==================== block 1
Block 1, clock wires, drivers and flops:
Drawn at 1 px/um.
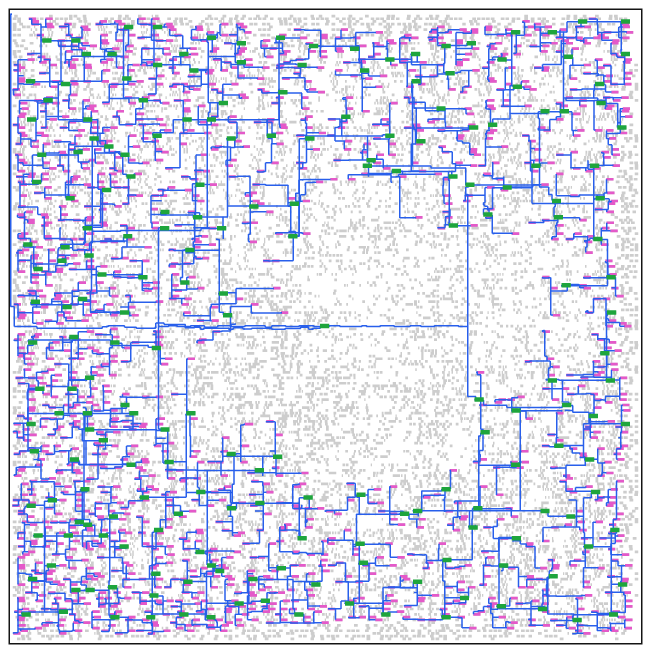

==> config.mk <==
export PLATFORM = sky130hd
export DESIGN_NAME = sha_absorb_packer_flat
export DESIGN_NICKNAME = d
export VERILOG_FILES = /design/src/rtl/sha_absorb_packer_pkg.sv /design/src/rtl/sha_absorb_packer_if.sv /design/src/rtl/sha_absorb_packer.sv /design/src/flat_wrapper.sv
export SDC_FILE = /design/constraint.sdc
export NUM_CORES = 2
export LEC_CHECK = 0
export CAP_MARGIN = 20
export CELL_PAD_IN_SITES_DETAIL_PLACEMENT = 1
export CELL_PAD_IN_SITES_GLOBAL_PLACEMENT = 2
export CORE_AREA = 2 2 629 631
export CTS_CLUSTER_DIAMETER = 150
export DETAILED_ROUTE_END_ITERATION = 10
export DIE_AREA = 0 0 631 633
export PLACE_DENSITY_LB_ADDON = 0.1
export SYNTH_ARGS = -nofsm -noshare
export SYNTH_HDL_FRONTEND = slang
export SYNTH_SLANG_ARGS = --single-unit
==> constraint.sdc <==
create_clock -name ACLK -period 6.33 [get_ports ACLK]
set_input_delay 1.266 -clock ACLK [delete_from_list [all_inputs] [get_ports ACLK]]
set_output_delay 1.266 -clock ACLK [all_outputs]
set_load 0.02 [all_outputs]
==> src/rtl/sha_absorb_packer_pkg.sv <==
// rtl/sha_absorb_packer_pkg.sv - shared SHA-3 types, FSM states, rate and padding helpers
//
// Contents:
//   lane_t        one 64-bit Keccak lane
//   state_t       5x5 lanes, lane L = 5*y+x at [y][x]
//   fsm_state_e   absorb packer states
//   rate_lanes()  rate lanes for a variant TID
//   pad_block()   OR SHA-3 padding (0x06 ... 0x80) into a block
package sha3_pkg;

  typedef logic [63:0]             lane_t;
  typedef logic [4:0][4:0][63:0]   state_t;

  typedef enum logic [1:0] {
    ST_FILL   = 2'd0,
    ST_EMIT   = 2'd1,
    ST_PADBLK = 2'd2
  } fsm_state_e;

  localparam logic [7:0] PAD_FIRST = 8'h06;
  localparam logic [7:0] PAD_FINAL = 8'h80;

  // 0=SHA3-224, 1=SHA3-256, 2=SHA3-384, 3=SHA3-512
  function automatic int unsigned rate_lanes(input logic [1:0] tid);
    case (tid)
      2'd0:    return 18;
      2'd1:    return 17;
      2'd2:    return 13;
      default: return 9;
    endcase
  endfunction

  // byte_idx is the flat byte offset of the first free byte after the
  // message; the state flattens with lane L at bits [64L+63:64L].
  function automatic state_t pad_block(input state_t     s,
                                       input int unsigned byte_idx,
                                       input logic [1:0]  tid);
    logic [1599:0] flat;
    logic [10:0]   first_bit;
    logic [10:0]   final_bit;
    flat      = s;
    first_bit = 11'(byte_idx * 8);
    final_bit = 11'((rate_lanes(tid) * 8 - 1) * 8);
    flat[first_bit +: 8] = flat[first_bit +: 8] | PAD_FIRST;
    flat[final_bit +: 8] = flat[final_bit +: 8] | PAD_FINAL;
    return flat;
  endfunction

endpackage

==> src/rtl/sha_absorb_packer_if.sv <==
// rtl/sha_absorb_packer_if.sv - message stream in, packed rate block out
//
// Signals:
//   S_TDATA/S_TVALID/S_TREADY/S_TLAST/S_TID  message word stream
//   Block/Block_valid/Block_ready            packed block handshake
//   Block_last/Block_tid                     block qualifiers
// Modports:
//   slave   the packer (stream sink, block source)
//   master  the environment (stream source, block sink)
interface sha_absorb_packer_if #(
  parameter int DATA_WIDTH = 16
) ();
  import sha3_pkg::*;

  logic [DATA_WIDTH-1:0] S_TDATA;
  logic                  S_TVALID;
  logic                  S_TREADY;
  logic                  S_TLAST;
  logic [1:0]            S_TID;

  state_t                Block;
  logic                  Block_valid;
  logic                  Block_ready;
  logic                  Block_last;
  logic [1:0]            Block_tid;

  modport slave (
    input  S_TDATA, S_TVALID, S_TLAST, S_TID, Block_ready,
    output S_TREADY, Block, Block_valid, Block_last, Block_tid
  );

  modport master (
    output S_TDATA, S_TVALID, S_TLAST, S_TID, Block_ready,
    input  S_TREADY, Block, Block_valid, Block_last, Block_tid
  );

endinterface

==> src/rtl/sha_absorb_packer.sv <==
// rtl/sha_absorb_packer.sv - packs stream words into padded SHA-3 rate blocks
//
// Ports:
//   ACLK     clock, rising edge
//   ARESETn  synchronous active-low reset
//   bus      sha_absorb_packer_if.slave: word stream in, block handshake out
// Parameter:
//   DATA_WIDTH  stream word width, 16/32/64
module sha_absorb_packer
  import sha3_pkg::*;
#(
  parameter int unsigned DATA_WIDTH = 16
) (
  input logic              ACLK,
  input logic              ARESETn,
  sha_absorb_packer_if.slave bus
);

  localparam int unsigned WORDS_PER_LANE = 64 / DATA_WIDTH;
  localparam int unsigned BYTES_PER_WORD = DATA_WIDTH / 8;

  fsm_state_e  state_q;
  state_t      blk_q;
  logic [6:0]  cnt_q;
  logic        in_msg_q;
  logic        pad_pending_q;
  logic        tready_q;
  logic        valid_q;
  logic        last_q;
  logic [1:0]  tid_q;

  logic          accept;
  logic [1:0]    cur_tid;
  logic [6:0]    last_idx;
  logic [10:0]   word_bit;
  int unsigned   pad_byte;
  logic [1599:0] blk_flat;
  state_t        blk_word;
  state_t        blk_padded;

  // tready_q is only ever high in FILL, so it doubles as the FILL qualifier.
  assign accept   = bus.S_TVALID && tready_q;

  // The first word of a message carries the variant; later words reuse the
  // latched copy so a changing S_TID cannot resize a block in flight.
  assign cur_tid  = in_msg_q ? tid_q : bus.S_TID;
  assign last_idx = 7'(rate_lanes(cur_tid) * WORDS_PER_LANE - 1);
  assign word_bit = 11'(cnt_q) * 11'(DATA_WIDTH);
  assign pad_byte = (32'(cnt_q) + 32'd1) * BYTES_PER_WORD;

  // Block with the incoming word merged in, and its padded variant for a
  // message that ends short of the block boundary.
  always_comb begin
    blk_flat                         = blk_q;
    blk_flat[word_bit +: DATA_WIDTH] = bus.S_TDATA;
    blk_word                         = blk_flat;
    blk_padded                       = pad_block(blk_word, pad_byte, cur_tid);
  end

  always_ff @(posedge ACLK) begin
    if (!ARESETn) begin
      state_q       <= ST_FILL;
      blk_q         <= '0;
      cnt_q         <= '0;
      in_msg_q      <= 1'b0;
      pad_pending_q <= 1'b0;
      tready_q      <= 1'b0;
      valid_q       <= 1'b0;
      last_q        <= 1'b0;
      tid_q         <= 2'd0;
    end else begin
      case (state_q)
        ST_FILL: begin
          tready_q <= 1'b1;
          if (accept) begin
            if (!in_msg_q) begin
              tid_q <= bus.S_TID;
            end
            if (bus.S_TLAST) begin
              in_msg_q <= 1'b0;
              state_q  <= ST_EMIT;
              valid_q  <= 1'b1;
              tready_q <= 1'b0;
              if (cnt_q == last_idx) begin
                // No room left for padding: it goes into a block of its own.
                blk_q         <= blk_word;
                last_q        <= 1'b0;
                pad_pending_q <= 1'b1;
              end else begin
                blk_q  <= blk_padded;
                last_q <= 1'b1;
              end
            end else begin
              in_msg_q <= 1'b1;
              blk_q    <= blk_word;
              if (cnt_q == last_idx) begin
                state_q  <= ST_EMIT;
                valid_q  <= 1'b1;
                tready_q <= 1'b0;
                last_q   <= 1'b0;
              end else begin
                cnt_q <= cnt_q + 7'd1;
              end
            end
          end
        end

        ST_EMIT: begin
          if (bus.Block_ready) begin
            blk_q   <= '0;
            cnt_q   <= '0;
            valid_q <= 1'b0;
            if (pad_pending_q) begin
              state_q <= ST_PADBLK;
            end else begin
              state_q  <= ST_FILL;
              tready_q <= 1'b1;
            end
          end
        end

        ST_PADBLK: begin
          blk_q         <= pad_block('0, 0, tid_q);
          last_q        <= 1'b1;
          pad_pending_q <= 1'b0;
          valid_q       <= 1'b1;
          state_q       <= ST_EMIT;
        end

        default: begin
          state_q  <= ST_FILL;
          tready_q <= 1'b0;
          valid_q  <= 1'b0;
        end
      endcase
    end
  end

  assign bus.S_TREADY    = tready_q;
  assign bus.Block       = blk_q;
  assign bus.Block_valid = valid_q;
  assign bus.Block_last  = last_q;
  assign bus.Block_tid   = tid_q;

endmodule

==> src/flat_wrapper.sv <==
// flat-port wrapper written by rule: the top's interface ports become plain ports
module sha_absorb_packer_flat import sha3_pkg::*;
#(
  parameter int unsigned DATA_WIDTH = 16
)
  (ACLK, ARESETn, bus_S_TDATA, bus_S_TVALID, bus_S_TLAST, bus_S_TID, bus_Block_ready, bus_S_TREADY, bus_Block, bus_Block_valid, bus_Block_last, bus_Block_tid);
  sha_absorb_packer_if #(.DATA_WIDTH(DATA_WIDTH)) bus_i ();
  input logic ACLK;
  input logic ARESETn;
  input wire logic [$bits(bus_i.S_TDATA)-1:0] bus_S_TDATA;
  input wire logic [$bits(bus_i.S_TVALID)-1:0] bus_S_TVALID;
  input wire logic [$bits(bus_i.S_TLAST)-1:0] bus_S_TLAST;
  input wire logic [$bits(bus_i.S_TID)-1:0] bus_S_TID;
  input wire logic [$bits(bus_i.Block_ready)-1:0] bus_Block_ready;
  output wire logic [$bits(bus_i.S_TREADY)-1:0] bus_S_TREADY;
  output wire logic [$bits(bus_i.Block)-1:0] bus_Block;
  output wire logic [$bits(bus_i.Block_valid)-1:0] bus_Block_valid;
  output wire logic [$bits(bus_i.Block_last)-1:0] bus_Block_last;
  output wire logic [$bits(bus_i.Block_tid)-1:0] bus_Block_tid;
  assign bus_i.S_TDATA = bus_S_TDATA;
  assign bus_i.S_TVALID = bus_S_TVALID;
  assign bus_i.S_TLAST = bus_S_TLAST;
  assign bus_i.S_TID = bus_S_TID;
  assign bus_i.Block_ready = bus_Block_ready;
  assign bus_S_TREADY = bus_i.S_TREADY;
  assign bus_Block = bus_i.Block;
  assign bus_Block_valid = bus_i.Block_valid;
  assign bus_Block_last = bus_i.Block_last;
  assign bus_Block_tid = bus_i.Block_tid;
  sha_absorb_packer #(.DATA_WIDTH(DATA_WIDTH)) u_core (.ACLK(ACLK), .ARESETn(ARESETn), .bus(bus_i));
endmodule
==================== block 2
==> config.mk <==
export PLATFORM = sky130hd
export DESIGN_NAME = tl_channel_buffer
export DESIGN_NICKNAME = d
export VERILOG_FILES = /design/src/rtl/tl_channel_buffer.sv
export SDC_FILE = /design/constraint.sdc
export NUM_CORES = 1
export LEC_CHECK = 0
export ABC_AREA = 1
export ABC_CLOCK_PERIOD_IN_PS = 6070
export CAP_MARGIN = 20
export CORE_AREA = 2 2 196 150
export CTS_CLUSTER_DIAMETER = 120
export CTS_CLUSTER_SIZE = 16
export DETAILED_ROUTE_END_ITERATION = 7
export DIE_AREA = 0 0 198 152
export PLACE_DENSITY = 0.59
export SYNTH_ARGS = -nofsm -noshare
export SYNTH_HDL_FRONTEND = slang
export SYNTH_HIERARCHICAL = 1
export SYNTH_SLANG_ARGS = --single-unit
==> constraint.sdc <==
create_clock -name clock -period 6.07 [get_ports clock]
set_input_delay 0.607 -clock clock [delete_from_list [all_inputs] [get_ports clock]]
set_output_delay 0.607 -clock clock [all_outputs]
set_load 0.01 [all_outputs]
==> src/rtl/tl_channel_buffer.sv <==
// Purpose: TileLink-UL A/D channel buffer; each direction is an independent, bit-exact FIFO.
// Latency: one cycle per queue (zero with FLOW while empty, or DEPTH=0 wire-through).
// Backpressure: in_ready drops when a queue is full (PIPE lets a full queue refill as it drains); reset low gates both handshakes.

module tl_queue #(
    parameter int W     = 8,
    parameter int DEPTH = 2,
    parameter int FLOW  = 0,
    parameter int PIPE  = 0,
    parameter int CNT_W = 2
) (
    input  logic             clock,
    input  logic             reset,
    input  logic             in_valid,
    output logic             in_ready,
    input  logic [W-1:0]     in_bits,
    output logic             out_valid,
    input  logic             out_ready,
    output logic [W-1:0]     out_bits,
    output logic [CNT_W-1:0] count
);

    generate
        if (DEPTH == 0) begin : g_wire
            // No storage: the channel is a plain wire and ignores reset.
            assign out_valid = in_valid;
            assign out_bits  = in_bits;
            assign in_ready  = out_ready;
            assign count     = '0;

            logic unused_ctl;
            assign unused_ctl = clock ^ reset;
        end else begin : g_ring
            localparam int PW = (DEPTH > 1) ? $clog2(DEPTH) : 1;
            localparam logic [PW-1:0] LAST = PW'(DEPTH - 1);

            logic [W-1:0]  mem [DEPTH];
            logic [PW-1:0] enq_ptr;
            logic [PW-1:0] deq_ptr;
            logic          maybe_full;
            logic          ptr_eq;
            logic          empty;
            logic          full;
            logic          bypass;
            logic          enq;
            logic          deq;
            logic          do_enq;
            logic          do_deq;
            int            occ;

            // Pointers wrap explicitly so non-power-of-2 depths work.
            function automatic logic [PW-1:0] bump(input logic [PW-1:0] p);
                return (p == LAST) ? '0 : p + 1'b1;
            endfunction

            assign ptr_eq = (enq_ptr == deq_ptr);
            assign empty  = ptr_eq && !maybe_full;
            assign full   = ptr_eq && maybe_full;
            assign bypass = (FLOW != 0) && empty;

            // Handshake, gated off while reset is held low.
            always_comb begin
                out_valid = reset && (!empty || (bypass && in_valid));
                in_ready  = reset && (!full || ((PIPE != 0) && out_ready));
                out_bits  = bypass ? in_bits : mem[deq_ptr];
            end

            assign enq = in_valid && in_ready;
            assign deq = out_valid && out_ready;
            // A flow-through beat taken in the same cycle never touches storage.
            assign do_enq = enq && !(bypass && deq);
            assign do_deq = deq && !bypass;

            // Occupancy derived from the pointer distance; equal pointers are resolved by maybe_full.
            always_comb begin
                occ = int'(enq_ptr) - int'(deq_ptr);
                if (occ < 0) occ = occ + DEPTH;
                if (full) occ = DEPTH;
            end
            assign count = CNT_W'(occ);

            // Pointer and fullness state; storage itself is never cleared.
            always_ff @(posedge clock) begin
                if (!reset) begin
                    enq_ptr    <= '0;
                    deq_ptr    <= '0;
                    maybe_full <= 1'b0;
                end else begin
                    if (do_enq) enq_ptr <= bump(enq_ptr);
                    if (do_deq) deq_ptr <= bump(deq_ptr);
                    if (do_enq != do_deq) maybe_full <= do_enq;
                end
            end

            // Beat storage written at the enqueue pointer.
            always_ff @(posedge clock) begin
                if (do_enq) mem[enq_ptr] <= in_bits;
            end
        end
    endgenerate

endmodule

module tl_channel_buffer #(
    parameter int DATA_W  = 32,
    parameter int ADDR_W  = 30,
    parameter int SIZE_W  = 3,
    parameter int SRC_W   = 3,
    parameter int SINK_W  = 1,
    parameter int A_DEPTH = 2,
    parameter int D_DEPTH = 2,
    parameter int A_FLOW  = 0,
    parameter int D_FLOW  = 0,
    parameter int A_PIPE  = 0,
    parameter int D_PIPE  = 0,
    localparam int MASK_W  = DATA_W / 8,
    // A beat: opcode, param, size, source, address, mask, data, corrupt
    localparam int AW      = 3 + 3 + SIZE_W + SRC_W + ADDR_W + MASK_W + DATA_W + 1,
    // D beat: opcode, param, size, source, sink, denied, data, corrupt
    localparam int DW      = 3 + 2 + SIZE_W + SRC_W + SINK_W + 1 + DATA_W + 1,
    localparam int A_CNT_W = (A_DEPTH == 0) ? 1 : $clog2(A_DEPTH + 1),
    localparam int D_CNT_W = (D_DEPTH == 0) ? 1 : $clog2(D_DEPTH + 1)
) (
    input  logic               clock,
    input  logic               reset,
    input  logic               a_in_valid,
    output logic               a_in_ready,
    input  logic [AW-1:0]      a_in_bits,
    output logic               a_out_valid,
    input  logic               a_out_ready,
    output logic [AW-1:0]      a_out_bits,
    input  logic               d_in_valid,
    output logic               d_in_ready,
    input  logic [DW-1:0]      d_in_bits,
    output logic               d_out_valid,
    input  logic               d_out_ready,
    output logic [DW-1:0]      d_out_bits,
    output logic [A_CNT_W-1:0] a_count,
    output logic [D_CNT_W-1:0] d_count
);

    // Requests flow master to slave.
    tl_queue #(
        .W(AW), .DEPTH(A_DEPTH), .FLOW(A_FLOW), .PIPE(A_PIPE), .CNT_W(A_CNT_W)
    ) u_a_queue (
        .clock     (clock),
        .reset     (reset),
        .in_valid  (a_in_valid),
        .in_ready  (a_in_ready),
        .in_bits   (a_in_bits),
        .out_valid (a_out_valid),
        .out_ready (a_out_ready),
        .out_bits  (a_out_bits),
        .count     (a_count)
    );

    // Responses flow slave to master.
    tl_queue #(
        .W(DW), .DEPTH(D_DEPTH), .FLOW(D_FLOW), .PIPE(D_PIPE), .CNT_W(D_CNT_W)
    ) u_d_queue (
        .clock     (clock),
        .reset     (reset),
        .in_valid  (d_in_valid),
        .in_ready  (d_in_ready),
        .in_bits   (d_in_bits),
        .out_valid (d_out_valid),
        .out_ready (d_out_ready),
        .out_bits  (d_out_bits),
        .count     (d_count)
    );

endmodule

Block 1, clock routing:
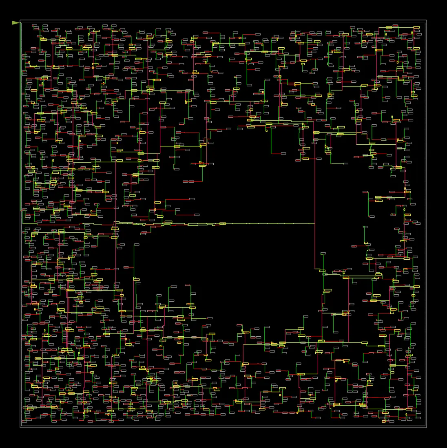
# clk buffers: 311
Latency at later pin: 1.04 ns
Setup Skew: 0.106 ns
CTS Sinks: 1616
flip-flops: 1616

## Picture notes: 'clock wires, drivers and flops' of block 1
green -> clock-net drivers  # count 212
magenta -> flip-flops  # count 1616
blue -> clock wires  # length 30.1 mm
flops lie = spread over the die
routed clock nets = 213

==> impl_metrics.py, block 1 <==
# Physical implementation metrics
metrics = {
    "finish": {
        "largest_reg_flops": 1600,
        "regArea_um2": 32400,
        "layout_top_cell": "buf_4",
        "final_area_um2": 127000,
        "layout-drive-gt1-share_pct": 23.0,
    },
    "power_and_ir_drop": {
        "combPwrFrac_pct": 26.4,
        "pwr_density_cell_nw_per_um2": 251,
        "seq-power_uw": 10400,
    },
    "synth": {
        "synthTopCellsByCount": "dfxtp_1 (1616), nor2_1 (1612), nand2_1 (914)",
        "ys_seq_share_pct": 41.1,
        "yosysUniqueCellTypes": 101,
        "logic_family": "AND-OR/OR-AND gates",
        "syn_area_per_cell_um2": 7.84,
        "synth_area_um2": 78600,
        "ys_ff": 1616,
        "area_leaders": "dfxtp_1 (41%), nor2_1 (7.7%), a22oi_1 (6.9%), a21oi_1 (5.7%), nand2_1 (4.4%)",
    },
    "timing": {
        "layout_min_cycle_time_ns": 6.62,
        "fin_ws_ns": -0.287,
        "finalMaxSlewViolations": 2,
        "hold_ws_ns": 0.461,
        "fmax_mhz": 151,
        "setup_viol": 69,
    },
    "grt": {
        "grtUsageMet1_pct": 56.5,
        "grt_pass1_wl_um": 1280000,
        "grtUsageMet3_pct": 14.9,
        "first_global_vias": 110000,
        "antenna_found_initial": 199,
    },
    "drt": {
        "first_pass_iters": 9,
        "drt-initial-drc-count": 17500,
        "drt-total-wl_um": 1030000,
        "topRoutingLayerUsed": "met5",
        "via_per_inst": 6.16,
        "wl_met3_um": 102000,
        "drtAntennaViolNets": 0,
        "wl_met1_um": 379000,
    },
    "min_path": {
        "hold_start": "u_core.bus.Block[753]$_SDFFE_PN0P_",
    },
    "worst_setup_path": {
        "critical_path_arrival_ns": 7.41,
        "worstPathRequired_ns": 7.12,
        "crit_cells": 22,
        "worstSetupEndpoint": "u_core.bus.Block[995]$_SDFFE_PN0P_",
        "end_kind": "register",
        "cp_slowest_cell": "a21oi_1",
        "cp_max_fo": 10,
        "worstPathCellList": "inv_1 -> ha_1 -> xnor2_1 -> buf_4 -> o2bb2ai_1 -> buf_4 -> buf_4 -> o211ai_1 -> buf_4 -> buf_4 -> a21oi_1 -> buf_4 -> o41ai_1 -> buf_4 -> a21oi_1 -> buf_4 -> nor4_1 -> a31oi_1 -> o211a_1 -> nand2b_1 -> buf_4 -> o22ai_1",
        "max_stage_delay_ns": 0.99,
        "crit_top_cell": "buf_4",
    },
    "run_status": {
        "status": "complete, but fails checks",
        "violations": "slew limit, setup timing",
    },
    "floorplan": {
        "fp.dieH_um": 633,
        "num_rows": 230,
        "n_tap_cell": 5220,
        "initial_core_util_pct": 20.1,
    },
    "clock_tree": {
        "post_cts_buffers": 0,
    },
    "placed_design": {
        "place_inst": 18300,
        "pre_cts_slack_ns": -0.591,
    },
}
Block 2, clock wires, drivers and flops:
Drawn at 2 px/um.
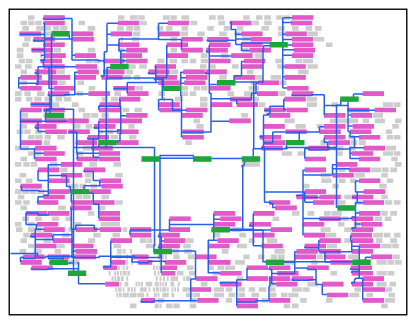
green -> clock-net drivers  # count 20
blue -> clock wires  # length 3110 um
magenta -> flip-flops  # count 258
routed clock nets = 21
flops lie = spread over the die

Block 2, signal wires on met3:
Drawn at 2 px/um.
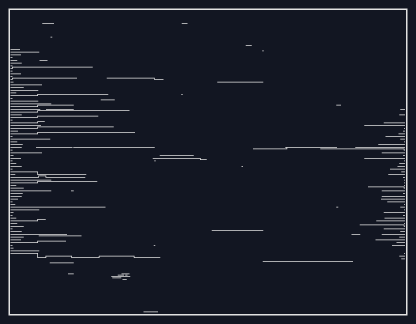
longest straight run = 48.5 um
main direction = horizontal
share of all routed wire = 8.7%

==> impl_metrics.py, block 2 <==
# Physical implementation metrics
metrics = {
    "run_status": {
        "status": "completed",
    },
    "synth": {
        "ys_cells": 471,
        "synth-edff-count": 250,
        "synth_cells": 471,
        "fp_nets": 602,
        "syn_area_per_cell_um2": 20.7,
        "ys_seq_share_pct": 78.7,
        "mux_share_pct": 16.4,
        "netlist.top_cell.by_area": "edfxtp_1",
        "synth_warnings": 6,
    },
    "power_and_ir_drop": {
        "power.leakage_uw": 0.00456,
        "seq-power_uw": 2040,
        "ir_drop_mv": 0.185,
        "powerComb_uw": 458,
        "power_switching_uw": 784,
        "pwr.group.clock_uw": 1220,
    },
    "placed_design": {
        "gp_congestion": 0.732,
        "placed_area_um2": 12700,
        "dp_hpwl_um": 14000,
        "place_inst": 1113,
    },
    "worst_setup_path": {
        "cp_max_fo": 75,
        "worstPathRequired_ns": 5.46,
        "max_stage_delay_ns": 0.75,
        "worstSetupEndpoint": "a_out_bits[59]",
        "cp_num_buf_inv": 2,
    },
    "finish": {
        "nonClockInverterCount": 24,
        "top_area_cell_class": "flip-flops and latches",
        "comb_area_um2": 1820,
        "final_area_um2": 13300,
        "logic_gates": 171,
        "syn2layout_area_growth_pct": 36.9,
        "largest_reg_flops": 158,
        "seq_area_share_pct": 57.5,
    },
    "min_path": {
        "hold_class": "register to register",
        "holdPathEnd": "u_a_queue/g_ring.maybe_full$_SDFFE_PN0P_",
    },
    "floorplan": {
        "num_rows": 54,
    },
    "timing": {
        "hold_ws_ns": 0.591,
        "setup_viol": 0,
        "tightest_slew_ns": 1.10,
        "layout_min_cycle_time_ns": 3.29,
    },
    "clock_tree": {
        "cts_buffers": 20,
        "ctsResizeCount": 0,
        "clk_pin_slew_worst_paths_ns": 0.07,
        "post_cts_buffers": 0,
        "cts_tree": "built",
        "htree_levels": 1,
        "clk_latency_ns": 0.50,
    },
    "grt": {
        "globalRouteOverflowTotal": 0,
        "antenna_found_initial": 1,
        "grt_util_all_layers_pct": 13.3,
        "gr-usage-met2_pct": 22.4,
        "grtUsageMet3_pct": 5.11,
        "first_global_vias": 5331,
    },
    "flow_run": {
        "warnings": 26,
        "cap_violations": 0,
    },
    "drt": {
        "via_per_inst": 4.43,
        "wl_per_cell_um": 18.1,
    },
}

==================== block 3
Block 3, signal wires on met3:
Drawn at 1 px/um.
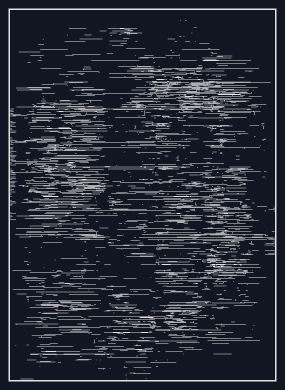

[config.mk]
export PLATFORM = sky130hd
export DESIGN_NAME = block_pe_n_flat
export DESIGN_NICKNAME = d
export VERILOG_FILES = /design/src/rtl/block_pe_pkg.sv /design/src/rtl/block_pe_n_if.sv /design/src/rtl/pe_scratchpad.sv /design/src/rtl/block_pe_n.sv /design/src/flat_wrapper.sv
export SDC_FILE = /design/constraint.sdc
export NUM_CORES = 2
export LEC_CHECK = 0
export CAP_MARGIN = 30
export CORE_ASPECT_RATIO = 1.4
export CORE_UTILIZATION = 54
export DETAILED_ROUTE_END_ITERATION = 6
export PLACE_DENSITY = 0.75
export REMOVE_ABC_BUFFERS = 1
export SYNTH_ARGS = -nofsm -noshare
export SYNTH_HDL_FRONTEND = slang
export SYNTH_HIERARCHICAL = 1
export SYNTH_SLANG_ARGS = --single-unit
[constraint.sdc]
create_clock -name clk -period 13.7 [get_ports clk]
set_input_delay 2.74 -clock clk [delete_from_list [all_inputs] [get_ports clk]]
set_output_delay 2.74 -clock clk [all_outputs]
set_load 0.05 [all_outputs]
[src/rtl/block_pe_pkg.sv]
// block_pe_pkg: shared types and sizing helpers for the block_pe_n tile.
//   alu_op_e    - ALU operation encodings (ALU_ADD..ALU_SHR)
//   mem_mode_e  - scratchpad mode encodings
//   cfg_ctrl_t  - packed control fields sitting between the selects and the constant
//   sel_w/cfg_w - source-select width and total config chain length
package block_pe_pkg;

   typedef enum logic [2:0] {
      ALU_ADD = 3'd0,
      ALU_SUB = 3'd1,
      ALU_MUL = 3'd2,
      ALU_AND = 3'd3,
      ALU_OR  = 3'd4,
      ALU_XOR = 3'd5,
      ALU_SHL = 3'd6,
      ALU_SHR = 3'd7
   } alu_op_e;

   typedef enum logic [1:0] {
      MEM_IDLE  = 2'd0,
      MEM_LOAD  = 2'd1,
      MEM_STORE = 2'd2,
      MEM_RSVD  = 2'd3
   } mem_mode_e;

   // Packed MSB first, so alu_en lands at the lowest bit of the field.
   typedef struct packed {
      logic      out_sel;
      mem_mode_e mem_mode;
      alu_op_e   alu_op;
      logic      alu_en;
   } cfg_ctrl_t;

   localparam int unsigned CTRL_W = $bits(cfg_ctrl_t);

   function automatic int unsigned sel_w(int unsigned num_in);
      return $clog2(num_in + 3);
   endfunction

   function automatic int unsigned cfg_w(int unsigned width, int unsigned num_in);
      return 4 * sel_w(num_in) + CTRL_W + width;
   endfunction

endpackage

[src/rtl/block_pe_n_if.sv]
// block_pe_n_if: data-side bundle of one PE tile.
//   in_data/in_valid - NUM_IN operands (input i at [i*WIDTH +: WIDTH]) with per-input valid
//   out0/out0_valid  - registered result and its one-cycle valid
// master drives operands and observes the result; slave is the PE side.
interface block_pe_n_if #(
   parameter int unsigned WIDTH  = 32,
   parameter int unsigned NUM_IN = 4
);
   logic [NUM_IN*WIDTH-1:0] in_data;
   logic [NUM_IN-1:0]       in_valid;
   logic [WIDTH-1:0]        out0;
   logic                    out0_valid;

   modport master (output in_data, in_valid, input out0, out0_valid);
   modport slave  (input in_data, in_valid, output out0, out0_valid);
endinterface

[src/rtl/pe_scratchpad.sv]
// pe_scratchpad: DEPTH x WIDTH synchronous RAM with a registered read port.
//   clk, reset  - clock, synchronous active-low reset (clears read register only)
//   wr_en/rd_en - write and read strobes (never both set by the PE)
//   addr, wdata - shared address, write data
//   rdata       - last word read; holds when no read
//   rvalid      - high for the cycle after a read
module pe_scratchpad #(
   parameter int unsigned WIDTH = 32,
   parameter int unsigned DEPTH = 16,
   localparam int unsigned AW   = $clog2(DEPTH)
) (
   input  logic             clk,
   input  logic             reset,
   input  logic             wr_en,
   input  logic             rd_en,
   input  logic [AW-1:0]    addr,
   input  logic [WIDTH-1:0] wdata,
   output logic [WIDTH-1:0] rdata,
   output logic             rvalid
);
   logic [WIDTH-1:0] mem [DEPTH];
   logic [WIDTH-1:0] rdata_q;
   logic             rvalid_q;

   // Contents survive reset; writes are simply suppressed while it is held.
   always_ff @(posedge clk) begin
      if (reset && wr_en) begin
         mem[addr] <= wdata;
      end
   end

   always_ff @(posedge clk) begin
      if (!reset) begin
         rdata_q  <= '0;
         rvalid_q <= 1'b0;
      end else begin
         rvalid_q <= rd_en;
         if (rd_en) begin
            rdata_q <= mem[addr];
         end
      end
   end

   assign rdata  = rdata_q;
   assign rvalid = rvalid_q;
endmodule

[src/rtl/block_pe_n.sv]
// block_pe_n: CGRA tile with NUM_IN gated inputs, registered ALU with feedback,
// DEPTH-word scratchpad and a serially loaded configuration word.
//   clk, reset           - clock, synchronous active-low reset
//   config_en, config_in - shift enable and serial bit from the upstream tile
//   config_out           - serial bit to the downstream tile (cfg[0])
//   io (slave)           - operands in, registered result out
module block_pe_n
   import block_pe_pkg::*;
#(
   parameter int unsigned WIDTH  = 32,
   parameter int unsigned NUM_IN = 4,
   parameter int unsigned DEPTH  = 16
) (
   input  logic          clk,
   input  logic          reset,
   input  logic          config_en,
   input  logic          config_in,
   output logic          config_out,
   block_pe_n_if.slave   io
);
   localparam int unsigned SELW  = sel_w(NUM_IN);
   localparam int unsigned CFGW  = cfg_w(WIDTH, NUM_IN);
   localparam int unsigned NSLOT = 2 ** SELW;
   localparam int unsigned AW    = $clog2(DEPTH);
   localparam int unsigned SHW   = $clog2(WIDTH);

   logic [CFGW-1:0]  cfg_q;
   logic [WIDTH-1:0] alu_q, alu_d, mem_q;
   logic             alu_v_q, mem_v;

   logic [SELW-1:0]  sel_a, sel_b, sel_addr, sel_wdata;
   cfg_ctrl_t        ctrl;
   logic [WIDTH-1:0] const_val;

   assign sel_a     = cfg_q[0*SELW +: SELW];
   assign sel_b     = cfg_q[1*SELW +: SELW];
   assign sel_addr  = cfg_q[2*SELW +: SELW];
   assign sel_wdata = cfg_q[3*SELW +: SELW];
   assign ctrl      = cfg_ctrl_t'(cfg_q[4*SELW +: CTRL_W]);
   assign const_val = cfg_q[CFGW-1 -: WIDTH];

   // Source table padded to a power of two; unused codes read as invalid zero.
   logic [WIDTH-1:0] src_val [NSLOT];
   logic [NSLOT-1:0] src_vld;

   for (genvar i = 0; i < NSLOT; i++) begin : g_src
      if (i < NUM_IN) begin : g_in
         assign src_val[i] = io.in_data[i*WIDTH +: WIDTH];
         assign src_vld[i] = io.in_valid[i];
      end else if (i == NUM_IN) begin : g_alu
         assign src_val[i] = alu_q;
         assign src_vld[i] = 1'b1;
      end else if (i == NUM_IN + 1) begin : g_mem
         assign src_val[i] = mem_q;
         assign src_vld[i] = 1'b1;
      end else if (i == NUM_IN + 2) begin : g_const
         assign src_val[i] = const_val;
         assign src_vld[i] = 1'b1;
      end else begin : g_none
         assign src_val[i] = '0;
         assign src_vld[i] = 1'b0;
      end
   end

   logic [WIDTH-1:0] a_val, b_val, addr_val, wd_val;
   logic             fire_alu, fire_load, fire_store;
   logic             unused_addr_hi;

   assign a_val    = src_val[sel_a];
   assign b_val    = src_val[sel_b];
   assign addr_val = src_val[sel_addr];
   assign wd_val   = src_val[sel_wdata];
   assign unused_addr_hi = ^addr_val[WIDTH-1:AW];

   assign fire_alu   = ~config_en & ctrl.alu_en & src_vld[sel_a] & src_vld[sel_b];
   assign fire_load  = ~config_en & (ctrl.mem_mode == MEM_LOAD) & src_vld[sel_addr];
   assign fire_store = ~config_en & (ctrl.mem_mode == MEM_STORE) & src_vld[sel_addr]
                       & src_vld[sel_wdata];

   always_comb begin
      alu_d = alu_q;
      unique case (ctrl.alu_op)
         ALU_ADD: alu_d = a_val + b_val;
         ALU_SUB: alu_d = a_val - b_val;
         ALU_MUL: alu_d = a_val * b_val;
         ALU_AND: alu_d = a_val & b_val;
         ALU_OR:  alu_d = a_val | b_val;
         ALU_XOR: alu_d = a_val ^ b_val;
         ALU_SHL: alu_d = a_val << b_val[SHW-1:0];
         ALU_SHR: alu_d = a_val >> b_val[SHW-1:0];
         default: alu_d = alu_q;
      endcase
   end

   always_ff @(posedge clk) begin
      if (!reset) begin
         cfg_q   <= '0;
         alu_q   <= '0;
         alu_v_q <= 1'b0;
      end else begin
         if (config_en) begin
            cfg_q <= {config_in, cfg_q[CFGW-1:1]};
         end
         if (fire_alu) begin
            alu_q <= alu_d;
         end
         alu_v_q <= fire_alu;
      end
   end

   pe_scratchpad #(
      .WIDTH (WIDTH),
      .DEPTH (DEPTH)
   ) u_spad (
      .clk    (clk),
      .reset  (reset),
      .wr_en  (fire_store),
      .rd_en  (fire_load),
      .addr   (addr_val[AW-1:0]),
      .wdata  (wd_val),
      .rdata  (mem_q),
      .rvalid (mem_v)
   );

   assign config_out    = cfg_q[0];
   assign io.out0       = ctrl.out_sel ? mem_q : alu_q;
   assign io.out0_valid = ctrl.out_sel ? mem_v : alu_v_q;
endmodule
[src/flat_wrapper.sv]
// flat-port wrapper written by rule: the top's interface ports become plain ports
module block_pe_n_flat import block_pe_pkg::*;
#(
   parameter int unsigned WIDTH  = 32,
   parameter int unsigned NUM_IN = 4,
   parameter int unsigned DEPTH  = 16
)
  (clk, reset, config_en, config_in, config_out, io_in_data, io_in_valid, io_out0, io_out0_valid);
  block_pe_n_if #(.WIDTH(WIDTH), .NUM_IN(NUM_IN)) io_i ();
  input  logic clk;
  input  logic reset;
  input  logic config_en;
  input  logic config_in;
  output logic config_out;
  input wire logic [$bits(io_i.in_data)-1:0] io_in_data;
  input wire logic [$bits(io_i.in_valid)-1:0] io_in_valid;
  output wire logic [$bits(io_i.out0)-1:0] io_out0;
  output wire logic [$bits(io_i.out0_valid)-1:0] io_out0_valid;
  assign io_i.in_data = io_in_data;
  assign io_i.in_valid = io_in_valid;
  assign io_out0 = io_i.out0;
  assign io_out0_valid = io_i.out0_valid;
  block_pe_n #(.WIDTH(WIDTH), .NUM_IN(NUM_IN), .DEPTH(DEPTH)) u_core (.clk(clk), .reset(reset), .config_en(config_en), .config_in(config_in), .config_out(config_out), .io(io_i));
endmodule
==================== block 4
<file path="config.mk">
export PLATFORM = sky130hd
export DESIGN_NAME = pipe_req_arbiter_flat
export DESIGN_NICKNAME = d
export VERILOG_FILES = /design/src/rtl/pipe_req_arbiter_pkg.sv /design/src/rtl/pipe_req_arbiter_if.sv /design/src/rtl/pipe_req_arbiter_rr_arbiter.sv /design/src/rtl/pipe_req_arbiter.sv /design/src/flat_wrapper.sv
export SDC_FILE = /design/constraint.sdc
export NUM_CORES = 1
export LEC_CHECK = 0
export CAP_MARGIN = 20
export CORE_MARGIN = 2
export CORE_UTILIZATION = 45
export CTS_CLUSTER_DIAMETER = 40
export DETAILED_ROUTE_END_ITERATION = 8
export PLACE_DENSITY = 0.87
export RECOVER_POWER = 25
export SYNTH_ARGS = -nofsm -noshare
export SYNTH_HDL_FRONTEND = slang
export SYNTH_SLANG_ARGS = --single-unit
</file>
<file path="constraint.sdc">
create_clock -name clk -period 7.5 [get_ports clk]
set_clock_uncertainty 0.2 [all_clocks]
set_input_delay 1.125 -clock clk [delete_from_list [all_inputs] [get_ports clk]]
set_output_delay 1.125 -clock clk [all_outputs]
set_load 0.05 [all_outputs]
</file>
<file path="src/rtl/pipe_req_arbiter_pkg.sv">
// Shared types and helpers for the pipelined request arbiter.
// The round-robin pick lives here so the arbiter and any model agree on one definition.
package pipe_arb_pkg;

    localparam int NREQ_DEF = 4;
    localparam int DW_DEF   = 6;
    localparam int RW_DEF   = 13;
    localparam int LAT_DEF  = 3;

    // Sized for the largest supported requester count, so one tag type serves every NREQ.
    localparam int MAX_REQ  = 8;
    localparam int TAG_IW   = 3;

    typedef struct packed {
        logic              v;
        logic [TAG_IW-1:0] idx;
    } tag_t;

    // One-hot grant: first set bit of valid, scanning from ptr and wrapping modulo n.
    function automatic logic [MAX_REQ-1:0] rr_pick(input logic [MAX_REQ-1:0] valid,
                                                   input logic [TAG_IW-1:0]  ptr,
                                                   input int                 n);
        logic [MAX_REQ-1:0] g;
        logic               found;
        int                 j;
        g     = '0;
        found = 1'b0;
        for (int k = 0; k < MAX_REQ; k++) begin
            if (k < n) begin
                j = int'(ptr) + k;
                if (j >= n) j = j - n;
                if (!found && valid[j[TAG_IW-1:0]]) begin
                    g[j[TAG_IW-1:0]] = 1'b1;
                    found            = 1'b1;
                end
            end
        end
        return g;
    endfunction

endpackage

</file>
<file path="src/rtl/pipe_req_arbiter_if.sv">
// Requester/pipeline/response bundle of the arbiter.
// The master side is the environment (requesters, pipeline, response consumers).
interface pipe_req_arbiter_if
    import pipe_arb_pkg::*;
#(
    parameter int  NREQ = NREQ_DEF,
    parameter int  DW   = DW_DEF,
    parameter int  RW   = RW_DEF,
    localparam int IW   = $clog2(NREQ)
);
    logic [NREQ-1:0]    req_valid;
    logic [NREQ-1:0]    req_ready;
    logic [NREQ*DW-1:0] req_a;
    logic [NREQ*DW-1:0] req_b;
    logic [NREQ*DW-1:0] req_c;
    logic [NREQ*DW-1:0] req_d;
    logic [DW-1:0]      pipe_a;
    logic [DW-1:0]      pipe_b;
    logic [DW-1:0]      pipe_c;
    logic [DW-1:0]      pipe_d;
    logic [RW-1:0]      pipe_result;
    logic [NREQ-1:0]    rsp_valid;
    logic [RW-1:0]      rsp_data;
    logic [IW+1:0]      inflight;
    logic [15:0]        issue_cnt;

    modport master (
        output req_valid, req_a, req_b, req_c, req_d, pipe_result,
        input  req_ready, pipe_a, pipe_b, pipe_c, pipe_d, rsp_valid, rsp_data, inflight, issue_cnt
    );

    modport slave (
        input  req_valid, req_a, req_b, req_c, req_d, pipe_result,
        output req_ready, pipe_a, pipe_b, pipe_c, pipe_d, rsp_valid, rsp_data, inflight, issue_cnt
    );

endinterface

</file>
<file path="src/rtl/pipe_req_arbiter_rr_arbiter.sv">
// Combinational round-robin arbiter: request vector + start pointer in,
// one-hot grant and binary winner index out.
module rr_arbiter
    import pipe_arb_pkg::*;
#(
    parameter int  N  = NREQ_DEF,
    localparam int IW = $clog2(N)
) (
    input  logic [N-1:0]  valid,
    input  logic [IW-1:0] ptr,
    output logic [N-1:0]  grant,
    output logic [IW-1:0] idx
);
    logic [MAX_REQ-1:0] g_full;

    always_comb begin
        g_full = rr_pick(MAX_REQ'(valid), TAG_IW'(ptr), N);
        grant  = g_full[N-1:0];
        idx    = '0;
        for (int i = 0; i < MAX_REQ; i++) begin
            if (g_full[i]) idx = IW'(i);
        end
    end

endmodule

</file>
<file path="src/rtl/pipe_req_arbiter.sv">
// Shares one fixed-latency, stall-free arithmetic pipeline between NREQ requesters;
// a tag shift register running alongside the pipeline routes each result home.
module pipe_req_arbiter
    import pipe_arb_pkg::*;
#(
    parameter int  NREQ = NREQ_DEF,
    parameter int  DW   = DW_DEF,
    parameter int  RW   = RW_DEF,
    parameter int  LAT  = LAT_DEF,
    localparam int IW   = $clog2(NREQ),
    localparam int CW   = IW + 2
) (
    input logic              clk,
    input logic              rst_n,
    pipe_req_arbiter_if.slave bus
);
    logic [IW-1:0]   ptr;
    logic [IW-1:0]   widx;
    logic [IW-1:0]   ptr_nxt;
    logic [NREQ-1:0] grant;
    logic            xfer;
    logic            rsp_fire;
    tag_t            tag_pipe [LAT:0];

    rr_arbiter #(.N(NREQ)) u_arb (
        .valid (bus.req_valid),
        .ptr   (ptr),
        .grant (grant),
        .idx   (widx)
    );

    assign bus.req_ready = rst_n ? grant : '0;
    assign xfer          = |(bus.req_valid & bus.req_ready);
    assign ptr_nxt       = (widx == IW'(NREQ - 1)) ? '0 : widx + IW'(1);
    assign rsp_fire      = tag_pipe[LAT].v;

    always_ff @(posedge clk) begin
        if (!rst_n) begin
            ptr           <= '0;
            bus.pipe_a    <= '0;
            bus.pipe_b    <= '0;
            bus.pipe_c    <= '0;
            bus.pipe_d    <= '0;
            bus.rsp_valid <= '0;
            bus.rsp_data  <= '0;
            bus.inflight  <= '0;
            bus.issue_cnt <= '0;
            for (int k = 0; k <= LAT; k++) tag_pipe[k] <= '0;
        end else begin
            if (xfer) ptr <= ptr_nxt;

            // Idle cycles feed zeros so the pipeline sees clean bubbles.
            bus.pipe_a    <= xfer ? bus.req_a[widx*DW +: DW] : '0;
            bus.pipe_b    <= xfer ? bus.req_b[widx*DW +: DW] : '0;
            bus.pipe_c    <= xfer ? bus.req_c[widx*DW +: DW] : '0;
            bus.pipe_d    <= xfer ? bus.req_d[widx*DW +: DW] : '0;
            bus.issue_cnt <= bus.issue_cnt + 16'(xfer);

            tag_pipe[0] <= '{v: xfer, idx: TAG_IW'(widx)};
            for (int k = 1; k <= LAT; k++) tag_pipe[k] <= tag_pipe[k-1];

            // Last tag lines up with pipe_result of the same operand set.
            if (rsp_fire) begin
                bus.rsp_valid <= NREQ'(1) << tag_pipe[LAT].idx;
                bus.rsp_data  <= bus.pipe_result;
            end else begin
                bus.rsp_valid <= '0;
            end

            case ({xfer, rsp_fire})
                2'b10:   bus.inflight <= bus.inflight + CW'(1);
                2'b01:   bus.inflight <= bus.inflight - CW'(1);
                default: bus.inflight <= bus.inflight;
            endcase
        end
    end

endmodule

</file>
<file path="src/flat_wrapper.sv">
// flat-port wrapper written by rule: the top's interface ports become plain ports
module pipe_req_arbiter_flat import pipe_arb_pkg::*;
#(
    parameter int  NREQ = NREQ_DEF,
    parameter int  DW   = DW_DEF,
    parameter int  RW   = RW_DEF,
    parameter int  LAT  = LAT_DEF,
    localparam int IW   = $clog2(NREQ),
    localparam int CW   = IW + 2
)
  (clk, rst_n, bus_req_valid, bus_req_a, bus_req_b, bus_req_c, bus_req_d, bus_pipe_result, bus_req_ready, bus_pipe_a, bus_pipe_b, bus_pipe_c, bus_pipe_d, bus_rsp_valid, bus_rsp_data, bus_inflight, bus_issue_cnt);
  pipe_req_arbiter_if #(.NREQ(NREQ), .DW(DW), .RW(RW)) bus_i ();
  input logic clk;
  input logic rst_n;
  input wire logic [$bits(bus_i.req_valid)-1:0] bus_req_valid;
  input wire logic [$bits(bus_i.req_a)-1:0] bus_req_a;
  input wire logic [$bits(bus_i.req_b)-1:0] bus_req_b;
  input wire logic [$bits(bus_i.req_c)-1:0] bus_req_c;
  input wire logic [$bits(bus_i.req_d)-1:0] bus_req_d;
  input wire logic [$bits(bus_i.pipe_result)-1:0] bus_pipe_result;
  output wire logic [$bits(bus_i.req_ready)-1:0] bus_req_ready;
  output wire logic [$bits(bus_i.pipe_a)-1:0] bus_pipe_a;
  output wire logic [$bits(bus_i.pipe_b)-1:0] bus_pipe_b;
  output wire logic [$bits(bus_i.pipe_c)-1:0] bus_pipe_c;
  output wire logic [$bits(bus_i.pipe_d)-1:0] bus_pipe_d;
  output wire logic [$bits(bus_i.rsp_valid)-1:0] bus_rsp_valid;
  output wire logic [$bits(bus_i.rsp_data)-1:0] bus_rsp_data;
  output wire logic [$bits(bus_i.inflight)-1:0] bus_inflight;
  output wire logic [$bits(bus_i.issue_cnt)-1:0] bus_issue_cnt;
  assign bus_i.req_valid = bus_req_valid;
  assign bus_i.req_a = bus_req_a;
  assign bus_i.req_b = bus_req_b;
  assign bus_i.req_c = bus_req_c;
  assign bus_i.req_d = bus_req_d;
  assign bus_i.pipe_result = bus_pipe_result;
  assign bus_req_ready = bus_i.req_ready;
  assign bus_pipe_a = bus_i.pipe_a;
  assign bus_pipe_b = bus_i.pipe_b;
  assign bus_pipe_c = bus_i.pipe_c;
  assign bus_pipe_d = bus_i.pipe_d;
  assign bus_rsp_valid = bus_i.rsp_valid;
  assign bus_rsp_data = bus_i.rsp_data;
  assign bus_inflight = bus_i.inflight;
  assign bus_issue_cnt = bus_i.issue_cnt;
  pipe_req_arbiter #(.NREQ(NREQ), .DW(DW), .RW(RW), .LAT(LAT)) u_core (.clk(clk), .rst_n(rst_n), .bus(bus_i));
endmodule
</file>
Block 3, clock routing:
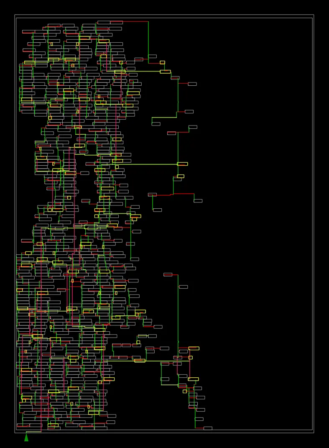
CTS Sinks: 629
Latency at later pin: 0.64 ns

Notes on 'signal wires on met3' of block 3 above:
share of all routed wire = 10%
main direction = horizontal
nets with wire on the layer = 753

==> impl_metrics.py, block 3 <==
# Physical implementation metrics
metrics = {
    "run_status": {
        "status": "completed",
    },
    "placed_design": {
        "placed_area_um2": 55400,
    },
    "synth": {
        "synth_area_um2": 52300,
        "syn_area_per_cell_um2": 10.6,
        "netlist.top_cell.by_area": "edfxtp_1",
        "synth_warnings": 6,
    },
    "clock_tree": {
        "post_cts_buffers": 0,
        "ctsResizeCount": 0,
    },
    "worst_setup_path": {
        "worstSetupEndpoint": "u_core/alu_q[31]$_SDFFE_PN0P_",
        "cp_max_fo": 17,
        "cp_num_buf_inv": 4,
    },
    "drt": {
        "wl_per_cell_um": 32.7,
        "drt-initial-drc-count": 4937,
    },
    "power_and_ir_drop": {
        "power_leader": "combinational cells",
        "seq-power_uw": 2060,
    },
    "floorplan": {
        "num_rows": 134,
    },
    "timing": {
        "finalMaxSlewViolations": 0,
        "relSlewSlack_pct": 24.8,
    },
    "flow_run": {
        "warnings": 59,
    },
    "grt": {
        "busiest_layer": "met2",
    },
}
Block 4, gate families picked out:
Drawn at 3 px/um.
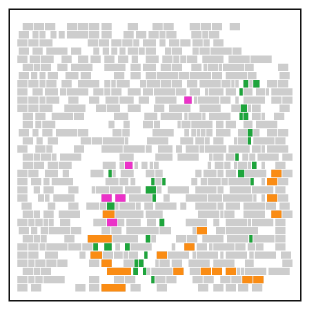
magenta -> non-inverting ao/oa cells  # cells 5
green -> nand cells  # cells 30
orange -> mux cells  # cells 19

Block 4, clock wires, drivers and flops:
Drawn at 4 px/um.
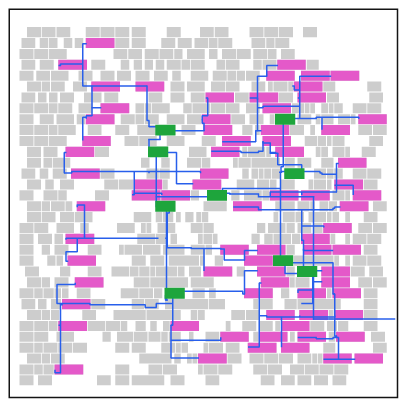
green -> clock-net drivers  # count 9
magenta -> flip-flops  # count 75
blue -> clock wires  # length 928 um
routed clock nets = 10
flops lie = spread over the die

==> impl_metrics.py, block 4 <==
# Physical implementation metrics
metrics = {
    "finish": {
        "largest_reg_flops": 16,
        "regMostFlops": "u_core.bus.issue_cnt",
        "final-nonclk-buf-share_pct": 31.2,
        "layout_top_cell": "clkdlybuf4s50_1",
    },
    "power_and_ir_drop": {
        "internal_power_uw": 1140,
        "powerComb_uw": 1300,
        "p_sw_share_pct": 47.2,
    },
    "min_path": {
        "holdPathEnd": "u_core.tag_pipe[1][0]$_SDFF_PN0_",
    },
    "floorplan": {
        "fp.dieH_um": 96.7,
        "num_rows": 33,
        "die_w_um": 96.7,
    },
    "worst_setup_path": {
        "cp_num_buf_inv": 2,
        "reg2reg_from": "u_core.ptr[0]$_SDFFE_PN0N_",
        "path_class": "input pin to output port",
    },
    "grt": {
        "antenna_found_initial": 0,
        "busiest_layer": "met2",
        "first_global_vias": 3578,
        "grt_pass1_wl_um": 17100,
    },
    "synth": {
        "ys_cells": 382,
        "synthArstFlopShare_pct": 0,
        "synth.most_common_cell": "dfxtp_1",
        "mux_share_pct": 5.96,
        "synth_area_um2": 3860,
        "logic_family": "simple AND/OR/NAND/NOR gates",
        "synth_cells": 382,
        "syn_area_per_cell_um2": 10.1,
    },
    "clock_tree": {
        "hold_buffers": 0,
        "cts_buffer_depth": 2,
    },
    "run_status": {
        "status": "completed",
    },
    "timing": {
        "finalMaxSlewViolations": 0,
        "fmax_mhz": 180,
        "relSlewSlack_pct": 32.4,
        "period_used_pct": 74.2,
    },
    "drt": {
        "topRoutingLayerUsed": "met4",
        "drt-initial-drc-count": 132,
        "met2WireLength_um": 5570,
    },
    "placed_design": {
        "gp_congestion": 0.865,
        "placed_area_um2": 5670,
    },
}

==================== block 5
Block 5, clock wires, drivers and flops:
Drawn at 2 px/um.
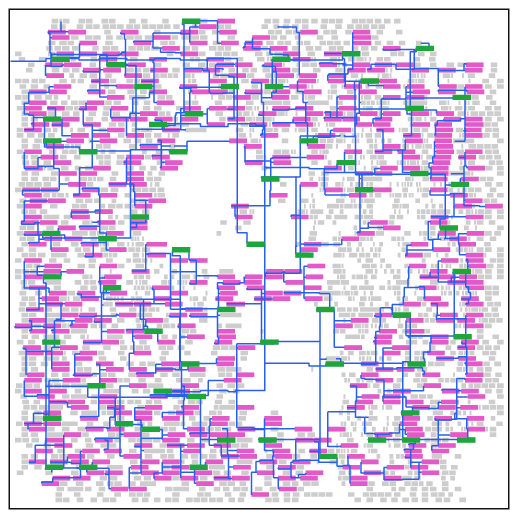

**config.mk**
```make
export PLATFORM = sky130hd
export DESIGN_NAME = masked_subbytes_sched
export DESIGN_NICKNAME = d
export VERILOG_FILES = /design/src/rtl/masked_subbytes_sched.sv
export SDC_FILE = /design/constraint.sdc
export NUM_CORES = 1
export LEC_CHECK = 0
export CORE_MARGIN = 2
export CORE_UTILIZATION = 42
export CTS_CLUSTER_DIAMETER = 100
export DETAILED_ROUTE_END_ITERATION = 10
export PLACE_DENSITY = 0.68
export SYNTH_ARGS = -nofsm -noshare
export SYNTH_HDL_FRONTEND = slang
export SYNTH_SLANG_ARGS = --single-unit
```
**constraint.sdc**
```tcl
create_clock -name ClkxCI -period 27.3 [get_ports ClkxCI]
set_clock_uncertainty 0.05 [all_clocks]
set_input_delay 5.46 -clock ClkxCI [delete_from_list [all_inputs] [get_ports ClkxCI]]
set_output_delay 5.46 -clock ClkxCI [all_outputs]
set_load 0.01 [all_outputs]
```
**src/rtl/masked_subbytes_sched.sv**
```systemverilog
// Purpose: byte-serial SubBytes sequencer feeding one pipelined masked sbox and reassembling its shared result.
// Latency: byte k issued in cycle 2+k after start, captured LATENCY cycles later, DonexSO at cycle 18+LATENCY without bubbles.
// Backpressure: none toward the sbox; a missing RndValidxSI inserts an all-zero bubble and delays later events by one cycle.
module masked_subbytes_sched #(
    parameter int SHARES  = 2,
    parameter int LATENCY = 4
) (
    input  logic                    ClkxCI,
    input  logic                    RstxBI,
    input  logic                    StartxSI,
    input  logic [128*SHARES-1:0]   StatexDI,
    input  logic                    RndValidxSI,
    input  logic [8*SHARES-1:0]     SboxOutxDI,
    output logic [8*SHARES-1:0]     SboxInxDO,
    output logic                    IssuexSO,
    output logic                    BusyxSO,
    output logic                    DonexSO,
    output logic [128*SHARES-1:0]   StatexDO
);

    localparam logic [1:0] ST_IDLE  = 2'd0;
    localparam logic [1:0] ST_ISSUE = 2'd1;
    localparam logic [1:0] ST_DRAIN = 2'd2;
    localparam logic [1:0] ST_DONE  = 2'd3;

    logic [1:0]              fsm;
    logic [128*SHARES-1:0]   state_lat;
    logic [3:0]              idx;
    logic [3:0]              iss_idx;
    logic [4:0]              cap_cnt;
    logic [LATENCY-1:0]      tag_vld;
    logic [3:0]              tag_idx [LATENCY];
    logic [8*SHARES-1:0]     byte_sel;
    logic                    start_acc;
    logic                    load_byte;
    logic                    capture;
    logic [3:0]              cap_idx;

    assign start_acc = (fsm == ST_IDLE) && StartxSI;
    assign load_byte = (fsm == ST_ISSUE) && RndValidxSI;
    assign capture   = tag_vld[LATENCY-1];
    assign cap_idx   = tag_idx[LATENCY-1];
    assign BusyxSO   = (fsm != ST_IDLE);
    assign DonexSO   = (fsm == ST_DONE);

    // Per-share byte mux; the select is the public byte index, so no share ever meets another.
    always_comb begin
        byte_sel = '0;
        for (int s = 0; s < SHARES; s++) begin
            byte_sel[8*s +: 8] = state_lat[128*s + 8*int'(idx) +: 8];
        end
    end

    // Sequencer: issue all 16 bytes, wait for the last capture, pulse done for one cycle.
    always_ff @(posedge ClkxCI or posedge RstxBI) begin
        if (RstxBI) begin
            fsm <= ST_IDLE;
        end else begin
            case (fsm)
                ST_IDLE:  if (StartxSI) fsm <= ST_ISSUE;
                ST_ISSUE: if (RndValidxSI && (idx == 4'd15)) fsm <= ST_DRAIN;
                ST_DRAIN: if (capture && (cap_cnt == 5'd15)) fsm <= ST_DONE;
                default:  fsm <= ST_IDLE;
            endcase
        end
    end

    // Input latch and byte index; a start is only honoured from IDLE so a held start cannot re-latch.
    always_ff @(posedge ClkxCI or posedge RstxBI) begin
        if (RstxBI) begin
            state_lat <= '0;
            idx       <= '0;
        end else if (start_acc) begin
            state_lat <= StatexDI;
            idx       <= '0;
        end else if (load_byte && (idx != 4'd15)) begin
            idx       <= idx + 4'd1;
        end
    end

    // Registered sbox input: the flop is the glitch barrier, bubbles drive all-zero shares.
    always_ff @(posedge ClkxCI or posedge RstxBI) begin
        if (RstxBI) begin
            SboxInxDO <= '0;
            IssuexSO  <= 1'b0;
            iss_idx   <= '0;
        end else begin
            SboxInxDO <= load_byte ? byte_sel : '0;
            IssuexSO  <= load_byte;
            iss_idx   <= load_byte ? idx : 4'd0;
        end
    end

    // Tag pipe mirrors the sbox depth so the tail lines up with the returning byte.
    always_ff @(posedge ClkxCI or posedge RstxBI) begin
        if (RstxBI) begin
            tag_vld <= '0;
            for (int j = 0; j < LATENCY; j++) tag_idx[j] <= '0;
        end else begin
            tag_vld[0] <= IssuexSO;
            tag_idx[0] <= iss_idx;
            for (int j = 1; j < LATENCY; j++) begin
                tag_vld[j] <= tag_vld[j-1];
                tag_idx[j] <= tag_idx[j-1];
            end
        end
    end

    // Capture counter restarts with each accepted start; the result register is not cleared.
    always_ff @(posedge ClkxCI or posedge RstxBI) begin
        if (RstxBI) begin
            cap_cnt <= '0;
        end else if (start_acc) begin
            cap_cnt <= '0;
        end else if (capture) begin
            cap_cnt <= cap_cnt + 5'd1;
        end
    end

    // Write each returning shared byte into its slot, share by share.
    always_ff @(posedge ClkxCI or posedge RstxBI) begin
        if (RstxBI) begin
            StatexDO <= '0;
        end else if (capture) begin
            for (int s = 0; s < SHARES; s++) begin
                StatexDO[128*s + 8*int'(cap_idx) +: 8] <= SboxOutxDI[8*s +: 8];
            end
        end
    end

endmodule

```
==================== block 6
## src/rtl/l2_port_arbiter.sv

```systemverilog
// Round-robin arbiter and sequencer for the single-ported L2 array: serialises
// NCORES L1 read/write requests onto one cache port, one transaction in flight.
module l2_port_arbiter #(
  parameter int NCORES     = 8,
  parameter int AW         = 13,
  parameter int DW         = 64,
  parameter int RD_LATENCY = 1
) (
  input  logic                 clock,
  input  logic                 resetn,
  input  logic [NCORES-1:0]    req_valid,
  input  logic [NCORES-1:0]    req_write,
  input  logic [NCORES*AW-1:0] req_addr,
  input  logic [NCORES*DW-1:0] req_wdata,
  output logic [NCORES-1:0]    req_ready,
  output logic [NCORES-1:0]    resp_valid,
  output logic [DW-1:0]        resp_data,
  output logic [AW-1:0]        cache_addr,
  output logic [DW-1:0]        cache_wdata,
  output logic                 cache_read,
  output logic                 cache_write,
  input  logic [DW-1:0]        cache_rdata
);

  localparam int PW = (NCORES > 1) ? $clog2(NCORES) : 1;
  localparam int CW = (RD_LATENCY > 1) ? $clog2(RD_LATENCY) : 1;
  localparam logic [NCORES-1:0] ONE_OH = {{(NCORES-1){1'b0}}, 1'b1};

  typedef enum logic [1:0] {
    S_IDLE  = 2'd0,
    S_ISSUE = 2'd1,
    S_WAIT  = 2'd2,
    S_RESP  = 2'd3
  } state_e;

  state_e            state_q, state_d;
  logic [CW-1:0]     cnt_q, cnt_d;
  logic [PW-1:0]     rr_ptr_q, rr_ptr_d;
  logic [PW-1:0]     id_q, id_d;
  logic              wr_q, wr_d;

  logic [AW-1:0]     cache_addr_q, cache_addr_d;
  logic [DW-1:0]     cache_wdata_q, cache_wdata_d;
  logic              cache_read_q, cache_read_d;
  logic              cache_write_q, cache_write_d;
  logic [NCORES-1:0] resp_valid_q, resp_valid_d;
  logic [DW-1:0]     resp_data_q, resp_data_d;

  logic [PW-1:0]     win_s;
  logic              found_s;
  logic              accept_s;
  logic [NCORES-1:0] win_oh_s;

  // Round-robin search: first valid core starting at rr_ptr, wrapping mod NCORES.
  always_comb begin
    int            sum;
    logic [PW-1:0] idx;
    found_s = 1'b0;
    win_s   = '0;
    sum     = 0;
    idx     = '0;
    for (int k = 0; k < NCORES; k++) begin
      sum = int'(rr_ptr_q) + k;
      if (sum >= NCORES) begin
        sum = sum - NCORES;
      end else begin
        sum = sum;
      end
      idx = PW'(sum);
      if (!found_s && req_valid[idx]) begin
        found_s = 1'b1;
        win_s   = idx;
      end else begin
        found_s = found_s;
      end
    end
  end

  assign win_oh_s = found_s ? (ONE_OH << win_s) : '0;
  assign accept_s = (state_q == S_IDLE) && found_s;

  // State register plus the per-transaction control latched on accept.
  always_ff @(posedge clock or negedge resetn) begin
    if (!resetn) begin
      state_q  <= S_IDLE;
      cnt_q    <= '0;
      rr_ptr_q <= '0;
      id_q     <= '0;
      wr_q     <= 1'b0;
    end else begin
      state_q  <= state_d;
      cnt_q    <= cnt_d;
      rr_ptr_q <= rr_ptr_d;
      id_q     <= id_d;
      wr_q     <= wr_d;
    end
  end

  // Next-state logic; read wait length is counted down from RD_LATENCY-1.
  always_comb begin
    state_d = state_q;
    cnt_d   = cnt_q;
    case (state_q)
      S_IDLE: begin
        if (found_s) begin
          state_d = S_ISSUE;
        end else begin
          state_d = S_IDLE;
        end
      end
      S_ISSUE: begin
        if (wr_q) begin
          state_d = S_RESP;
        end else if (RD_LATENCY == 1) begin
          state_d = S_RESP;
        end else begin
          state_d = S_WAIT;
          cnt_d   = CW'(RD_LATENCY - 1);
        end
      end
      S_WAIT: begin
        if (cnt_q == CW'(1)) begin
          state_d = S_RESP;
          cnt_d   = '0;
        end else begin
          state_d = S_WAIT;
          cnt_d   = cnt_q - CW'(1);
        end
      end
      S_RESP: begin
        state_d = S_IDLE;
      end
      default: begin
        state_d = S_IDLE;
        cnt_d   = '0;
      end
    endcase
  end

  // Output logic: combinational grant, next values of the registered port outputs.
  always_comb begin
    req_ready     = '0;
    rr_ptr_d      = rr_ptr_q;
    id_d          = id_q;
    wr_d          = wr_q;
    cache_addr_d  = cache_addr_q;
    cache_wdata_d = cache_wdata_q;
    cache_read_d  = 1'b0;
    cache_write_d = 1'b0;
    resp_valid_d  = '0;
    resp_data_d   = resp_data_q;

    if ((state_q == S_IDLE) && resetn) begin
      req_ready = win_oh_s;
    end else begin
      req_ready = '0;
    end

    if (accept_s) begin
      id_d          = win_s;
      wr_d          = req_write[win_s];
      cache_addr_d  = req_addr[win_s*AW +: AW];
      cache_wdata_d = req_wdata[win_s*DW +: DW];
      cache_write_d = req_write[win_s];
      cache_read_d  = ~req_write[win_s];
      if (win_s == PW'(NCORES - 1)) begin
        rr_ptr_d = '0;
      end else begin
        rr_ptr_d = win_s + PW'(1);
      end
    end else begin
      rr_ptr_d = rr_ptr_q;
    end

    // Read data is sampled on the very edge that enters RESP.
    if (state_d == S_RESP) begin
      resp_valid_d = ONE_OH << id_q;
      if (wr_q) begin
        resp_data_d = '0;
      end else begin
        resp_data_d = cache_rdata;
      end
    end else begin
      resp_valid_d = '0;
    end
  end

  // Registered cache-port and response outputs.
  always_ff @(posedge clock or negedge resetn) begin
    if (!resetn) begin
      cache_addr_q  <= '0;
      cache_wdata_q <= '0;
      cache_read_q  <= 1'b0;
      cache_write_q <= 1'b0;
      resp_valid_q  <= '0;
      resp_data_q   <= '0;
    end else begin
      cache_addr_q  <= cache_addr_d;
      cache_wdata_q <= cache_wdata_d;
      cache_read_q  <= cache_read_d;
      cache_write_q <= cache_write_d;
      resp_valid_q  <= resp_valid_d;
      resp_data_q   <= resp_data_d;
    end
  end

  assign cache_addr  = cache_addr_q;
  assign cache_wdata = cache_wdata_q;
  assign cache_read  = cache_read_q;
  assign cache_write = cache_write_q;
  assign resp_valid  = resp_valid_q;
  assign resp_data   = resp_data_q;

endmodule

```

## config.mk

```make
export PLATFORM = sky130hd
export DESIGN_NAME = l2_port_arbiter
export DESIGN_NICKNAME = d
export VERILOG_FILES = /design/src/rtl/l2_port_arbiter.sv
export SDC_FILE = /design/constraint.sdc
export NUM_CORES = 1
export LEC_CHECK = 0
export CAP_MARGIN = 20
export CORE_AREA = 2 2 337 339
export CTS_CLUSTER_DIAMETER = 50
export DETAILED_ROUTE_END_ITERATION = 7
export DIE_AREA = 0 0 339 341
export DONT_BUFFER_PORTS = 1
export GPL_ROUTABILITY_DRIVEN = 0
export PLACE_DENSITY_LB_ADDON = 0.15
export SYNTH_ARGS = -nofsm -noshare
export SYNTH_HDL_FRONTEND = slang
export SYNTH_SLANG_ARGS = --single-unit
```

## constraint.sdc

```tcl
create_clock -name clock -period 11.96 [get_ports clock]
set_input_delay 2.99 -clock clock [delete_from_list [all_inputs] [get_ports clock]]
set_output_delay 2.99 -clock clock [all_outputs]
set_load 0.03 [all_outputs]
```

==================== block 7
### config.mk
export PLATFORM = sky130hd
export DESIGN_NAME = controlador_temporizacao_flat
export DESIGN_NICKNAME = d
export VERILOG_FILES = /design/src/rtl/controlador_temporizacao_if.sv /design/src/rtl/controlador_temporizacao.sv /design/src/flat_wrapper.sv
export SDC_FILE = /design/constraint.sdc
export NUM_CORES = 1
export LEC_CHECK = 0
export CAP_MARGIN = 20
export CORE_MARGIN = 10
export CORE_UTILIZATION = 62
export CTS_BUF_LIST = sky130_fd_sc_hd__clkbuf_8
export DETAILED_ROUTE_END_ITERATION = 8
export PLACE_DENSITY = 0.84
export RECOVER_POWER = 50
export SETUP_SLACK_MARGIN = 0.3
export SYNTH_ARGS = -nofsm -noshare
export SYNTH_HDL_FRONTEND = slang
export SYNTH_SLANG_ARGS = --single-unit
### constraint.sdc
create_clock -name clk -period 2.41 [get_ports clk]
set_clock_uncertainty 0.2 [all_clocks]
set_input_delay 0.482 -clock clk [delete_from_list [all_inputs] [get_ports clk]]
set_output_delay 0.482 -clock clk [all_outputs]
set_load 0.01 [all_outputs]
### src/rtl/controlador_temporizacao_if.sv
// Condition bus between the timing generator and the lamp-mode FSM.
`timescale 1ns/1ps
interface controlador_temporizacao_if;
  logic push_button;
  logic infrared;
  logic en_tc;
  logic a;
  logic b;
  logic c;
  logic d;

  modport master (
    output push_button,
    output infrared,
    output en_tc,
    input  a,
    input  b,
    input  c,
    input  d
  );

  modport slave (
    input  push_button,
    input  infrared,
    input  en_tc,
    output a,
    output b,
    output c,
    output d
  );
endinterface

### src/rtl/controlador_temporizacao.sv
// Button debounce and press-duration measurement, no-presence timer and
// synchronized presence level feeding the lamp-mode FSM conditions a/b/c/d.
`timescale 1ns/1ps
module controlador_temporizacao #(
  parameter int unsigned DEBOUNCE_CYC = 20,
  parameter int unsigned SHORT_CYC    = 300,
  parameter int unsigned LONG_CYC     = 5000,
  parameter int unsigned IDLE_CYC     = 30000
) (
  input logic clk,
  input logic rst,
  controlador_temporizacao_if.slave bus
);

  localparam int unsigned DB_W = $clog2(DEBOUNCE_CYC + 1);
  localparam int unsigned TP_W = $clog2(LONG_CYC + 1);
  localparam int unsigned TC_W = $clog2(IDLE_CYC + 1);

  typedef enum logic [1:0] {
    IDLE,
    PRESSED,
    LONG_HELD
  } press_state_t;

  logic            btn_s1, btn_s2;
  logic            ir_s1, ir_s2;
  logic            btn_db, btn_db_q;
  logic [DB_W-1:0] cnt_db;
  logic [TP_W-1:0] tp;
  logic [TC_W-1:0] tc;
  logic            a_q, b_q, c_q;
  press_state_t    state;

  // Two-flop synchronizers for both asynchronous inputs
  always_ff @(posedge clk or posedge rst) begin
    if (rst) begin
      btn_s1 <= 1'b0;
      btn_s2 <= 1'b0;
      ir_s1  <= 1'b0;
      ir_s2  <= 1'b0;
    end else begin
      btn_s1 <= bus.push_button;
      btn_s2 <= btn_s1;
      ir_s1  <= bus.infrared;
      ir_s2  <= ir_s1;
    end
  end

  // Debounced level only moves after DEBOUNCE_CYC consecutive differing samples
  always_ff @(posedge clk or posedge rst) begin
    if (rst) begin
      cnt_db <= '0;
      btn_db <= 1'b0;
    end else if (btn_s2 == btn_db) begin
      cnt_db <= '0;
    end else if (cnt_db == DB_W'(DEBOUNCE_CYC - 1)) begin
      cnt_db <= '0;
      btn_db <= ~btn_db;
    end else begin
      cnt_db <= cnt_db + DB_W'(1);
    end
  end

  // Press FSM: Tp measures debounced hold time; a/b are single-cycle pulses
  always_ff @(posedge clk or posedge rst) begin
    if (rst) begin
      state    <= IDLE;
      tp       <= '0;
      btn_db_q <= 1'b0;
      a_q      <= 1'b0;
      b_q      <= 1'b0;
    end else begin
      btn_db_q <= btn_db;
      a_q      <= 1'b0;
      b_q      <= 1'b0;
      case (state)
        IDLE: begin
          if (btn_db && !btn_db_q) begin
            state <= PRESSED;
            tp    <= '0;
          end
        end
        PRESSED: begin
          if (btn_db) begin
            if (tp == TP_W'(LONG_CYC - 1)) begin
              a_q   <= 1'b1;
              state <= LONG_HELD;
            end else begin
              tp <= tp + TP_W'(1);
            end
          end else begin
            b_q   <= (tp > TP_W'(SHORT_CYC));
            state <= IDLE;
          end
        end
        LONG_HELD: begin
          if (!btn_db) state <= IDLE;
        end
        default: state <= IDLE;
      endcase
    end
  end

  // No-presence timer; presence or disable takes priority over expiry
  always_ff @(posedge clk or posedge rst) begin
    if (rst) begin
      tc  <= '0;
      c_q <= 1'b0;
    end else if (!bus.en_tc || ir_s2) begin
      tc  <= '0;
      c_q <= 1'b0;
    end else if (tc == TC_W'(IDLE_CYC - 1)) begin
      tc  <= '0;
      c_q <= 1'b1;
    end else begin
      tc  <= tc + TC_W'(1);
      c_q <= 1'b0;
    end
  end

  assign bus.a = a_q;
  assign bus.b = b_q;
  assign bus.c = c_q;
  assign bus.d = ir_s2;

endmodule
### src/flat_wrapper.sv
// flat-port wrapper written by rule: the top's interface ports become plain ports
module controlador_temporizacao_flat 
#(
  parameter int unsigned DEBOUNCE_CYC = 20,
  parameter int unsigned SHORT_CYC    = 300,
  parameter int unsigned LONG_CYC     = 5000,
  parameter int unsigned IDLE_CYC     = 30000
)
  (clk, rst, bus_push_button, bus_infrared, bus_en_tc, bus_a, bus_b, bus_c, bus_d);
  controlador_temporizacao_if bus_i ();
  input logic clk;
  input logic rst;
  input wire logic [$bits(bus_i.push_button)-1:0] bus_push_button;
  input wire logic [$bits(bus_i.infrared)-1:0] bus_infrared;
  input wire logic [$bits(bus_i.en_tc)-1:0] bus_en_tc;
  output wire logic [$bits(bus_i.a)-1:0] bus_a;
  output wire logic [$bits(bus_i.b)-1:0] bus_b;
  output wire logic [$bits(bus_i.c)-1:0] bus_c;
  output wire logic [$bits(bus_i.d)-1:0] bus_d;
  assign bus_i.push_button = bus_push_button;
  assign bus_i.infrared = bus_infrared;
  assign bus_i.en_tc = bus_en_tc;
  assign bus_a = bus_i.a;
  assign bus_b = bus_i.b;
  assign bus_c = bus_i.c;
  assign bus_d = bus_i.d;
  controlador_temporizacao #(.DEBOUNCE_CYC(DEBOUNCE_CYC), .SHORT_CYC(SHORT_CYC), .LONG_CYC(LONG_CYC), .IDLE_CYC(IDLE_CYC)) u_core (.clk(clk), .rst(rst), .bus(bus_i));
endmodule
==================== block 8
File: src/rtl/altsyncram_model_pkg.sv
// Shared types and helpers for the altsyncram valid-propagation models.
// Used by both the a->b and b->a model directions.
package altsyncram_model_pkg;

   typedef enum logic {
      CLEAR,
      READY
   } state_e;

   typedef struct packed {
      logic av;
      logic ai;
      logic asg;
   } flags_t;

   function automatic flags_t derive_flags(input logic valid);
      flags_t f;
      f.av  = valid;
      f.ai  = ~valid;
      f.asg = f.av | f.ai;
      return f;
   endfunction

endpackage

File: src/rtl/altsyncram_model_clear_fsm.sv
// Clear-sweep controller: after reset, walks the valid RAM writing 0 to one word
// per cycle, then parks in READY with the counter held at the last address.
module altsyncram_model_clear_fsm
   import altsyncram_model_pkg::*;
#(
   parameter int unsigned numwords = 256,
   parameter int unsigned widthad  = 8
) (
   input  logic               i_clock,
   input  logic               i_reset,
   output logic               o_clr_we,
   output logic [widthad-1:0] o_clr_addr,
   output logic               o_init_done
);

   localparam logic [widthad-1:0] LastAddr = widthad'(numwords - 1);

   state_e             r_state;
   state_e             w_state_d;
   logic [widthad-1:0] r_cnt;
   logic [widthad-1:0] w_cnt_d;

   always_ff @(posedge i_clock) begin
      if (i_reset) begin
         r_state <= CLEAR;
         r_cnt   <= '0;
      end else begin
         r_state <= w_state_d;
         r_cnt   <= w_cnt_d;
      end
   end

   always_comb begin
      w_state_d = r_state;
      w_cnt_d   = r_cnt;
      o_clr_we  = 1'b0;
      case (r_state)
         CLEAR: begin
            o_clr_we = 1'b1;
            if (r_cnt == LastAddr) begin
               w_state_d = READY;
            end else begin
               w_cnt_d = r_cnt + 1'b1;
            end
         end
         READY:   ;
         default: w_state_d = CLEAR;
      endcase
   end

   assign o_clr_addr  = r_cnt;
   assign o_init_done = (r_state == READY);

endmodule

File: config.mk
export PLATFORM = sky130hd
export DESIGN_NAME = altsyncram_model_clear_fsm
export DESIGN_NICKNAME = d
export VERILOG_FILES = /design/src/rtl/altsyncram_model_pkg.sv /design/src/rtl/altsyncram_model_clear_fsm.sv
export SDC_FILE = /design/constraint.sdc
export NUM_CORES = 1
export LEC_CHECK = 0
export CAP_MARGIN = 20
export CORE_MARGIN = 3
export CORE_UTILIZATION = 30
export DETAILED_ROUTE_END_ITERATION = 8
export SLEW_MARGIN = 5
export SYNTH_ARGS = -nofsm -noshare
export SYNTH_HDL_FRONTEND = slang
export SYNTH_SLANG_ARGS = --single-unit
File: constraint.sdc
create_clock -name i_clock -period 1.45 [get_ports i_clock]
set_clock_uncertainty 0.2 [all_clocks]
set_input_delay 0.29 -clock i_clock [delete_from_list [all_inputs] [get_ports i_clock]]
set_output_delay 0.29 -clock i_clock [all_outputs]
set_load 0.03 [all_outputs]
Block 7, clock routing:
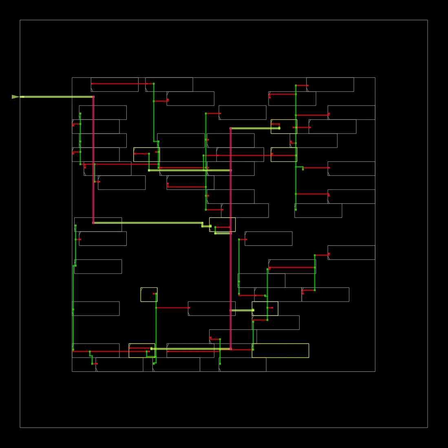
Latency at later pin: 0.30 ns
CTS Sinks: 44
# clk buffers: 6
CTS buffer count: 5

==> impl_metrics.py, block 7 <==
# Physical implementation metrics
metrics = {
    "floorplan": {
        "core_um2": 3360,
        "fp.dieH_um": 79.2,
        "n_tap_cell": 46,
        "initial_core_util_pct": 64.6,
    },
    "synth": {
        "ys_cells": 221,
        "area_leaders": "dfrtp_1 (51%), xnor2_1 (5.2%), nor2_1 (4.0%), nand3_1 (3.5%), nand2_1 (3.1%)",
        "fa_ha_area_share_pct": 2.30,
        "ys_sh_xor_pct": 6.05,
        "fp_nets": 230,
        "synth_top_area_share_pct": 50.7,
        "ys_seq_share_pct": 50.7,
        "mux_share_pct": 1.50,
        "synth.cellmix.compoundShare_pct": 9.50,
        "synth_cells": 221,
        "synthArstFlopShare_pct": 100,
        "ys_ff": 44,
        "netlist.top_cell.by_area": "dfrtp_1",
        "logic_family": "simple AND/OR/NAND/NOR gates",
        "synth.most_common_cell": "dfrtp_1",
        "synth_warnings": 0,
    },
    "min_path": {
        "hold_class": "register to register",
        "hold_start": "u_core.ir_s1$_DFF_PP0_",
        "holdPathEnd": "u_core.bus.d$_DFF_PP0_",
    },
    "timing": {
        "finalMaxSlewViolations": 0,
        "setup_viol": 0,
        "relSlewSlack_pct": 40.4,
        "setup_tns_ns": 0,
        "hold_ws_ns": 0.152,
    },
    "finish": {
        "stdcell_count": 277,
        "fin_nets": 239,
        "layout_top_cell": "dfrtp_1",
        "comb_area_um2": 998,
        "top_area_cell_class": "flip-flops and latches",
        "logic_gates": 160,
        "nonClockInverterCount": 8,
        "largest_reg_flops": 15,
        "seq_area_share_pct": 45.8,
    },
    "drt": {
        "wl_met1_um": 1770,
        "drt-total-wl_um": 4020,
        "topRoutingLayerUsed": "met4",
        "vias": 1656,
        "drt-initial-drc-count": 125,
    },
    "clock_tree": {
        "cts_tree": "built",
        "cts_root_buffer": "clkbuf_8",
    },
    "worst_setup_path": {
        "cp_slowest_cell": "nand3b_1",
        "cp_top_family": "simple AND/OR/NAND/NOR gates",
        "end_kind": "register",
        "worstSetupEndpoint": "u_core.tc[3]$_DFF_PP0_",
        "critical_path_arrival_ns": 1.96,
    },
    "power_and_ir_drop": {
        "power_leader": "registers",
        "powerComb_uw": 39.1,
        "power.leakage_uw": 0.000986,
        "pwr_density_cell_nw_per_um2": 574,
        "internal_power_uw": 1100,
        "seq_power_share_pct": 54.5,
        "ir_drop_mv": 0.543,
    },
    "placed_design": {
        "dp_hpwl_um": 2800,
        "placed_area_um2": 2290,
    },
    "grt": {
        "grt_util_all_layers_pct": 13.9,
        "gr-usage-met2_pct": 22.1,
        "busiest_layer": "met2",
        "first_global_vias": 1563,
        "grtUsageMet1_pct": 16.7,
    },
    "run_status": {
        "status": "completed",
    },
    "flow_run": {
        "warnings": 27,
    },
}
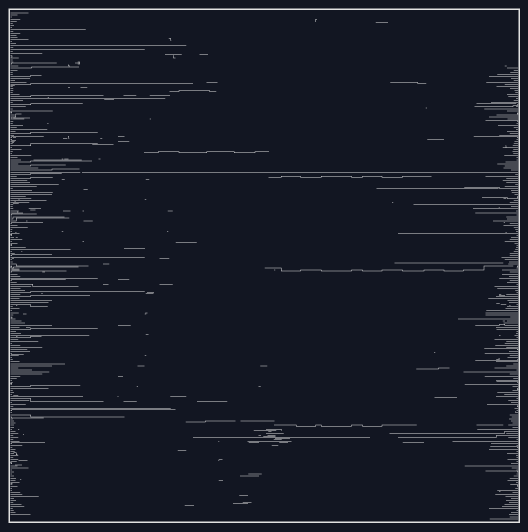
Block 6: signal wires on met3
Drawn at 1.5 px/um.
longest straight run = 291 um
share of all routed wire = 9.4%
nets with wire on the layer = 525
main direction = horizontal

Block 6, clock routing:
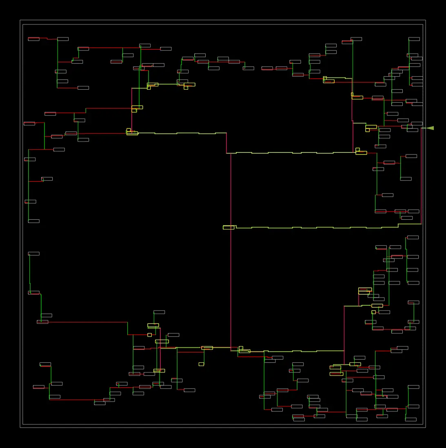
CTS buffer count: 17
CTS Sinks: 161
Setup Skew: 0.0245 ns

==> impl_metrics.py, block 6 <==
# Physical implementation metrics
metrics = {
    "placed_design": {
        "pre_cts_slack_ns": 2.46,
        "placed_area_um2": 14000,
    },
    "drt": {
        "drt-initial-drc-count": 559,
        "drtAntennaViolNets": 0,
        "route.detailed.drc": 0,
        "drt-total-wl_um": 82400,
    },
    "min_path": {
        "min_path_cells": 1,
        "hold_class": "register to register",
    },
    "clock_tree": {
        "cts_root_buffer": "clkbuf_16",
        "ctsResizeCount": 0,
        "cts_tree": "built",
    },
    "synth": {
        "synth_area_um2": 12800,
        "ys_sh_xor_pct": 0.458,
        "synth.cellmix.compoundShare_pct": 20.6,
        "ys_cells": 1359,
        "synth_cells": 1359,
        "yosysUniqueCellTypes": 60,
        "synthTopCellsByCount": "mux2i_1 (246), nand2_1 (233), dfrtp_1 (161)",
        "synthArstFlopShare_pct": 100,
        "synth-edff-count": 0,
    },
    "power_and_ir_drop": {
        "internal_power_uw": 2850,
        "pwr.group.clock_uw": 649,
        "ir_drop_mv": 0.332,
    },
    "run_status": {
        "status": "completed",
    },
    "timing": {
        "fin_ws_ns": 2.48,
        "period_used_pct": 79.2,
        "fmax_mhz": 106,
    },
    "grt": {
        "busiest_layer": "met2",
    },
    "floorplan": {
        "n_tap_cell": 1500,
        "die_w_um": 339,
        "die_area_um2": 116000,
        "core_um2": 112000,
    },
    "finish": {
        "comb_area_um2": 7900,
        "n_all_buffers": 26,
        "nFlopsAndLatches": 161,
        "antenna_cells": 20,
        "comb_share_pct": 53.7,
        "clock_buffers": 18,
        "top_area_cell_class": "logic gates",
        "final_area_um2": 14700,
    },
    "worst_setup_path": {
        "path_class": "input pin to output port",
        "crit_cells": 10,
        "cp_max_fo": 89,
        "reg2reg_from": "rr_ptr_q[1]$_DFFE_PN0P_",
    },
    "flow_run": {
        "cap_violations": 0,
    },
}
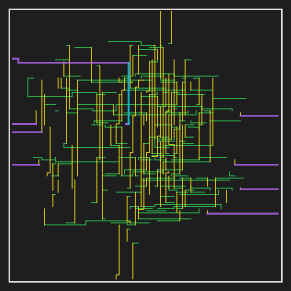
Block 8: signal wires by layer
Drawn at 6 px/um.
cyan -> M4  # wire length 10.2 um
green -> M1  # wire length 514 um
purple -> M3  # wire length 64.6 um
yellow -> M2  # wire length 582 um

==> impl_metrics.py, block 8 <==
# Physical implementation metrics
metrics = {
    "synth": {
        "ys.flop_type": "dfxtp_1",
        "yosys-stat-area_um2": 460,
        "area_leaders": "dfxtp_1 (39%), a31oi_1 (8.2%), nor4b_1 (3.8%), a21oi_4 (3.5%), and2b_1 (3.3%)",
    },
    "power_and_ir_drop": {
        "power_uw": 534,
    },
    "clock_tree": {
        "cts_tree": "built",
    },
    "min_path": {
        "hold_class": "register to register",
    },
    "run_status": {
        "violations": "setup timing",
        "status": "complete, but fails checks",
    },
    "timing": {
        "relSlewSlack_pct": 82.9,
        "setup_viol": 1,
        "fin_ws_ns": -0.00690,
    },
    "worst_setup_path": {
        "ff2ff_setup_slack_ns": -0.007,
    },
    "finish": {
        "finalCoreUtilization_pct": 56.2,
        "stdcell_count": 90,
        "final_area_um2": 768,
    },
    "floorplan": {
        "core_um2": 1370,
    },
}
Block 5, signal wires by layer:
Drawn at 1 px/um.
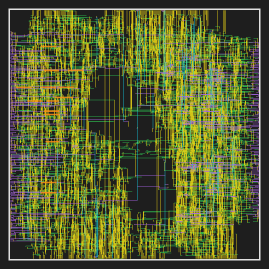
purple -> M3  # wire length 7260 um
green -> M1  # wire length 30.2 mm
orange -> M5  # wire length 190 um
yellow -> M2  # wire length 41.1 mm
cyan -> M4  # wire length 2740 um

About 'clock wires, drivers and flops' of block 5:
green -> clock-net drivers  # count 60
blue -> clock wires  # length 7090 um
magenta -> flip-flops  # count 564
flops lie = spread over the die

==> impl_metrics.py, block 5 <==
# Physical implementation metrics
metrics = {
    "run_status": {
        "status": "completed",
    },
    "finish": {
        "nFlopsAndLatches": 564,
        "layout-drive-gt1-share_pct": 23.0,
        "fin_nets": 2735,
        "nonClockInverterCount": 48,
        "clock_buffers": 77,
        "comb_area_um2": 10300,
        "top_area_cell_class": "flip-flops and latches",
        "regArea_um2": 14100,
        "final_area_um2": 33500,
        "clkCellAreaFrac_pct": 6.43,
        "seq_area_share_pct": 42.2,
        "stdcell_count": 3277,
        "final_cell_mix": "dfrtp_1 (561), clkdlybuf4s50_1 (550), mux2_2 (337)",
    },
    "synth": {
        "yosysUniqueCellTypes": 87,
        "synth_cells": 1938,
        "ys_cells": 1938,
        "ys_ff": 564,
        "mux_share_pct": 21.2,
        "netlist.top_cell.by_area": "dfrtp_1",
        "logic_family": "multiplexers",
        "synth_warnings": 0,
    },
    "drt": {
        "vias": 18800,
        "wl_per_cell_um": 24.9,
        "drtAntennaViolNets": 0,
        "wl_met1_um": 30200,
        "wl_met3_um": 7260,
        "met2WireLength_um": 41100,
    },
    "min_path": {
        "min_path_cells": 0,
        "hold_class": "register to register",
        "holdPathEnd": "tag_vld[1]$_DFF_PP0_",
    },
    "worst_setup_path": {
        "ff2ff_setup_slack_ns": 22.80,
        "max_stage_delay_ns": 0.89,
        "r2r-end": "StatexDO[80]$_DFFE_PP0P_",
        "cp_slowest_cell": "buf_4",
        "ff2ff_path_depth": 8,
        "path_class": "input pin to async pin",
    },
    "clock_tree": {
        "cts_buffer_depth": 3,
        "cts_buffers": 60,
        "cts_tree": "built",
        "cts_num_sinks": 564,
        "ctsResizeCount": 0,
    },
    "power_and_ir_drop": {
        "ir_drop_mv": 0.0603,
        "power_leader": "registers",
        "combPwrFrac_pct": 28.5,
        "seq-power_uw": 1230,
        "p_sw_share_pct": 29.9,
    },
    "flow_run": {
        "warnings": 39,
        "cap_violations": 0,
    },
    "placed_design": {
        "dp_hpwl_um": 59700,
        "gp_congestion": 0.896,
        "pre_cts_slack_ns": 18.03,
        "place_inst": 3156,
    },
    "timing": {
        "layout_min_cycle_time_ns": 8.60,
        "tightest_slew_ns": 1.26,
        "setup_tns_ns": 0,
        "relSlewSlack_pct": 15.2,
    },
    "floorplan": {
        "die_w_um": 249,
        "n_tap_cell": 773,
    },
    "grt": {
        "grt_util_all_layers_pct": 26.0,
    },
}

==================== block 9
Block 9, gate families picked out:
Drawn at 1.5 px/um.
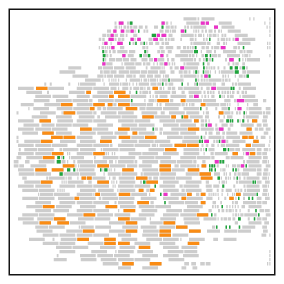

## src/rtl/beep_tone_sequencer_if.sv

```systemverilog
// Control/playback bundle between the note writer and the beeper sequencer.
// The slave side is the sequencer; the master side is the controller that feeds it.
interface beep_tone_sequencer_if;
    logic        wr_en;
    logic [4:0]  wr_addr;
    logic [7:0]  wr_data;
    logic [5:0]  song_len;
    logic        loop;
    logic        start;
    logic        stop;
    logic        pwm_en;
    logic [31:0] pwm_arr;
    logic [31:0] pwm_ccr;
    logic        busy;
    logic [4:0]  note_idx;
    logic        done;

    modport master (
        output wr_en, wr_addr, wr_data, song_len, loop, start, stop,
        input  pwm_en, pwm_arr, pwm_ccr, busy, note_idx, done
    );

    modport slave (
        input  wr_en, wr_addr, wr_data, song_len, loop, start, stop,
        output pwm_en, pwm_arr, pwm_ccr, busy, note_idx, done
    );
endinterface

```

## src/rtl/beep_tone_sequencer.sv

```systemverilog
// Melody player: walks a 32-entry note RAM and drives the PWM generator's en/arr/ccr.
// Each note is LOAD (1 cycle), then tone, then a silent gap; GAP_CYCLES is assumed >= 1.
module beep_tone_sequencer #(
    parameter int BEAT_CYCLES = 12_500_000,
    parameter int GAP_CYCLES  = 1_250_000,
    parameter int DUTY_SHIFT  = 1
) (
    input  logic                 clk_50mhz,
    input  logic                 rst_n,
    beep_tone_sequencer_if.slave bus
);
    localparam int CW = $clog2(16 * BEAT_CYCLES + 1);

    localparam logic [1:0] IDLE = 2'd0;
    localparam logic [1:0] LOAD = 2'd1;
    localparam logic [1:0] TONE = 2'd2;
    localparam logic [1:0] GAP  = 2'd3;

    logic [1:0]    r_state;
    logic [CW-1:0] r_cnt;
    logic [4:0]    r_note_idx;
    logic [5:0]    r_song_len;
    logic          r_pwm_en;
    logic [31:0]   r_pwm_arr;
    logic [31:0]   r_pwm_ccr;
    logic          r_busy;
    logic          r_done;
    logic [7:0]    r_ram [0:31];

    logic [1:0]    w_state_nxt;
    logic [CW-1:0] w_cnt_nxt;
    logic [4:0]    w_idx_nxt;
    logic [5:0]    w_len_nxt;
    logic          w_en_nxt;
    logic [31:0]   w_arr_nxt;
    logic          w_busy_nxt;
    logic          w_done_nxt;
    logic          w_song_end;
    logic [7:0]    w_entry;
    logic [3:0]    w_code;
    logic [4:0]    w_beats;
    logic [CW-1:0] w_tone_cnt;
    logic [5:0]    w_idx_inc;

    function automatic logic [31:0] f_oct4_arr(input logic [2:0] n);
        case (n)
            3'd1:    f_oct4_arr = 32'd191109;
            3'd2:    f_oct4_arr = 32'd170264;
            3'd3:    f_oct4_arr = 32'd151684;
            3'd4:    f_oct4_arr = 32'd143171;
            3'd5:    f_oct4_arr = 32'd127550;
            3'd6:    f_oct4_arr = 32'd113635;
            3'd7:    f_oct4_arr = 32'd101238;
            default: f_oct4_arr = 32'd0;
        endcase
    endfunction

    // Codes 8..14 are the octave-4 period halved (one octave up).
    function automatic logic [31:0] f_tone_arr(input logic [3:0] code);
        logic [3:0] n;
        if (code > 4'd7) begin
            n          = code - 4'd7;
            f_tone_arr = f_oct4_arr(n[2:0]) >> 1;
        end else begin
            n          = code;
            f_tone_arr = f_oct4_arr(n[2:0]);
        end
    endfunction

    assign w_entry    = r_ram[r_note_idx];
    assign w_code     = w_entry[7:4];
    assign w_beats    = (w_entry[3:0] == 4'd0) ? 5'd16 : {1'b0, w_entry[3:0]};
    assign w_tone_cnt = CW'(w_beats) * CW'(BEAT_CYCLES) - CW'(GAP_CYCLES) - CW'(1);
    assign w_idx_inc  = {1'b0, r_note_idx} + 6'd1;

    // Next-state and next-output logic; stop overrides everything else.
    always_comb begin
        w_state_nxt = r_state;
        w_cnt_nxt   = r_cnt;
        w_idx_nxt   = r_note_idx;
        w_len_nxt   = r_song_len;
        w_en_nxt    = r_pwm_en;
        w_arr_nxt   = r_pwm_arr;
        w_busy_nxt  = r_busy;
        w_done_nxt  = 1'b0;
        w_song_end  = 1'b0;
        if (bus.stop) begin
            w_state_nxt = IDLE;
            w_cnt_nxt   = '0;
            w_idx_nxt   = 5'd0;
            w_en_nxt    = 1'b0;
            w_busy_nxt  = 1'b0;
        end else begin
            case (r_state)
                IDLE: begin
                    if (bus.start && (bus.song_len == 6'd0)) begin
                        w_done_nxt = 1'b1;
                    end else if (bus.start) begin
                        w_state_nxt = LOAD;
                        w_idx_nxt   = 5'd0;
                        w_len_nxt   = bus.song_len;
                        w_busy_nxt  = 1'b1;
                    end else begin
                        w_state_nxt = IDLE;
                    end
                end
                LOAD: begin
                    w_en_nxt = 1'b0;
                    if (w_code == 4'hF) begin
                        w_song_end = 1'b1;
                    end else begin
                        w_state_nxt = TONE;
                        w_cnt_nxt   = w_tone_cnt;
                        w_en_nxt    = (w_code != 4'h0);
                        if (w_code != 4'h0) begin
                            w_arr_nxt = f_tone_arr(w_code);
                        end else begin
                            w_arr_nxt = r_pwm_arr;
                        end
                    end
                end
                TONE: begin
                    if (r_cnt == '0) begin
                        w_state_nxt = GAP;
                        w_cnt_nxt   = CW'(GAP_CYCLES - 1);
                        w_en_nxt    = 1'b0;
                    end else begin
                        w_cnt_nxt = r_cnt - CW'(1);
                    end
                end
                GAP: begin
                    if ((r_cnt == '0) && (w_idx_inc == r_song_len)) begin
                        w_song_end = 1'b1;
                    end else if (r_cnt == '0) begin
                        w_idx_nxt   = w_idx_inc[4:0];
                        w_state_nxt = LOAD;
                    end else begin
                        w_cnt_nxt = r_cnt - CW'(1);
                    end
                end
                default: begin
                    w_state_nxt = IDLE;
                    w_en_nxt    = 1'b0;
                    w_busy_nxt  = 1'b0;
                end
            endcase
            case ({w_song_end, bus.loop})
                2'b11: begin
                    w_state_nxt = LOAD;
                    w_idx_nxt   = 5'd0;
                    w_en_nxt    = 1'b0;
                end
                2'b10: begin
                    w_state_nxt = IDLE;
                    w_cnt_nxt   = '0;
                    w_done_nxt  = 1'b1;
                    w_busy_nxt  = 1'b0;
                    w_en_nxt    = 1'b0;
                end
                default: ;
            endcase
        end
    end

    // FSM state, counters and registered outputs.
    always_ff @(posedge clk_50mhz or negedge rst_n) begin
        if (!rst_n) begin
            r_state    <= IDLE;
            r_cnt      <= '0;
            r_note_idx <= 5'd0;
            r_song_len <= 6'd0;
            r_pwm_en   <= 1'b0;
            r_pwm_arr  <= 32'd0;
            r_pwm_ccr  <= 32'd0;
            r_busy     <= 1'b0;
            r_done     <= 1'b0;
        end else begin
            r_state    <= w_state_nxt;
            r_cnt      <= w_cnt_nxt;
            r_note_idx <= w_idx_nxt;
            r_song_len <= w_len_nxt;
            r_pwm_en   <= w_en_nxt;
            r_pwm_arr  <= w_arr_nxt;
            r_pwm_ccr  <= w_arr_nxt >> DUTY_SHIFT;
            r_busy     <= w_busy_nxt;
            r_done     <= w_done_nxt;
        end
    end

    // Note RAM has no reset; writes during playback are dropped so the song stays stable.
    always_ff @(posedge clk_50mhz) begin
        if (bus.wr_en && !r_busy) begin
            r_ram[bus.wr_addr] <= bus.wr_data;
        end
    end

    assign bus.pwm_en   = r_pwm_en;
    assign bus.pwm_arr  = r_pwm_arr;
    assign bus.pwm_ccr  = r_pwm_ccr;
    assign bus.busy     = r_busy;
    assign bus.note_idx = r_note_idx;
    assign bus.done     = r_done;
endmodule
```

## src/flat_wrapper.sv

```systemverilog
// flat-port wrapper written by rule: the top's interface ports become plain ports
module beep_tone_sequencer_flat 
#(
    parameter int BEAT_CYCLES = 12_500_000,
    parameter int GAP_CYCLES  = 1_250_000,
    parameter int DUTY_SHIFT  = 1
)
  (clk_50mhz, rst_n, bus_wr_en, bus_wr_addr, bus_wr_data, bus_song_len, bus_loop, bus_start, bus_stop, bus_pwm_en, bus_pwm_arr, bus_pwm_ccr, bus_busy, bus_note_idx, bus_done);
  beep_tone_sequencer_if bus_i ();
  input  logic clk_50mhz;
  input  logic rst_n;
  input wire logic [$bits(bus_i.wr_en)-1:0] bus_wr_en;
  input wire logic [$bits(bus_i.wr_addr)-1:0] bus_wr_addr;
  input wire logic [$bits(bus_i.wr_data)-1:0] bus_wr_data;
  input wire logic [$bits(bus_i.song_len)-1:0] bus_song_len;
  input wire logic [$bits(bus_i.loop)-1:0] bus_loop;
  input wire logic [$bits(bus_i.start)-1:0] bus_start;
  input wire logic [$bits(bus_i.stop)-1:0] bus_stop;
  output wire logic [$bits(bus_i.pwm_en)-1:0] bus_pwm_en;
  output wire logic [$bits(bus_i.pwm_arr)-1:0] bus_pwm_arr;
  output wire logic [$bits(bus_i.pwm_ccr)-1:0] bus_pwm_ccr;
  output wire logic [$bits(bus_i.busy)-1:0] bus_busy;
  output wire logic [$bits(bus_i.note_idx)-1:0] bus_note_idx;
  output wire logic [$bits(bus_i.done)-1:0] bus_done;
  assign bus_i.wr_en = bus_wr_en;
  assign bus_i.wr_addr = bus_wr_addr;
  assign bus_i.wr_data = bus_wr_data;
  assign bus_i.song_len = bus_song_len;
  assign bus_i.loop = bus_loop;
  assign bus_i.start = bus_start;
  assign bus_i.stop = bus_stop;
  assign bus_pwm_en = bus_i.pwm_en;
  assign bus_pwm_arr = bus_i.pwm_arr;
  assign bus_pwm_ccr = bus_i.pwm_ccr;
  assign bus_busy = bus_i.busy;
  assign bus_note_idx = bus_i.note_idx;
  assign bus_done = bus_i.done;
  beep_tone_sequencer #(.BEAT_CYCLES(BEAT_CYCLES), .GAP_CYCLES(GAP_CYCLES), .DUTY_SHIFT(DUTY_SHIFT)) u_core (.clk_50mhz(clk_50mhz), .rst_n(rst_n), .bus(bus_i));
endmodule
```

## config.mk

```make
export PLATFORM = sky130hd
export DESIGN_NAME = beep_tone_sequencer_flat
export DESIGN_NICKNAME = d
export VERILOG_FILES = /design/src/rtl/beep_tone_sequencer_if.sv /design/src/rtl/beep_tone_sequencer.sv /design/src/flat_wrapper.sv
export SDC_FILE = /design/constraint.sdc
export NUM_CORES = 1
export LEC_CHECK = 0
export CORE_MARGIN = 2
export CORE_UTILIZATION = 54
export CTS_BUF_LIST = sky130_fd_sc_hd__clkbuf_8 sky130_fd_sc_hd__clkbuf_16
export DETAILED_ROUTE_END_ITERATION = 16
export PLACE_DENSITY = 0.81
export SLEW_MARGIN = 20
export SYNTH_ARGS = -nofsm -noshare
export SYNTH_HDL_FRONTEND = slang
export SYNTH_SLANG_ARGS = --single-unit
```

## constraint.sdc

```tcl
create_clock -name clk_50mhz -period 7.9 [get_ports clk_50mhz]
set_clock_uncertainty 0.2 [all_clocks]
set_input_delay 1.185 -clock clk_50mhz [delete_from_list [all_inputs] [get_ports clk_50mhz]]
set_output_delay 1.185 -clock clk_50mhz [all_outputs]
set_load 0.02 [all_outputs]
```

==================== block 10
===== src/rtl/seq_alu_pkg.sv =====
// ============================================================================
//  Package : riscv_structures
//  Purpose : Shared types for the sequential execute-stage ALU: operation
//            encoding, branch-condition funct3 values and FSM state encoding.
//  Revision: 1.0  initial release
// ============================================================================
`default_nettype none

package riscv_structures;

    // Operation select. RV32I ops first, M-extension ops grouped at the end.
    typedef enum logic [4:0] {
        ADD    = 5'd0,
        SUB    = 5'd1,
        SLL    = 5'd2,
        SLT    = 5'd3,
        SLTU   = 5'd4,
        XOR    = 5'd5,
        SRL    = 5'd6,
        SRA    = 5'd7,
        OR     = 5'd8,
        AND    = 5'd9,
        MUL    = 5'd10,
        MULH   = 5'd11,
        MULHSU = 5'd12,
        MULHU  = 5'd13,
        DIV    = 5'd14,
        DIVU   = 5'd15,
        REM    = 5'd16,
        REMU   = 5'd17
    } alu_op_e;

    // Branch condition encodings (funct3 of the B-type instructions).
    localparam logic [2:0] BR_EQ  = 3'd0;
    localparam logic [2:0] BR_NE  = 3'd1;
    localparam logic [2:0] BR_LT  = 3'd4;
    localparam logic [2:0] BR_GE  = 3'd5;
    localparam logic [2:0] BR_LTU = 3'd6;
    localparam logic [2:0] BR_GEU = 3'd7;

    typedef enum logic [1:0] {
        IDLE = 2'd0,
        BUSY = 2'd1,
        DONE = 2'd2
    } alu_state_e;

endpackage

`default_nettype wire


===== src/rtl/seq_alu_mdu_iter.sv =====
// ============================================================================
//  Module  : seq_alu_mdu_iter
//  Purpose : Iterative multiply / divide datapath. Multiplies by shift-add and
//            divides by restoring division, both on operand magnitudes,
//            retiring STEP_BITS bits per cycle. Signs are reapplied to the
//            combinational result of the final step.
//  Ports   : clk, rst     clock, asynchronous active-high reset
//            kill_i       abandon any operation in progress
//            start_i      load operands and begin (op_i, a_i, b_i sampled)
//            op_i         M-extension operation
//            a_i, b_i     operands
//            done_o       high in the cycle the final step is computed
//            result_o     final result, valid while done_o is high
//  Revision: 1.0  initial release
// ============================================================================
`default_nettype none

module seq_alu_mdu_iter
    import riscv_structures::*;
#(
    parameter int XLEN      = 32,
    parameter int STEP_BITS = 1
) (
    input  logic            clk,
    input  logic            rst,
    input  logic            kill_i,
    input  logic            start_i,
    input  alu_op_e         op_i,
    input  logic [XLEN-1:0] a_i,
    input  logic [XLEN-1:0] b_i,
    output logic            done_o,
    output logic [XLEN-1:0] result_o
);

    localparam int NSTEP = XLEN / STEP_BITS;
    localparam int CW    = $clog2(NSTEP + 1);
    // Step index of the final iteration; the counter would read NSTEP after it.
    localparam logic [CW-1:0] LAST = CW'(NSTEP - 1);

    logic            busy_q;
    logic [CW-1:0]   cnt_q;
    logic [XLEN-1:0] hi_q;      // product high half / partial remainder
    logic [XLEN-1:0] lo_q;      // multiplier, shifting out / quotient, shifting in
    logic [XLEN-1:0] b_q;       // multiplicand / divisor magnitude
    logic            is_div_q;
    logic            sel_alt_q; // high product half (MULH*) or remainder (REM*)
    logic            neg_main_q;
    logic            neg_rem_q;

    logic            a_sgn;
    logic            b_sgn;
    logic [XLEN-1:0] hi_nx;
    logic [XLEN-1:0] lo_nx;
    logic [XLEN:0]   sum;
    logic [XLEN:0]   shd;
    logic [2*XLEN-1:0] prod;
    logic [2*XLEN-1:0] prod_fix;
    logic [XLEN-1:0] quo_fix;
    logic [XLEN-1:0] rem_fix;

    // Operand signedness per op; only a negative signed operand is corrected.
    assign a_sgn = ((op_i == MULH) || (op_i == MULHSU) || (op_i == DIV) || (op_i == REM))
                   && a_i[XLEN-1];
    assign b_sgn = ((op_i == MULH) || (op_i == DIV) || (op_i == REM)) && b_i[XLEN-1];

    always_ff @(posedge clk or posedge rst) begin
        if (rst) begin
            busy_q     <= 1'b0;
            cnt_q      <= '0;
            hi_q       <= '0;
            lo_q       <= '0;
            b_q        <= '0;
            is_div_q   <= 1'b0;
            sel_alt_q  <= 1'b0;
            neg_main_q <= 1'b0;
            neg_rem_q  <= 1'b0;
        end else if (kill_i) begin
            busy_q <= 1'b0;
            cnt_q  <= '0;
        end else if (start_i) begin
            busy_q     <= 1'b1;
            cnt_q      <= '0;
            hi_q       <= '0;
            lo_q       <= a_sgn ? -a_i : a_i;
            b_q        <= b_sgn ? -b_i : b_i;
            is_div_q   <= (op_i == DIV) || (op_i == DIVU) || (op_i == REM) || (op_i == REMU);
            sel_alt_q  <= (op_i == MULH) || (op_i == MULHSU) || (op_i == MULHU)
                          || (op_i == REM) || (op_i == REMU);
            neg_main_q <= a_sgn ^ b_sgn;
            neg_rem_q  <= a_sgn;
        end else if (busy_q) begin
            hi_q <= hi_nx;
            lo_q <= lo_nx;
            if (cnt_q == LAST) begin
                busy_q <= 1'b0;
                cnt_q  <= '0;
            end else begin
                cnt_q <= cnt_q + CW'(1);
            end
        end
    end

    // STEP_BITS single-bit iterations unrolled per cycle.
    always_comb begin
        hi_nx = hi_q;
        lo_nx = lo_q;
        sum   = '0;
        shd   = '0;
        for (int k = 0; k < STEP_BITS; k++) begin
            if (is_div_q) begin
                shd   = {hi_nx, lo_nx[XLEN-1]};
                lo_nx = {lo_nx[XLEN-2:0], 1'b0};
                if (shd >= {1'b0, b_q}) begin
                    // Difference is below the divisor, so the low XLEN bits are exact.
                    hi_nx    = shd[XLEN-1:0] - b_q;
                    lo_nx[0] = 1'b1;
                end else begin
                    hi_nx = shd[XLEN-1:0];
                end
            end else begin
                sum   = {1'b0, hi_nx} + (lo_nx[0] ? {1'b0, b_q} : {(XLEN+1){1'b0}});
                lo_nx = {sum[0], lo_nx[XLEN-1:1]};
                hi_nx = sum[XLEN:1];
            end
        end
    end

    assign prod     = {hi_nx, lo_nx};
    assign prod_fix = neg_main_q ? -prod : prod;
    assign quo_fix  = neg_main_q ? -lo_nx : lo_nx;
    assign rem_fix  = neg_rem_q ? -hi_nx : hi_nx;

    assign done_o   = busy_q && (cnt_q == LAST);
    assign result_o = is_div_q ? (sel_alt_q ? rem_fix : quo_fix)
                               : (sel_alt_q ? prod_fix[2*XLEN-1:XLEN] : prod_fix[XLEN-1:0]);

endmodule

`default_nettype wire


===== src/rtl/seq_alu.sv =====
// ============================================================================
//  Module  : seq_alu
//  Purpose : Handshaked execute-stage ALU. RV32I integer ops and the six
//            branch conditions complete in one cycle; M-extension ops run on
//            an iterative unit when the build enables it.
//  Config  : SEQ_ALU_MDU_EN  defined   -> iterative MUL/DIV/REM unit present
//                            undefined -> M ops return 0 with illegal=1
//  Ports   : clk, rst               clock, asynchronous active-high reset
//            flush                  synchronous kill of any in-flight op
//            in_valid / in_ready    input handshake (ready only in IDLE)
//            in1, in2, alu_op       operands and operation
//            funct3                 branch condition select
//            out_valid / out_ready  output handshake (valid in DONE)
//            result, cond, illegal  registered outputs
//  Revision: 1.0  initial release
// ============================================================================
`default_nettype none

module seq_alu
    import riscv_structures::*;
#(
    parameter int XLEN      = 32,
    parameter int STEP_BITS = 1
) (
    input  logic            clk,
    input  logic            rst,
    input  logic            flush,
    input  logic            in_valid,
    output logic            in_ready,
    input  logic [XLEN-1:0] in1,
    input  logic [XLEN-1:0] in2,
    input  alu_op_e         alu_op,
    input  logic [2:0]      funct3,
    output logic            out_valid,
    input  logic            out_ready,
    output logic [XLEN-1:0] result,
    output logic            cond,
    output logic            illegal
);

    localparam int SHW = $clog2(XLEN);

    alu_state_e      state_q, state_d;
    logic [XLEN-1:0] result_q, result_d;
    logic            cond_q, cond_d;
    logic            illegal_q, illegal_d;

    logic            accept;
    logic [SHW-1:0]  shamt;
    logic [XLEN-1:0] sc_res;
    logic            sc_ill;
    logic            go_iter;
    logic            cond_w;
    logic            mdu_done;
    logic [XLEN-1:0] mdu_result;

    assign in_ready = (state_q == IDLE) && !rst;
    assign accept   = in_valid && in_ready;
    assign shamt    = in2[SHW-1:0];

`ifdef SEQ_ALU_MDU_EN
    localparam logic [XLEN-1:0] MOST_NEG = {1'b1, {(XLEN-1){1'b0}}};
    logic div0;
    logic sovf;
    // Special divide cases resolve at accept and never enter the iterative unit.
    assign div0 = (in2 == '0);
    assign sovf = (in1 == MOST_NEG) && (in2 == '1);
`endif

    // Single-cycle datapath; also decides whether the op needs the iterative unit.
    always_comb begin
        sc_res  = '0;
        sc_ill  = 1'b0;
        go_iter = 1'b0;
        case (alu_op)
            ADD:  sc_res = in1 + in2;
            SUB:  sc_res = in1 - in2;
            AND:  sc_res = in1 & in2;
            OR:   sc_res = in1 | in2;
            XOR:  sc_res = in1 ^ in2;
            SLL:  sc_res = in1 << shamt;
            SRL:  sc_res = in1 >> shamt;
            SRA:  sc_res = $unsigned($signed(in1) >>> shamt);
            SLT:  sc_res = {{(XLEN-1){1'b0}}, $signed(in1) < $signed(in2)};
            SLTU: sc_res = {{(XLEN-1){1'b0}}, in1 < in2};
`ifdef SEQ_ALU_MDU_EN
            MUL, MULH, MULHSU, MULHU: go_iter = 1'b1;
            DIV: begin
                if (div0)      sc_res = '1;
                else if (sovf) sc_res = in1;
                else           go_iter = 1'b1;
            end
            DIVU: begin
                if (div0) sc_res = '1;
                else      go_iter = 1'b1;
            end
            REM: begin
                if (div0)      sc_res = in1;
                else if (sovf) sc_res = '0;
                else           go_iter = 1'b1;
            end
            REMU: begin
                if (div0) sc_res = in1;
                else      go_iter = 1'b1;
            end
`else
            MUL, MULH, MULHSU, MULHU, DIV, DIVU, REM, REMU: sc_ill = 1'b1;
`endif
            default: sc_res = '0;
        endcase
    end

    always_comb begin
        cond_w = 1'b0;
        case (funct3)
            BR_EQ:   cond_w = (in1 == in2);
            BR_NE:   cond_w = (in1 != in2);
            BR_LT:   cond_w = ($signed(in1) < $signed(in2));
            BR_GE:   cond_w = ($signed(in1) >= $signed(in2));
            BR_LTU:  cond_w = (in1 < in2);
            BR_GEU:  cond_w = (in1 >= in2);
            default: cond_w = 1'b0;
        endcase
    end

`ifdef SEQ_ALU_MDU_EN
    seq_alu_mdu_iter #(
        .XLEN      (XLEN),
        .STEP_BITS (STEP_BITS)
    ) u_mdu (
        .clk      (clk),
        .rst      (rst),
        .kill_i   (flush),
        .start_i  (accept && go_iter && !flush),
        .op_i     (alu_op),
        .a_i      (in1),
        .b_i      (in2),
        .done_o   (mdu_done),
        .result_o (mdu_result)
    );
`else
    assign mdu_done   = 1'b0;
    assign mdu_result = '0;
`endif

    // FSM and output-register next state. flush outranks every transition but
    // leaves result/cond untouched.
    always_comb begin
        state_d   = state_q;
        result_d  = result_q;
        cond_d    = cond_q;
        illegal_d = illegal_q;
        if (flush) begin
            state_d = IDLE;
        end else begin
            case (state_q)
                IDLE: begin
                    if (accept) begin
                        cond_d    = cond_w;
                        illegal_d = sc_ill;
                        if (go_iter) begin
                            state_d = BUSY;
                        end else begin
                            state_d  = DONE;
                            result_d = sc_res;
                        end
                    end
                end
                BUSY: begin
                    if (mdu_done) begin
                        state_d  = DONE;
                        result_d = mdu_result;
                    end
                end
                DONE: begin
                    if (out_ready) state_d = IDLE;
                end
                default: state_d = IDLE;
            endcase
        end
    end

    always_ff @(posedge clk or posedge rst) begin
        if (rst) begin
            state_q   <= IDLE;
            result_q  <= '0;
            cond_q    <= 1'b0;
            illegal_q <= 1'b0;
        end else begin
            state_q   <= state_d;
            result_q  <= result_d;
            cond_q    <= cond_d;
            illegal_q <= illegal_d;
        end
    end

    assign out_valid = (state_q == DONE);
    assign result    = result_q;
    assign cond      = cond_q;
    assign illegal   = illegal_q;

endmodule

`default_nettype wire


===== config.mk =====
export PLATFORM = sky130hd
export DESIGN_NAME = seq_alu
export DESIGN_NICKNAME = d
export VERILOG_FILES = /design/src/rtl/seq_alu_pkg.sv /design/src/rtl/seq_alu_mdu_iter.sv /design/src/rtl/seq_alu.sv
export SDC_FILE = /design/constraint.sdc
export NUM_CORES = 1
export LEC_CHECK = 0
export CORE_ASPECT_RATIO = 1.25
export CORE_MARGIN = 2
export CORE_UTILIZATION = 45
export CTS_CLUSTER_DIAMETER = 100
export CTS_CLUSTER_SIZE = 28
export DETAILED_ROUTE_END_ITERATION = 12
export PLACE_DENSITY = 0.7
export SLEW_MARGIN = 0
export SYNTH_ARGS = -nofsm -noshare
export SYNTH_HDL_FRONTEND = slang
export SYNTH_SLANG_ARGS = --single-unit

===== constraint.sdc =====
create_clock -name clk -period 3.15 [get_ports clk]
set_input_delay 0.4725 -clock clk [delete_from_list [all_inputs] [get_ports clk]]
set_output_delay 0.4725 -clock clk [all_outputs]
set_load 0.005 [all_outputs]

==================== block 11
`src/rtl/regfile_wr_arbiter.sv`:
```
// Write-port controller for regfile32: round-robin arbitration between ALU (A) and
// load (B) writeback, plus a sequenced clear of registers 1..NREG-1 after reset or on request.
module regfile_wr_arbiter #(
  parameter int DATA_W = 32,
  parameter int ADDR_W = 5,
  parameter int NREG   = 32
) (
  input  logic              clk,
  input  logic              reset,
  input  logic              clr_start,
  output logic              clr_busy,
  input  logic              a_valid,
  output logic              a_ready,
  input  logic [ADDR_W-1:0] a_addr,
  input  logic [DATA_W-1:0] a_data,
  input  logic              b_valid,
  output logic              b_ready,
  input  logic [ADDR_W-1:0] b_addr,
  input  logic [DATA_W-1:0] b_data,
  output logic              D_En,
  output logic [ADDR_W-1:0] D_Addr,
  output logic [DATA_W-1:0] D
);

  localparam logic [0:0] ST_CLEAR = 1'b0;
  localparam logic [0:0] ST_RUN   = 1'b1;

  localparam logic RR_A = 1'b0;
  localparam logic RR_B = 1'b1;

  localparam logic [ADDR_W-1:0] LAST_ADDR = ADDR_W'(NREG - 1);
  localparam logic [ADDR_W-1:0] FIRST_ADDR = ADDR_W'(1);

  logic [0:0]        state;
  logic [ADDR_W-1:0] cnt;
  logic              rr;
  logic              run;

  assign run      = (state == ST_RUN);
  assign clr_busy = (state == ST_CLEAR);

  // Grants are combinational so a requester sees its handshake in the same cycle.
  assign a_ready = run & ~clr_start & a_valid & (~b_valid | (rr == RR_A));
  assign b_ready = run & ~clr_start & b_valid & (~a_valid | (rr == RR_B));

  // NOTE: all state below uses non-blocking assignments so every flop samples pre-edge values.
  always_ff @(posedge clk or negedge reset) begin
    if (!reset) begin
      state  <= ST_CLEAR;
      cnt    <= FIRST_ADDR;
      rr     <= RR_A;
      D_En   <= 1'b0;
      D_Addr <= '0;
      D      <= '0;
    end else if (state == ST_CLEAR) begin
      D_En   <= 1'b1;
      D_Addr <= cnt;
      D      <= '0;
      if (cnt == LAST_ADDR) begin
        state <= ST_RUN;
        cnt   <= FIRST_ADDR;
      end else begin
        cnt <= cnt + FIRST_ADDR;
      end
    end else if (clr_start) begin
      state <= ST_CLEAR;
      cnt   <= FIRST_ADDR;
      D_En  <= 1'b0;
    end else if (a_ready) begin
      // Address 0 is hardwired in the register file: complete the handshake, drop the write.
      D_En   <= (a_addr != '0);
      D_Addr <= a_addr;
      D      <= a_data;
      if (b_valid) rr <= RR_B;
    end else if (b_ready) begin
      D_En   <= (b_addr != '0);
      D_Addr <= b_addr;
      D      <= b_data;
      if (a_valid) rr <= RR_A;
    end else begin
      D_En <= 1'b0;
    end
  end

endmodule

```
`config.mk`:
```
export PLATFORM = sky130hd
export DESIGN_NAME = regfile_wr_arbiter
export DESIGN_NICKNAME = d
export VERILOG_FILES = /design/src/rtl/regfile_wr_arbiter.sv
export SDC_FILE = /design/constraint.sdc
export NUM_CORES = 1
export LEC_CHECK = 0
export CAP_MARGIN = 10
export CORE_MARGIN = 10
export CORE_UTILIZATION = 41
export DETAILED_ROUTE_END_ITERATION = 10
export PLACE_DENSITY = 0.85
export SLEW_MARGIN = 30
export SYNTH_ARGS = -nofsm -noshare
export SYNTH_HDL_FRONTEND = slang
export SYNTH_SLANG_ARGS = --single-unit
```
`constraint.sdc`:
```
create_clock -name clk -period 3.1 [get_ports clk]
set_input_delay 0.31 -clock clk [delete_from_list [all_inputs] [get_ports clk]]
set_output_delay 0.31 -clock clk [all_outputs]
set_load 0.01 [all_outputs]
```

## Gallery

Clock routing.
panel A
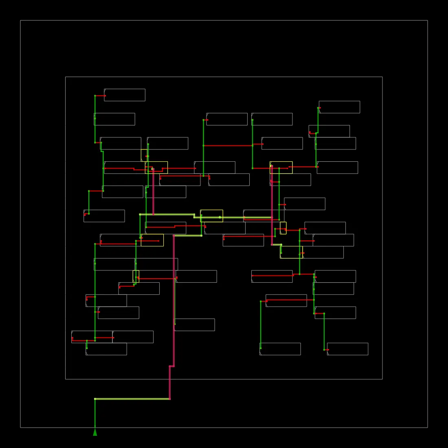
panel B
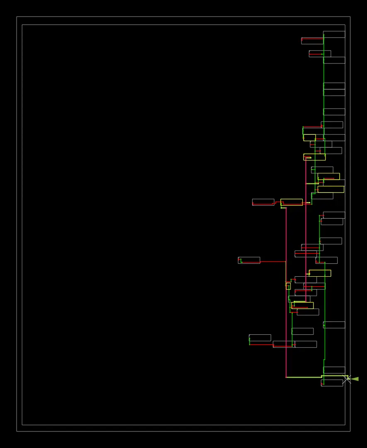
panel C
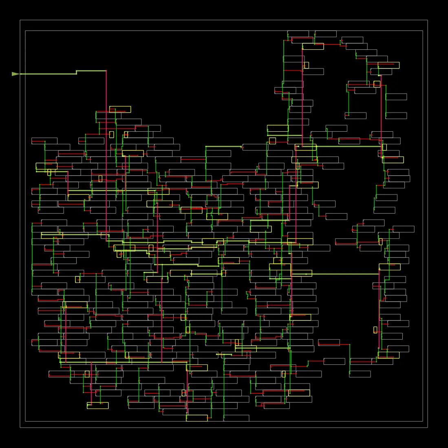
panel A: block 11
panel C: block 9
panel B: block 10

Block 11, signal wires by layer:
Drawn at 3 px/um.
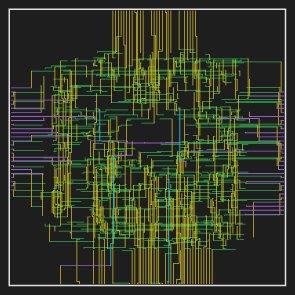
yellow -> M2  # wire length 3600 um
green -> M1  # wire length 3000 um
purple -> M3  # wire length 460 um
cyan -> M4  # wire length 99.5 um

==> impl_metrics.py, block 11 <==
# Physical implementation metrics
metrics = {
    "floorplan": {
        "num_rows": 25,
    },
    "worst_setup_path": {
        "worstPathCellList": "buf_4 -> clkinv_1 -> clkdlybuf4s50_1",
        "r2r-end": "D_Addr[1]$_DFFE_PN0P_",
    },
    "synth": {
        "synth_area_um2": 2100,
        "logic_family": "AND-OR/OR-AND gates",
        "ys_sh_xor_pct": 0.417,
        "synthArstFlopShare_pct": 100,
        "ys.flop_type": "dfrtp_1",
    },
    "clock_tree": {
        "clk_pin_slew_worst_paths_ns": 0.08,
        "hold_buffers": 0,
        "htree_levels": 2,
    },
    "finish": {
        "layout_top_cell": "clkdlybuf4s50_1",
        "largest_reg_flops": 32,
        "clkCellAreaFrac_pct": 2.36,
    },
    "timing": {
        "fin_ws_ns": 0.845,
        "period_used_pct": 72.7,
    },
    "power_and_ir_drop": {
        "pwr.group.clock_uw": 341,
    },
    "run_status": {
        "status": "completed",
    },
    "drt": {
        "wl_per_cell_um": 19.6,
    },
}
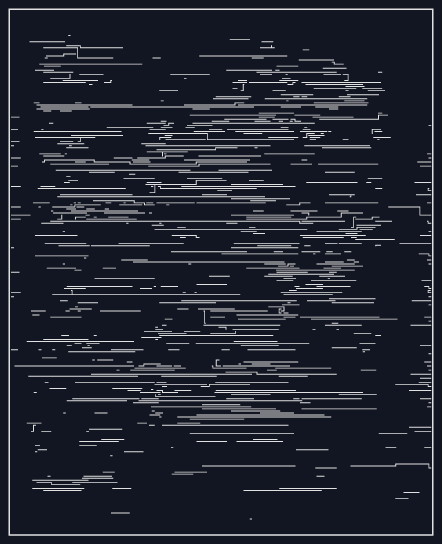
Block 10: signal wires on met3
Drawn at 3 px/um.
nets with wire on the layer = 386
share of all routed wire = 10%

==> impl_metrics.py, block 10 <==
# Physical implementation metrics
metrics = {
    "synth": {
        "yosysUniqueCellTypes": 91,
        "area_leaders": "ha_1 (12%), dfrtp_1 (8.3%), mux2i_1 (6.8%), mux4_2 (6.6%), a21oi_1 (6.4%)",
        "synthTopCellsByCount": "nand2_1 (152), nor2_1 (145), a21oi_1 (135)",
        "synth_warnings": 0,
    },
    "grt": {
        "antenna_found_initial": 1,
        "grtUsageMet3_pct": 4.85,
    },
    "worst_setup_path": {
        "critical_path_arrival_ns": 3.35,
        "ff2ff_setup_slack_ns": 0.57,
    },
    "flow_run": {
        "warnings": 95,
    },
    "run_status": {
        "violations": "DRC",
        "status": "complete, but fails checks",
    },
    "finish": {
        "fin_nets": 2088,
        "layout-drive-gt1-share_pct": 33.0,
    },
    "drt": {
        "wl_met3_um": 5680,
        "route.detailed.drc": 1,
    },
    "timing": {
        "finalMaxSlewViolations": 0,
    },
    "floorplan": {
        "fp.dieH_um": 175,
    },
    "clock_tree": {
        "hold_buffers": 0,
    },
}
Block 9, signal wires by layer:
Drawn at 1.5 px/um.
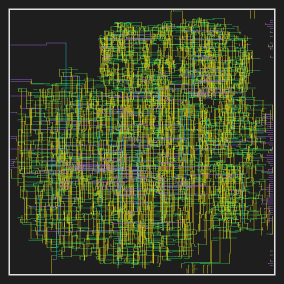
cyan -> M4  # wire length 1040 um
green -> M1  # wire length 15200 um
yellow -> M2  # wire length 18000 um
purple -> M3  # wire length 3010 um

About 'gate families picked out' of block 9:
green -> nand cells  # cells 103
magenta -> non-inverting ao/oa cells  # cells 41
orange -> mux cells  # cells 101

==> impl_metrics.py, block 9 <==
# Physical implementation metrics
metrics = {
    "timing": {
        "finalMaxSlewViolations": 0,
        "period_used_pct": 92.4,
        "setup_tns_ns": 0,
        "rsz0062_at_grt": "false",
    },
    "drt": {
        "vias": 10300,
        "met2WireLength_um": 18000,
        "route.detailed.drc": 0,
        "first_pass_iters": 5,
        "wl_met3_um": 3010,
    },
    "finish": {
        "syn2layout_area_growth_pct": 11.8,
        "regMostFlops": "u_core.r_ram",
        "stdcell_count": 1651,
        "nFlopsAndLatches": 318,
        "clkCellAreaFrac_pct": 5.91,
        "top_area_cell_class": "flip-flops and latches",
        "final_area_um2": 17800,
        "layout_top_cell": "edfxtp_1",
        "fin_nets": 1324,
    },
    "floorplan": {
        "ios": 97,
        "num_rows": 62,
        "fp.dieH_um": 176,
        "die_area_um2": 31000,
    },
    "power_and_ir_drop": {
        "pwr_density_cell_nw_per_um2": 288,
        "power_uw": 5140,
        "p_sw_share_pct": 33.9,
        "ir_drop_mv": 0.187,
        "power_switching_uw": 1750,
    },
    "synth": {
        "synth_cells": 1183,
        "synth_top_area_share_pct": 48.1,
        "yosysUniqueCellTypes": 82,
        "netlist.top_cell.by_area": "edfxtp_1",
        "synth_area_um2": 16000,
        "ys.flop_type": "edfxtp_1",
        "ys_seq_share_pct": 57.9,
        "ys_sh_xor_pct": 1.92,
        "ys_sh_simple_pct": 8.95,
    },
    "worst_setup_path": {
        "cp_slowest_cell": "dfrtp_4",
        "ff2ff_path_depth": 19,
        "worstSetupEndpoint": "u_core.r_cnt[27]$_DFFE_PN0P_",
        "cp_max_fo": 35,
        "worstPathRequired_ns": 8.10,
        "path_class": "register to register",
        "reg2reg_from": "u_core.bus.note_idx[0]$_DFFE_PN0P_",
    },
    "clock_tree": {
        "hold_buffers": 0,
        "cts_tree": "built",
        "ctsResizeCount": 0,
        "post_cts_buffers": 0,
        "clk_latency_ns": 0.55,
    },
    "placed_design": {
        "numPortBuffers": 67,
        "place_inst": 1589,
        "gp_congestion": 0.876,
    },
    "grt": {
        "globalRouteOverflowTotal": 0,
        "grt_max_degree": 63,
        "gr-usage-met2_pct": 40.0,
    },
    "min_path": {
        "hold_start": "u_core.bus.pwm_arr[11]$_DFFE_PN0P_",
        "min_path_cells": 2,
        "hold_class": "register to register",
    },
    "run_status": {
        "status": "completed",
    },
    "flow_run": {
        "warnings": 39,
    },
}


==> gallery <==
Signal wires on met3.
image #1
Drawn at 1 px/um.
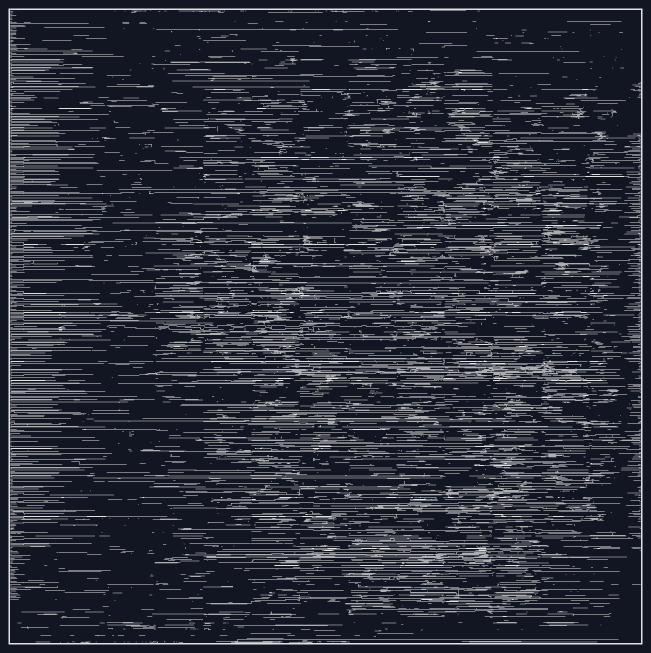
image #2
Drawn at 2 px/um.
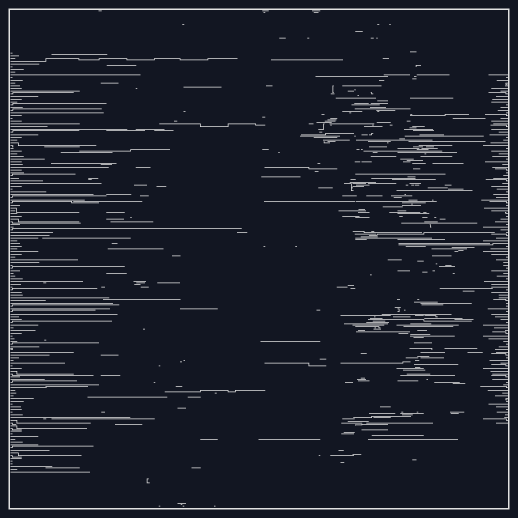
image #3
Drawn at 10 px/um.
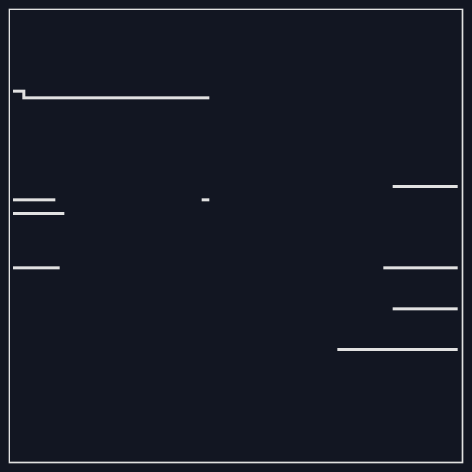
image #4
Drawn at 4 px/um.
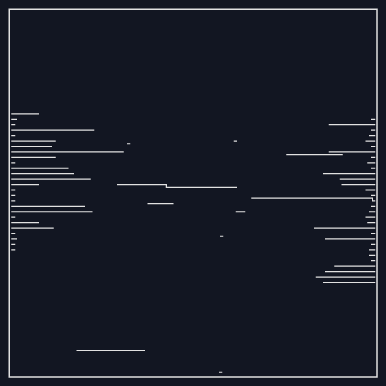
image #5
Drawn at 4 px/um.
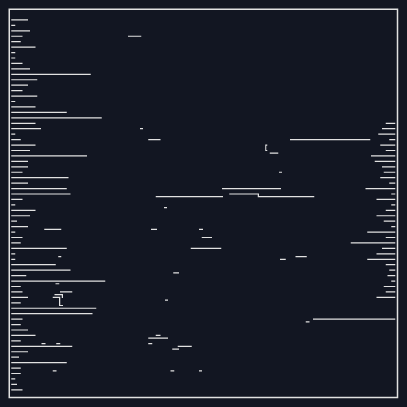
image #6
Drawn at 3 px/um.
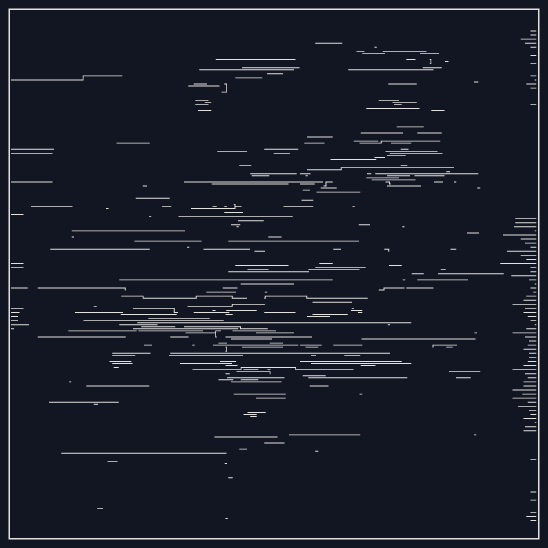
The one with the smallest die is image #3.
The one with the largest die is image #1.
For block 5, see image #2.
For block 1, see image #1.
For block 8, see image #3.
For block 9, see image #6.
For block 4, see image #5.
For block 11, see image #4.


==> layout pictures side by side <==
Clock routing.
picture 1
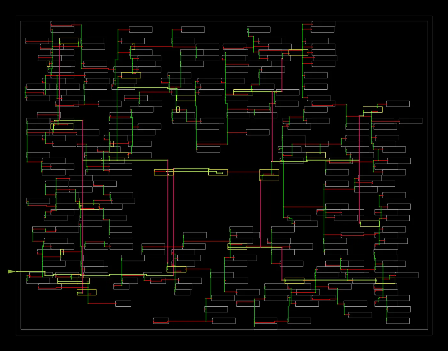
picture 2
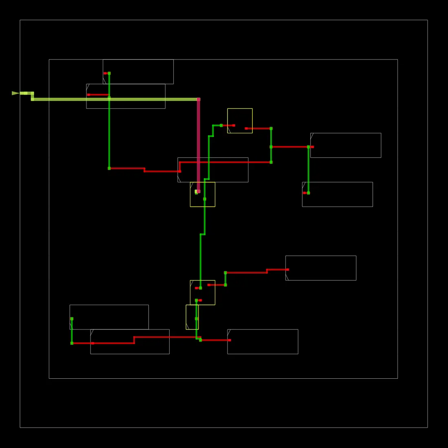
picture 3
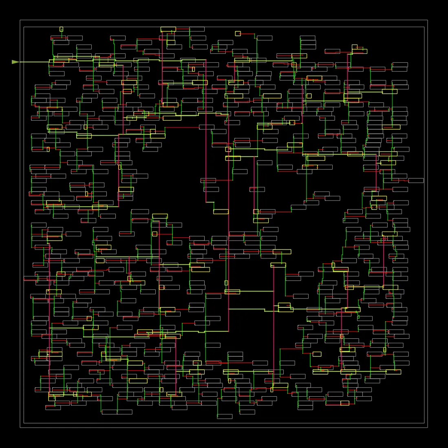
picture 4
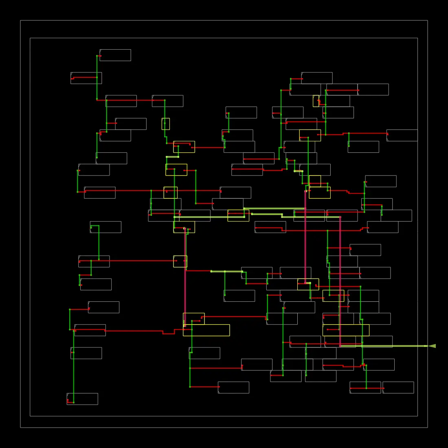
- picture 1 = block 2
- picture 2 = block 8
- picture 3 = block 5
- picture 4 = block 4
- most sequential cells: picture 3
- most clock buffers: picture 3

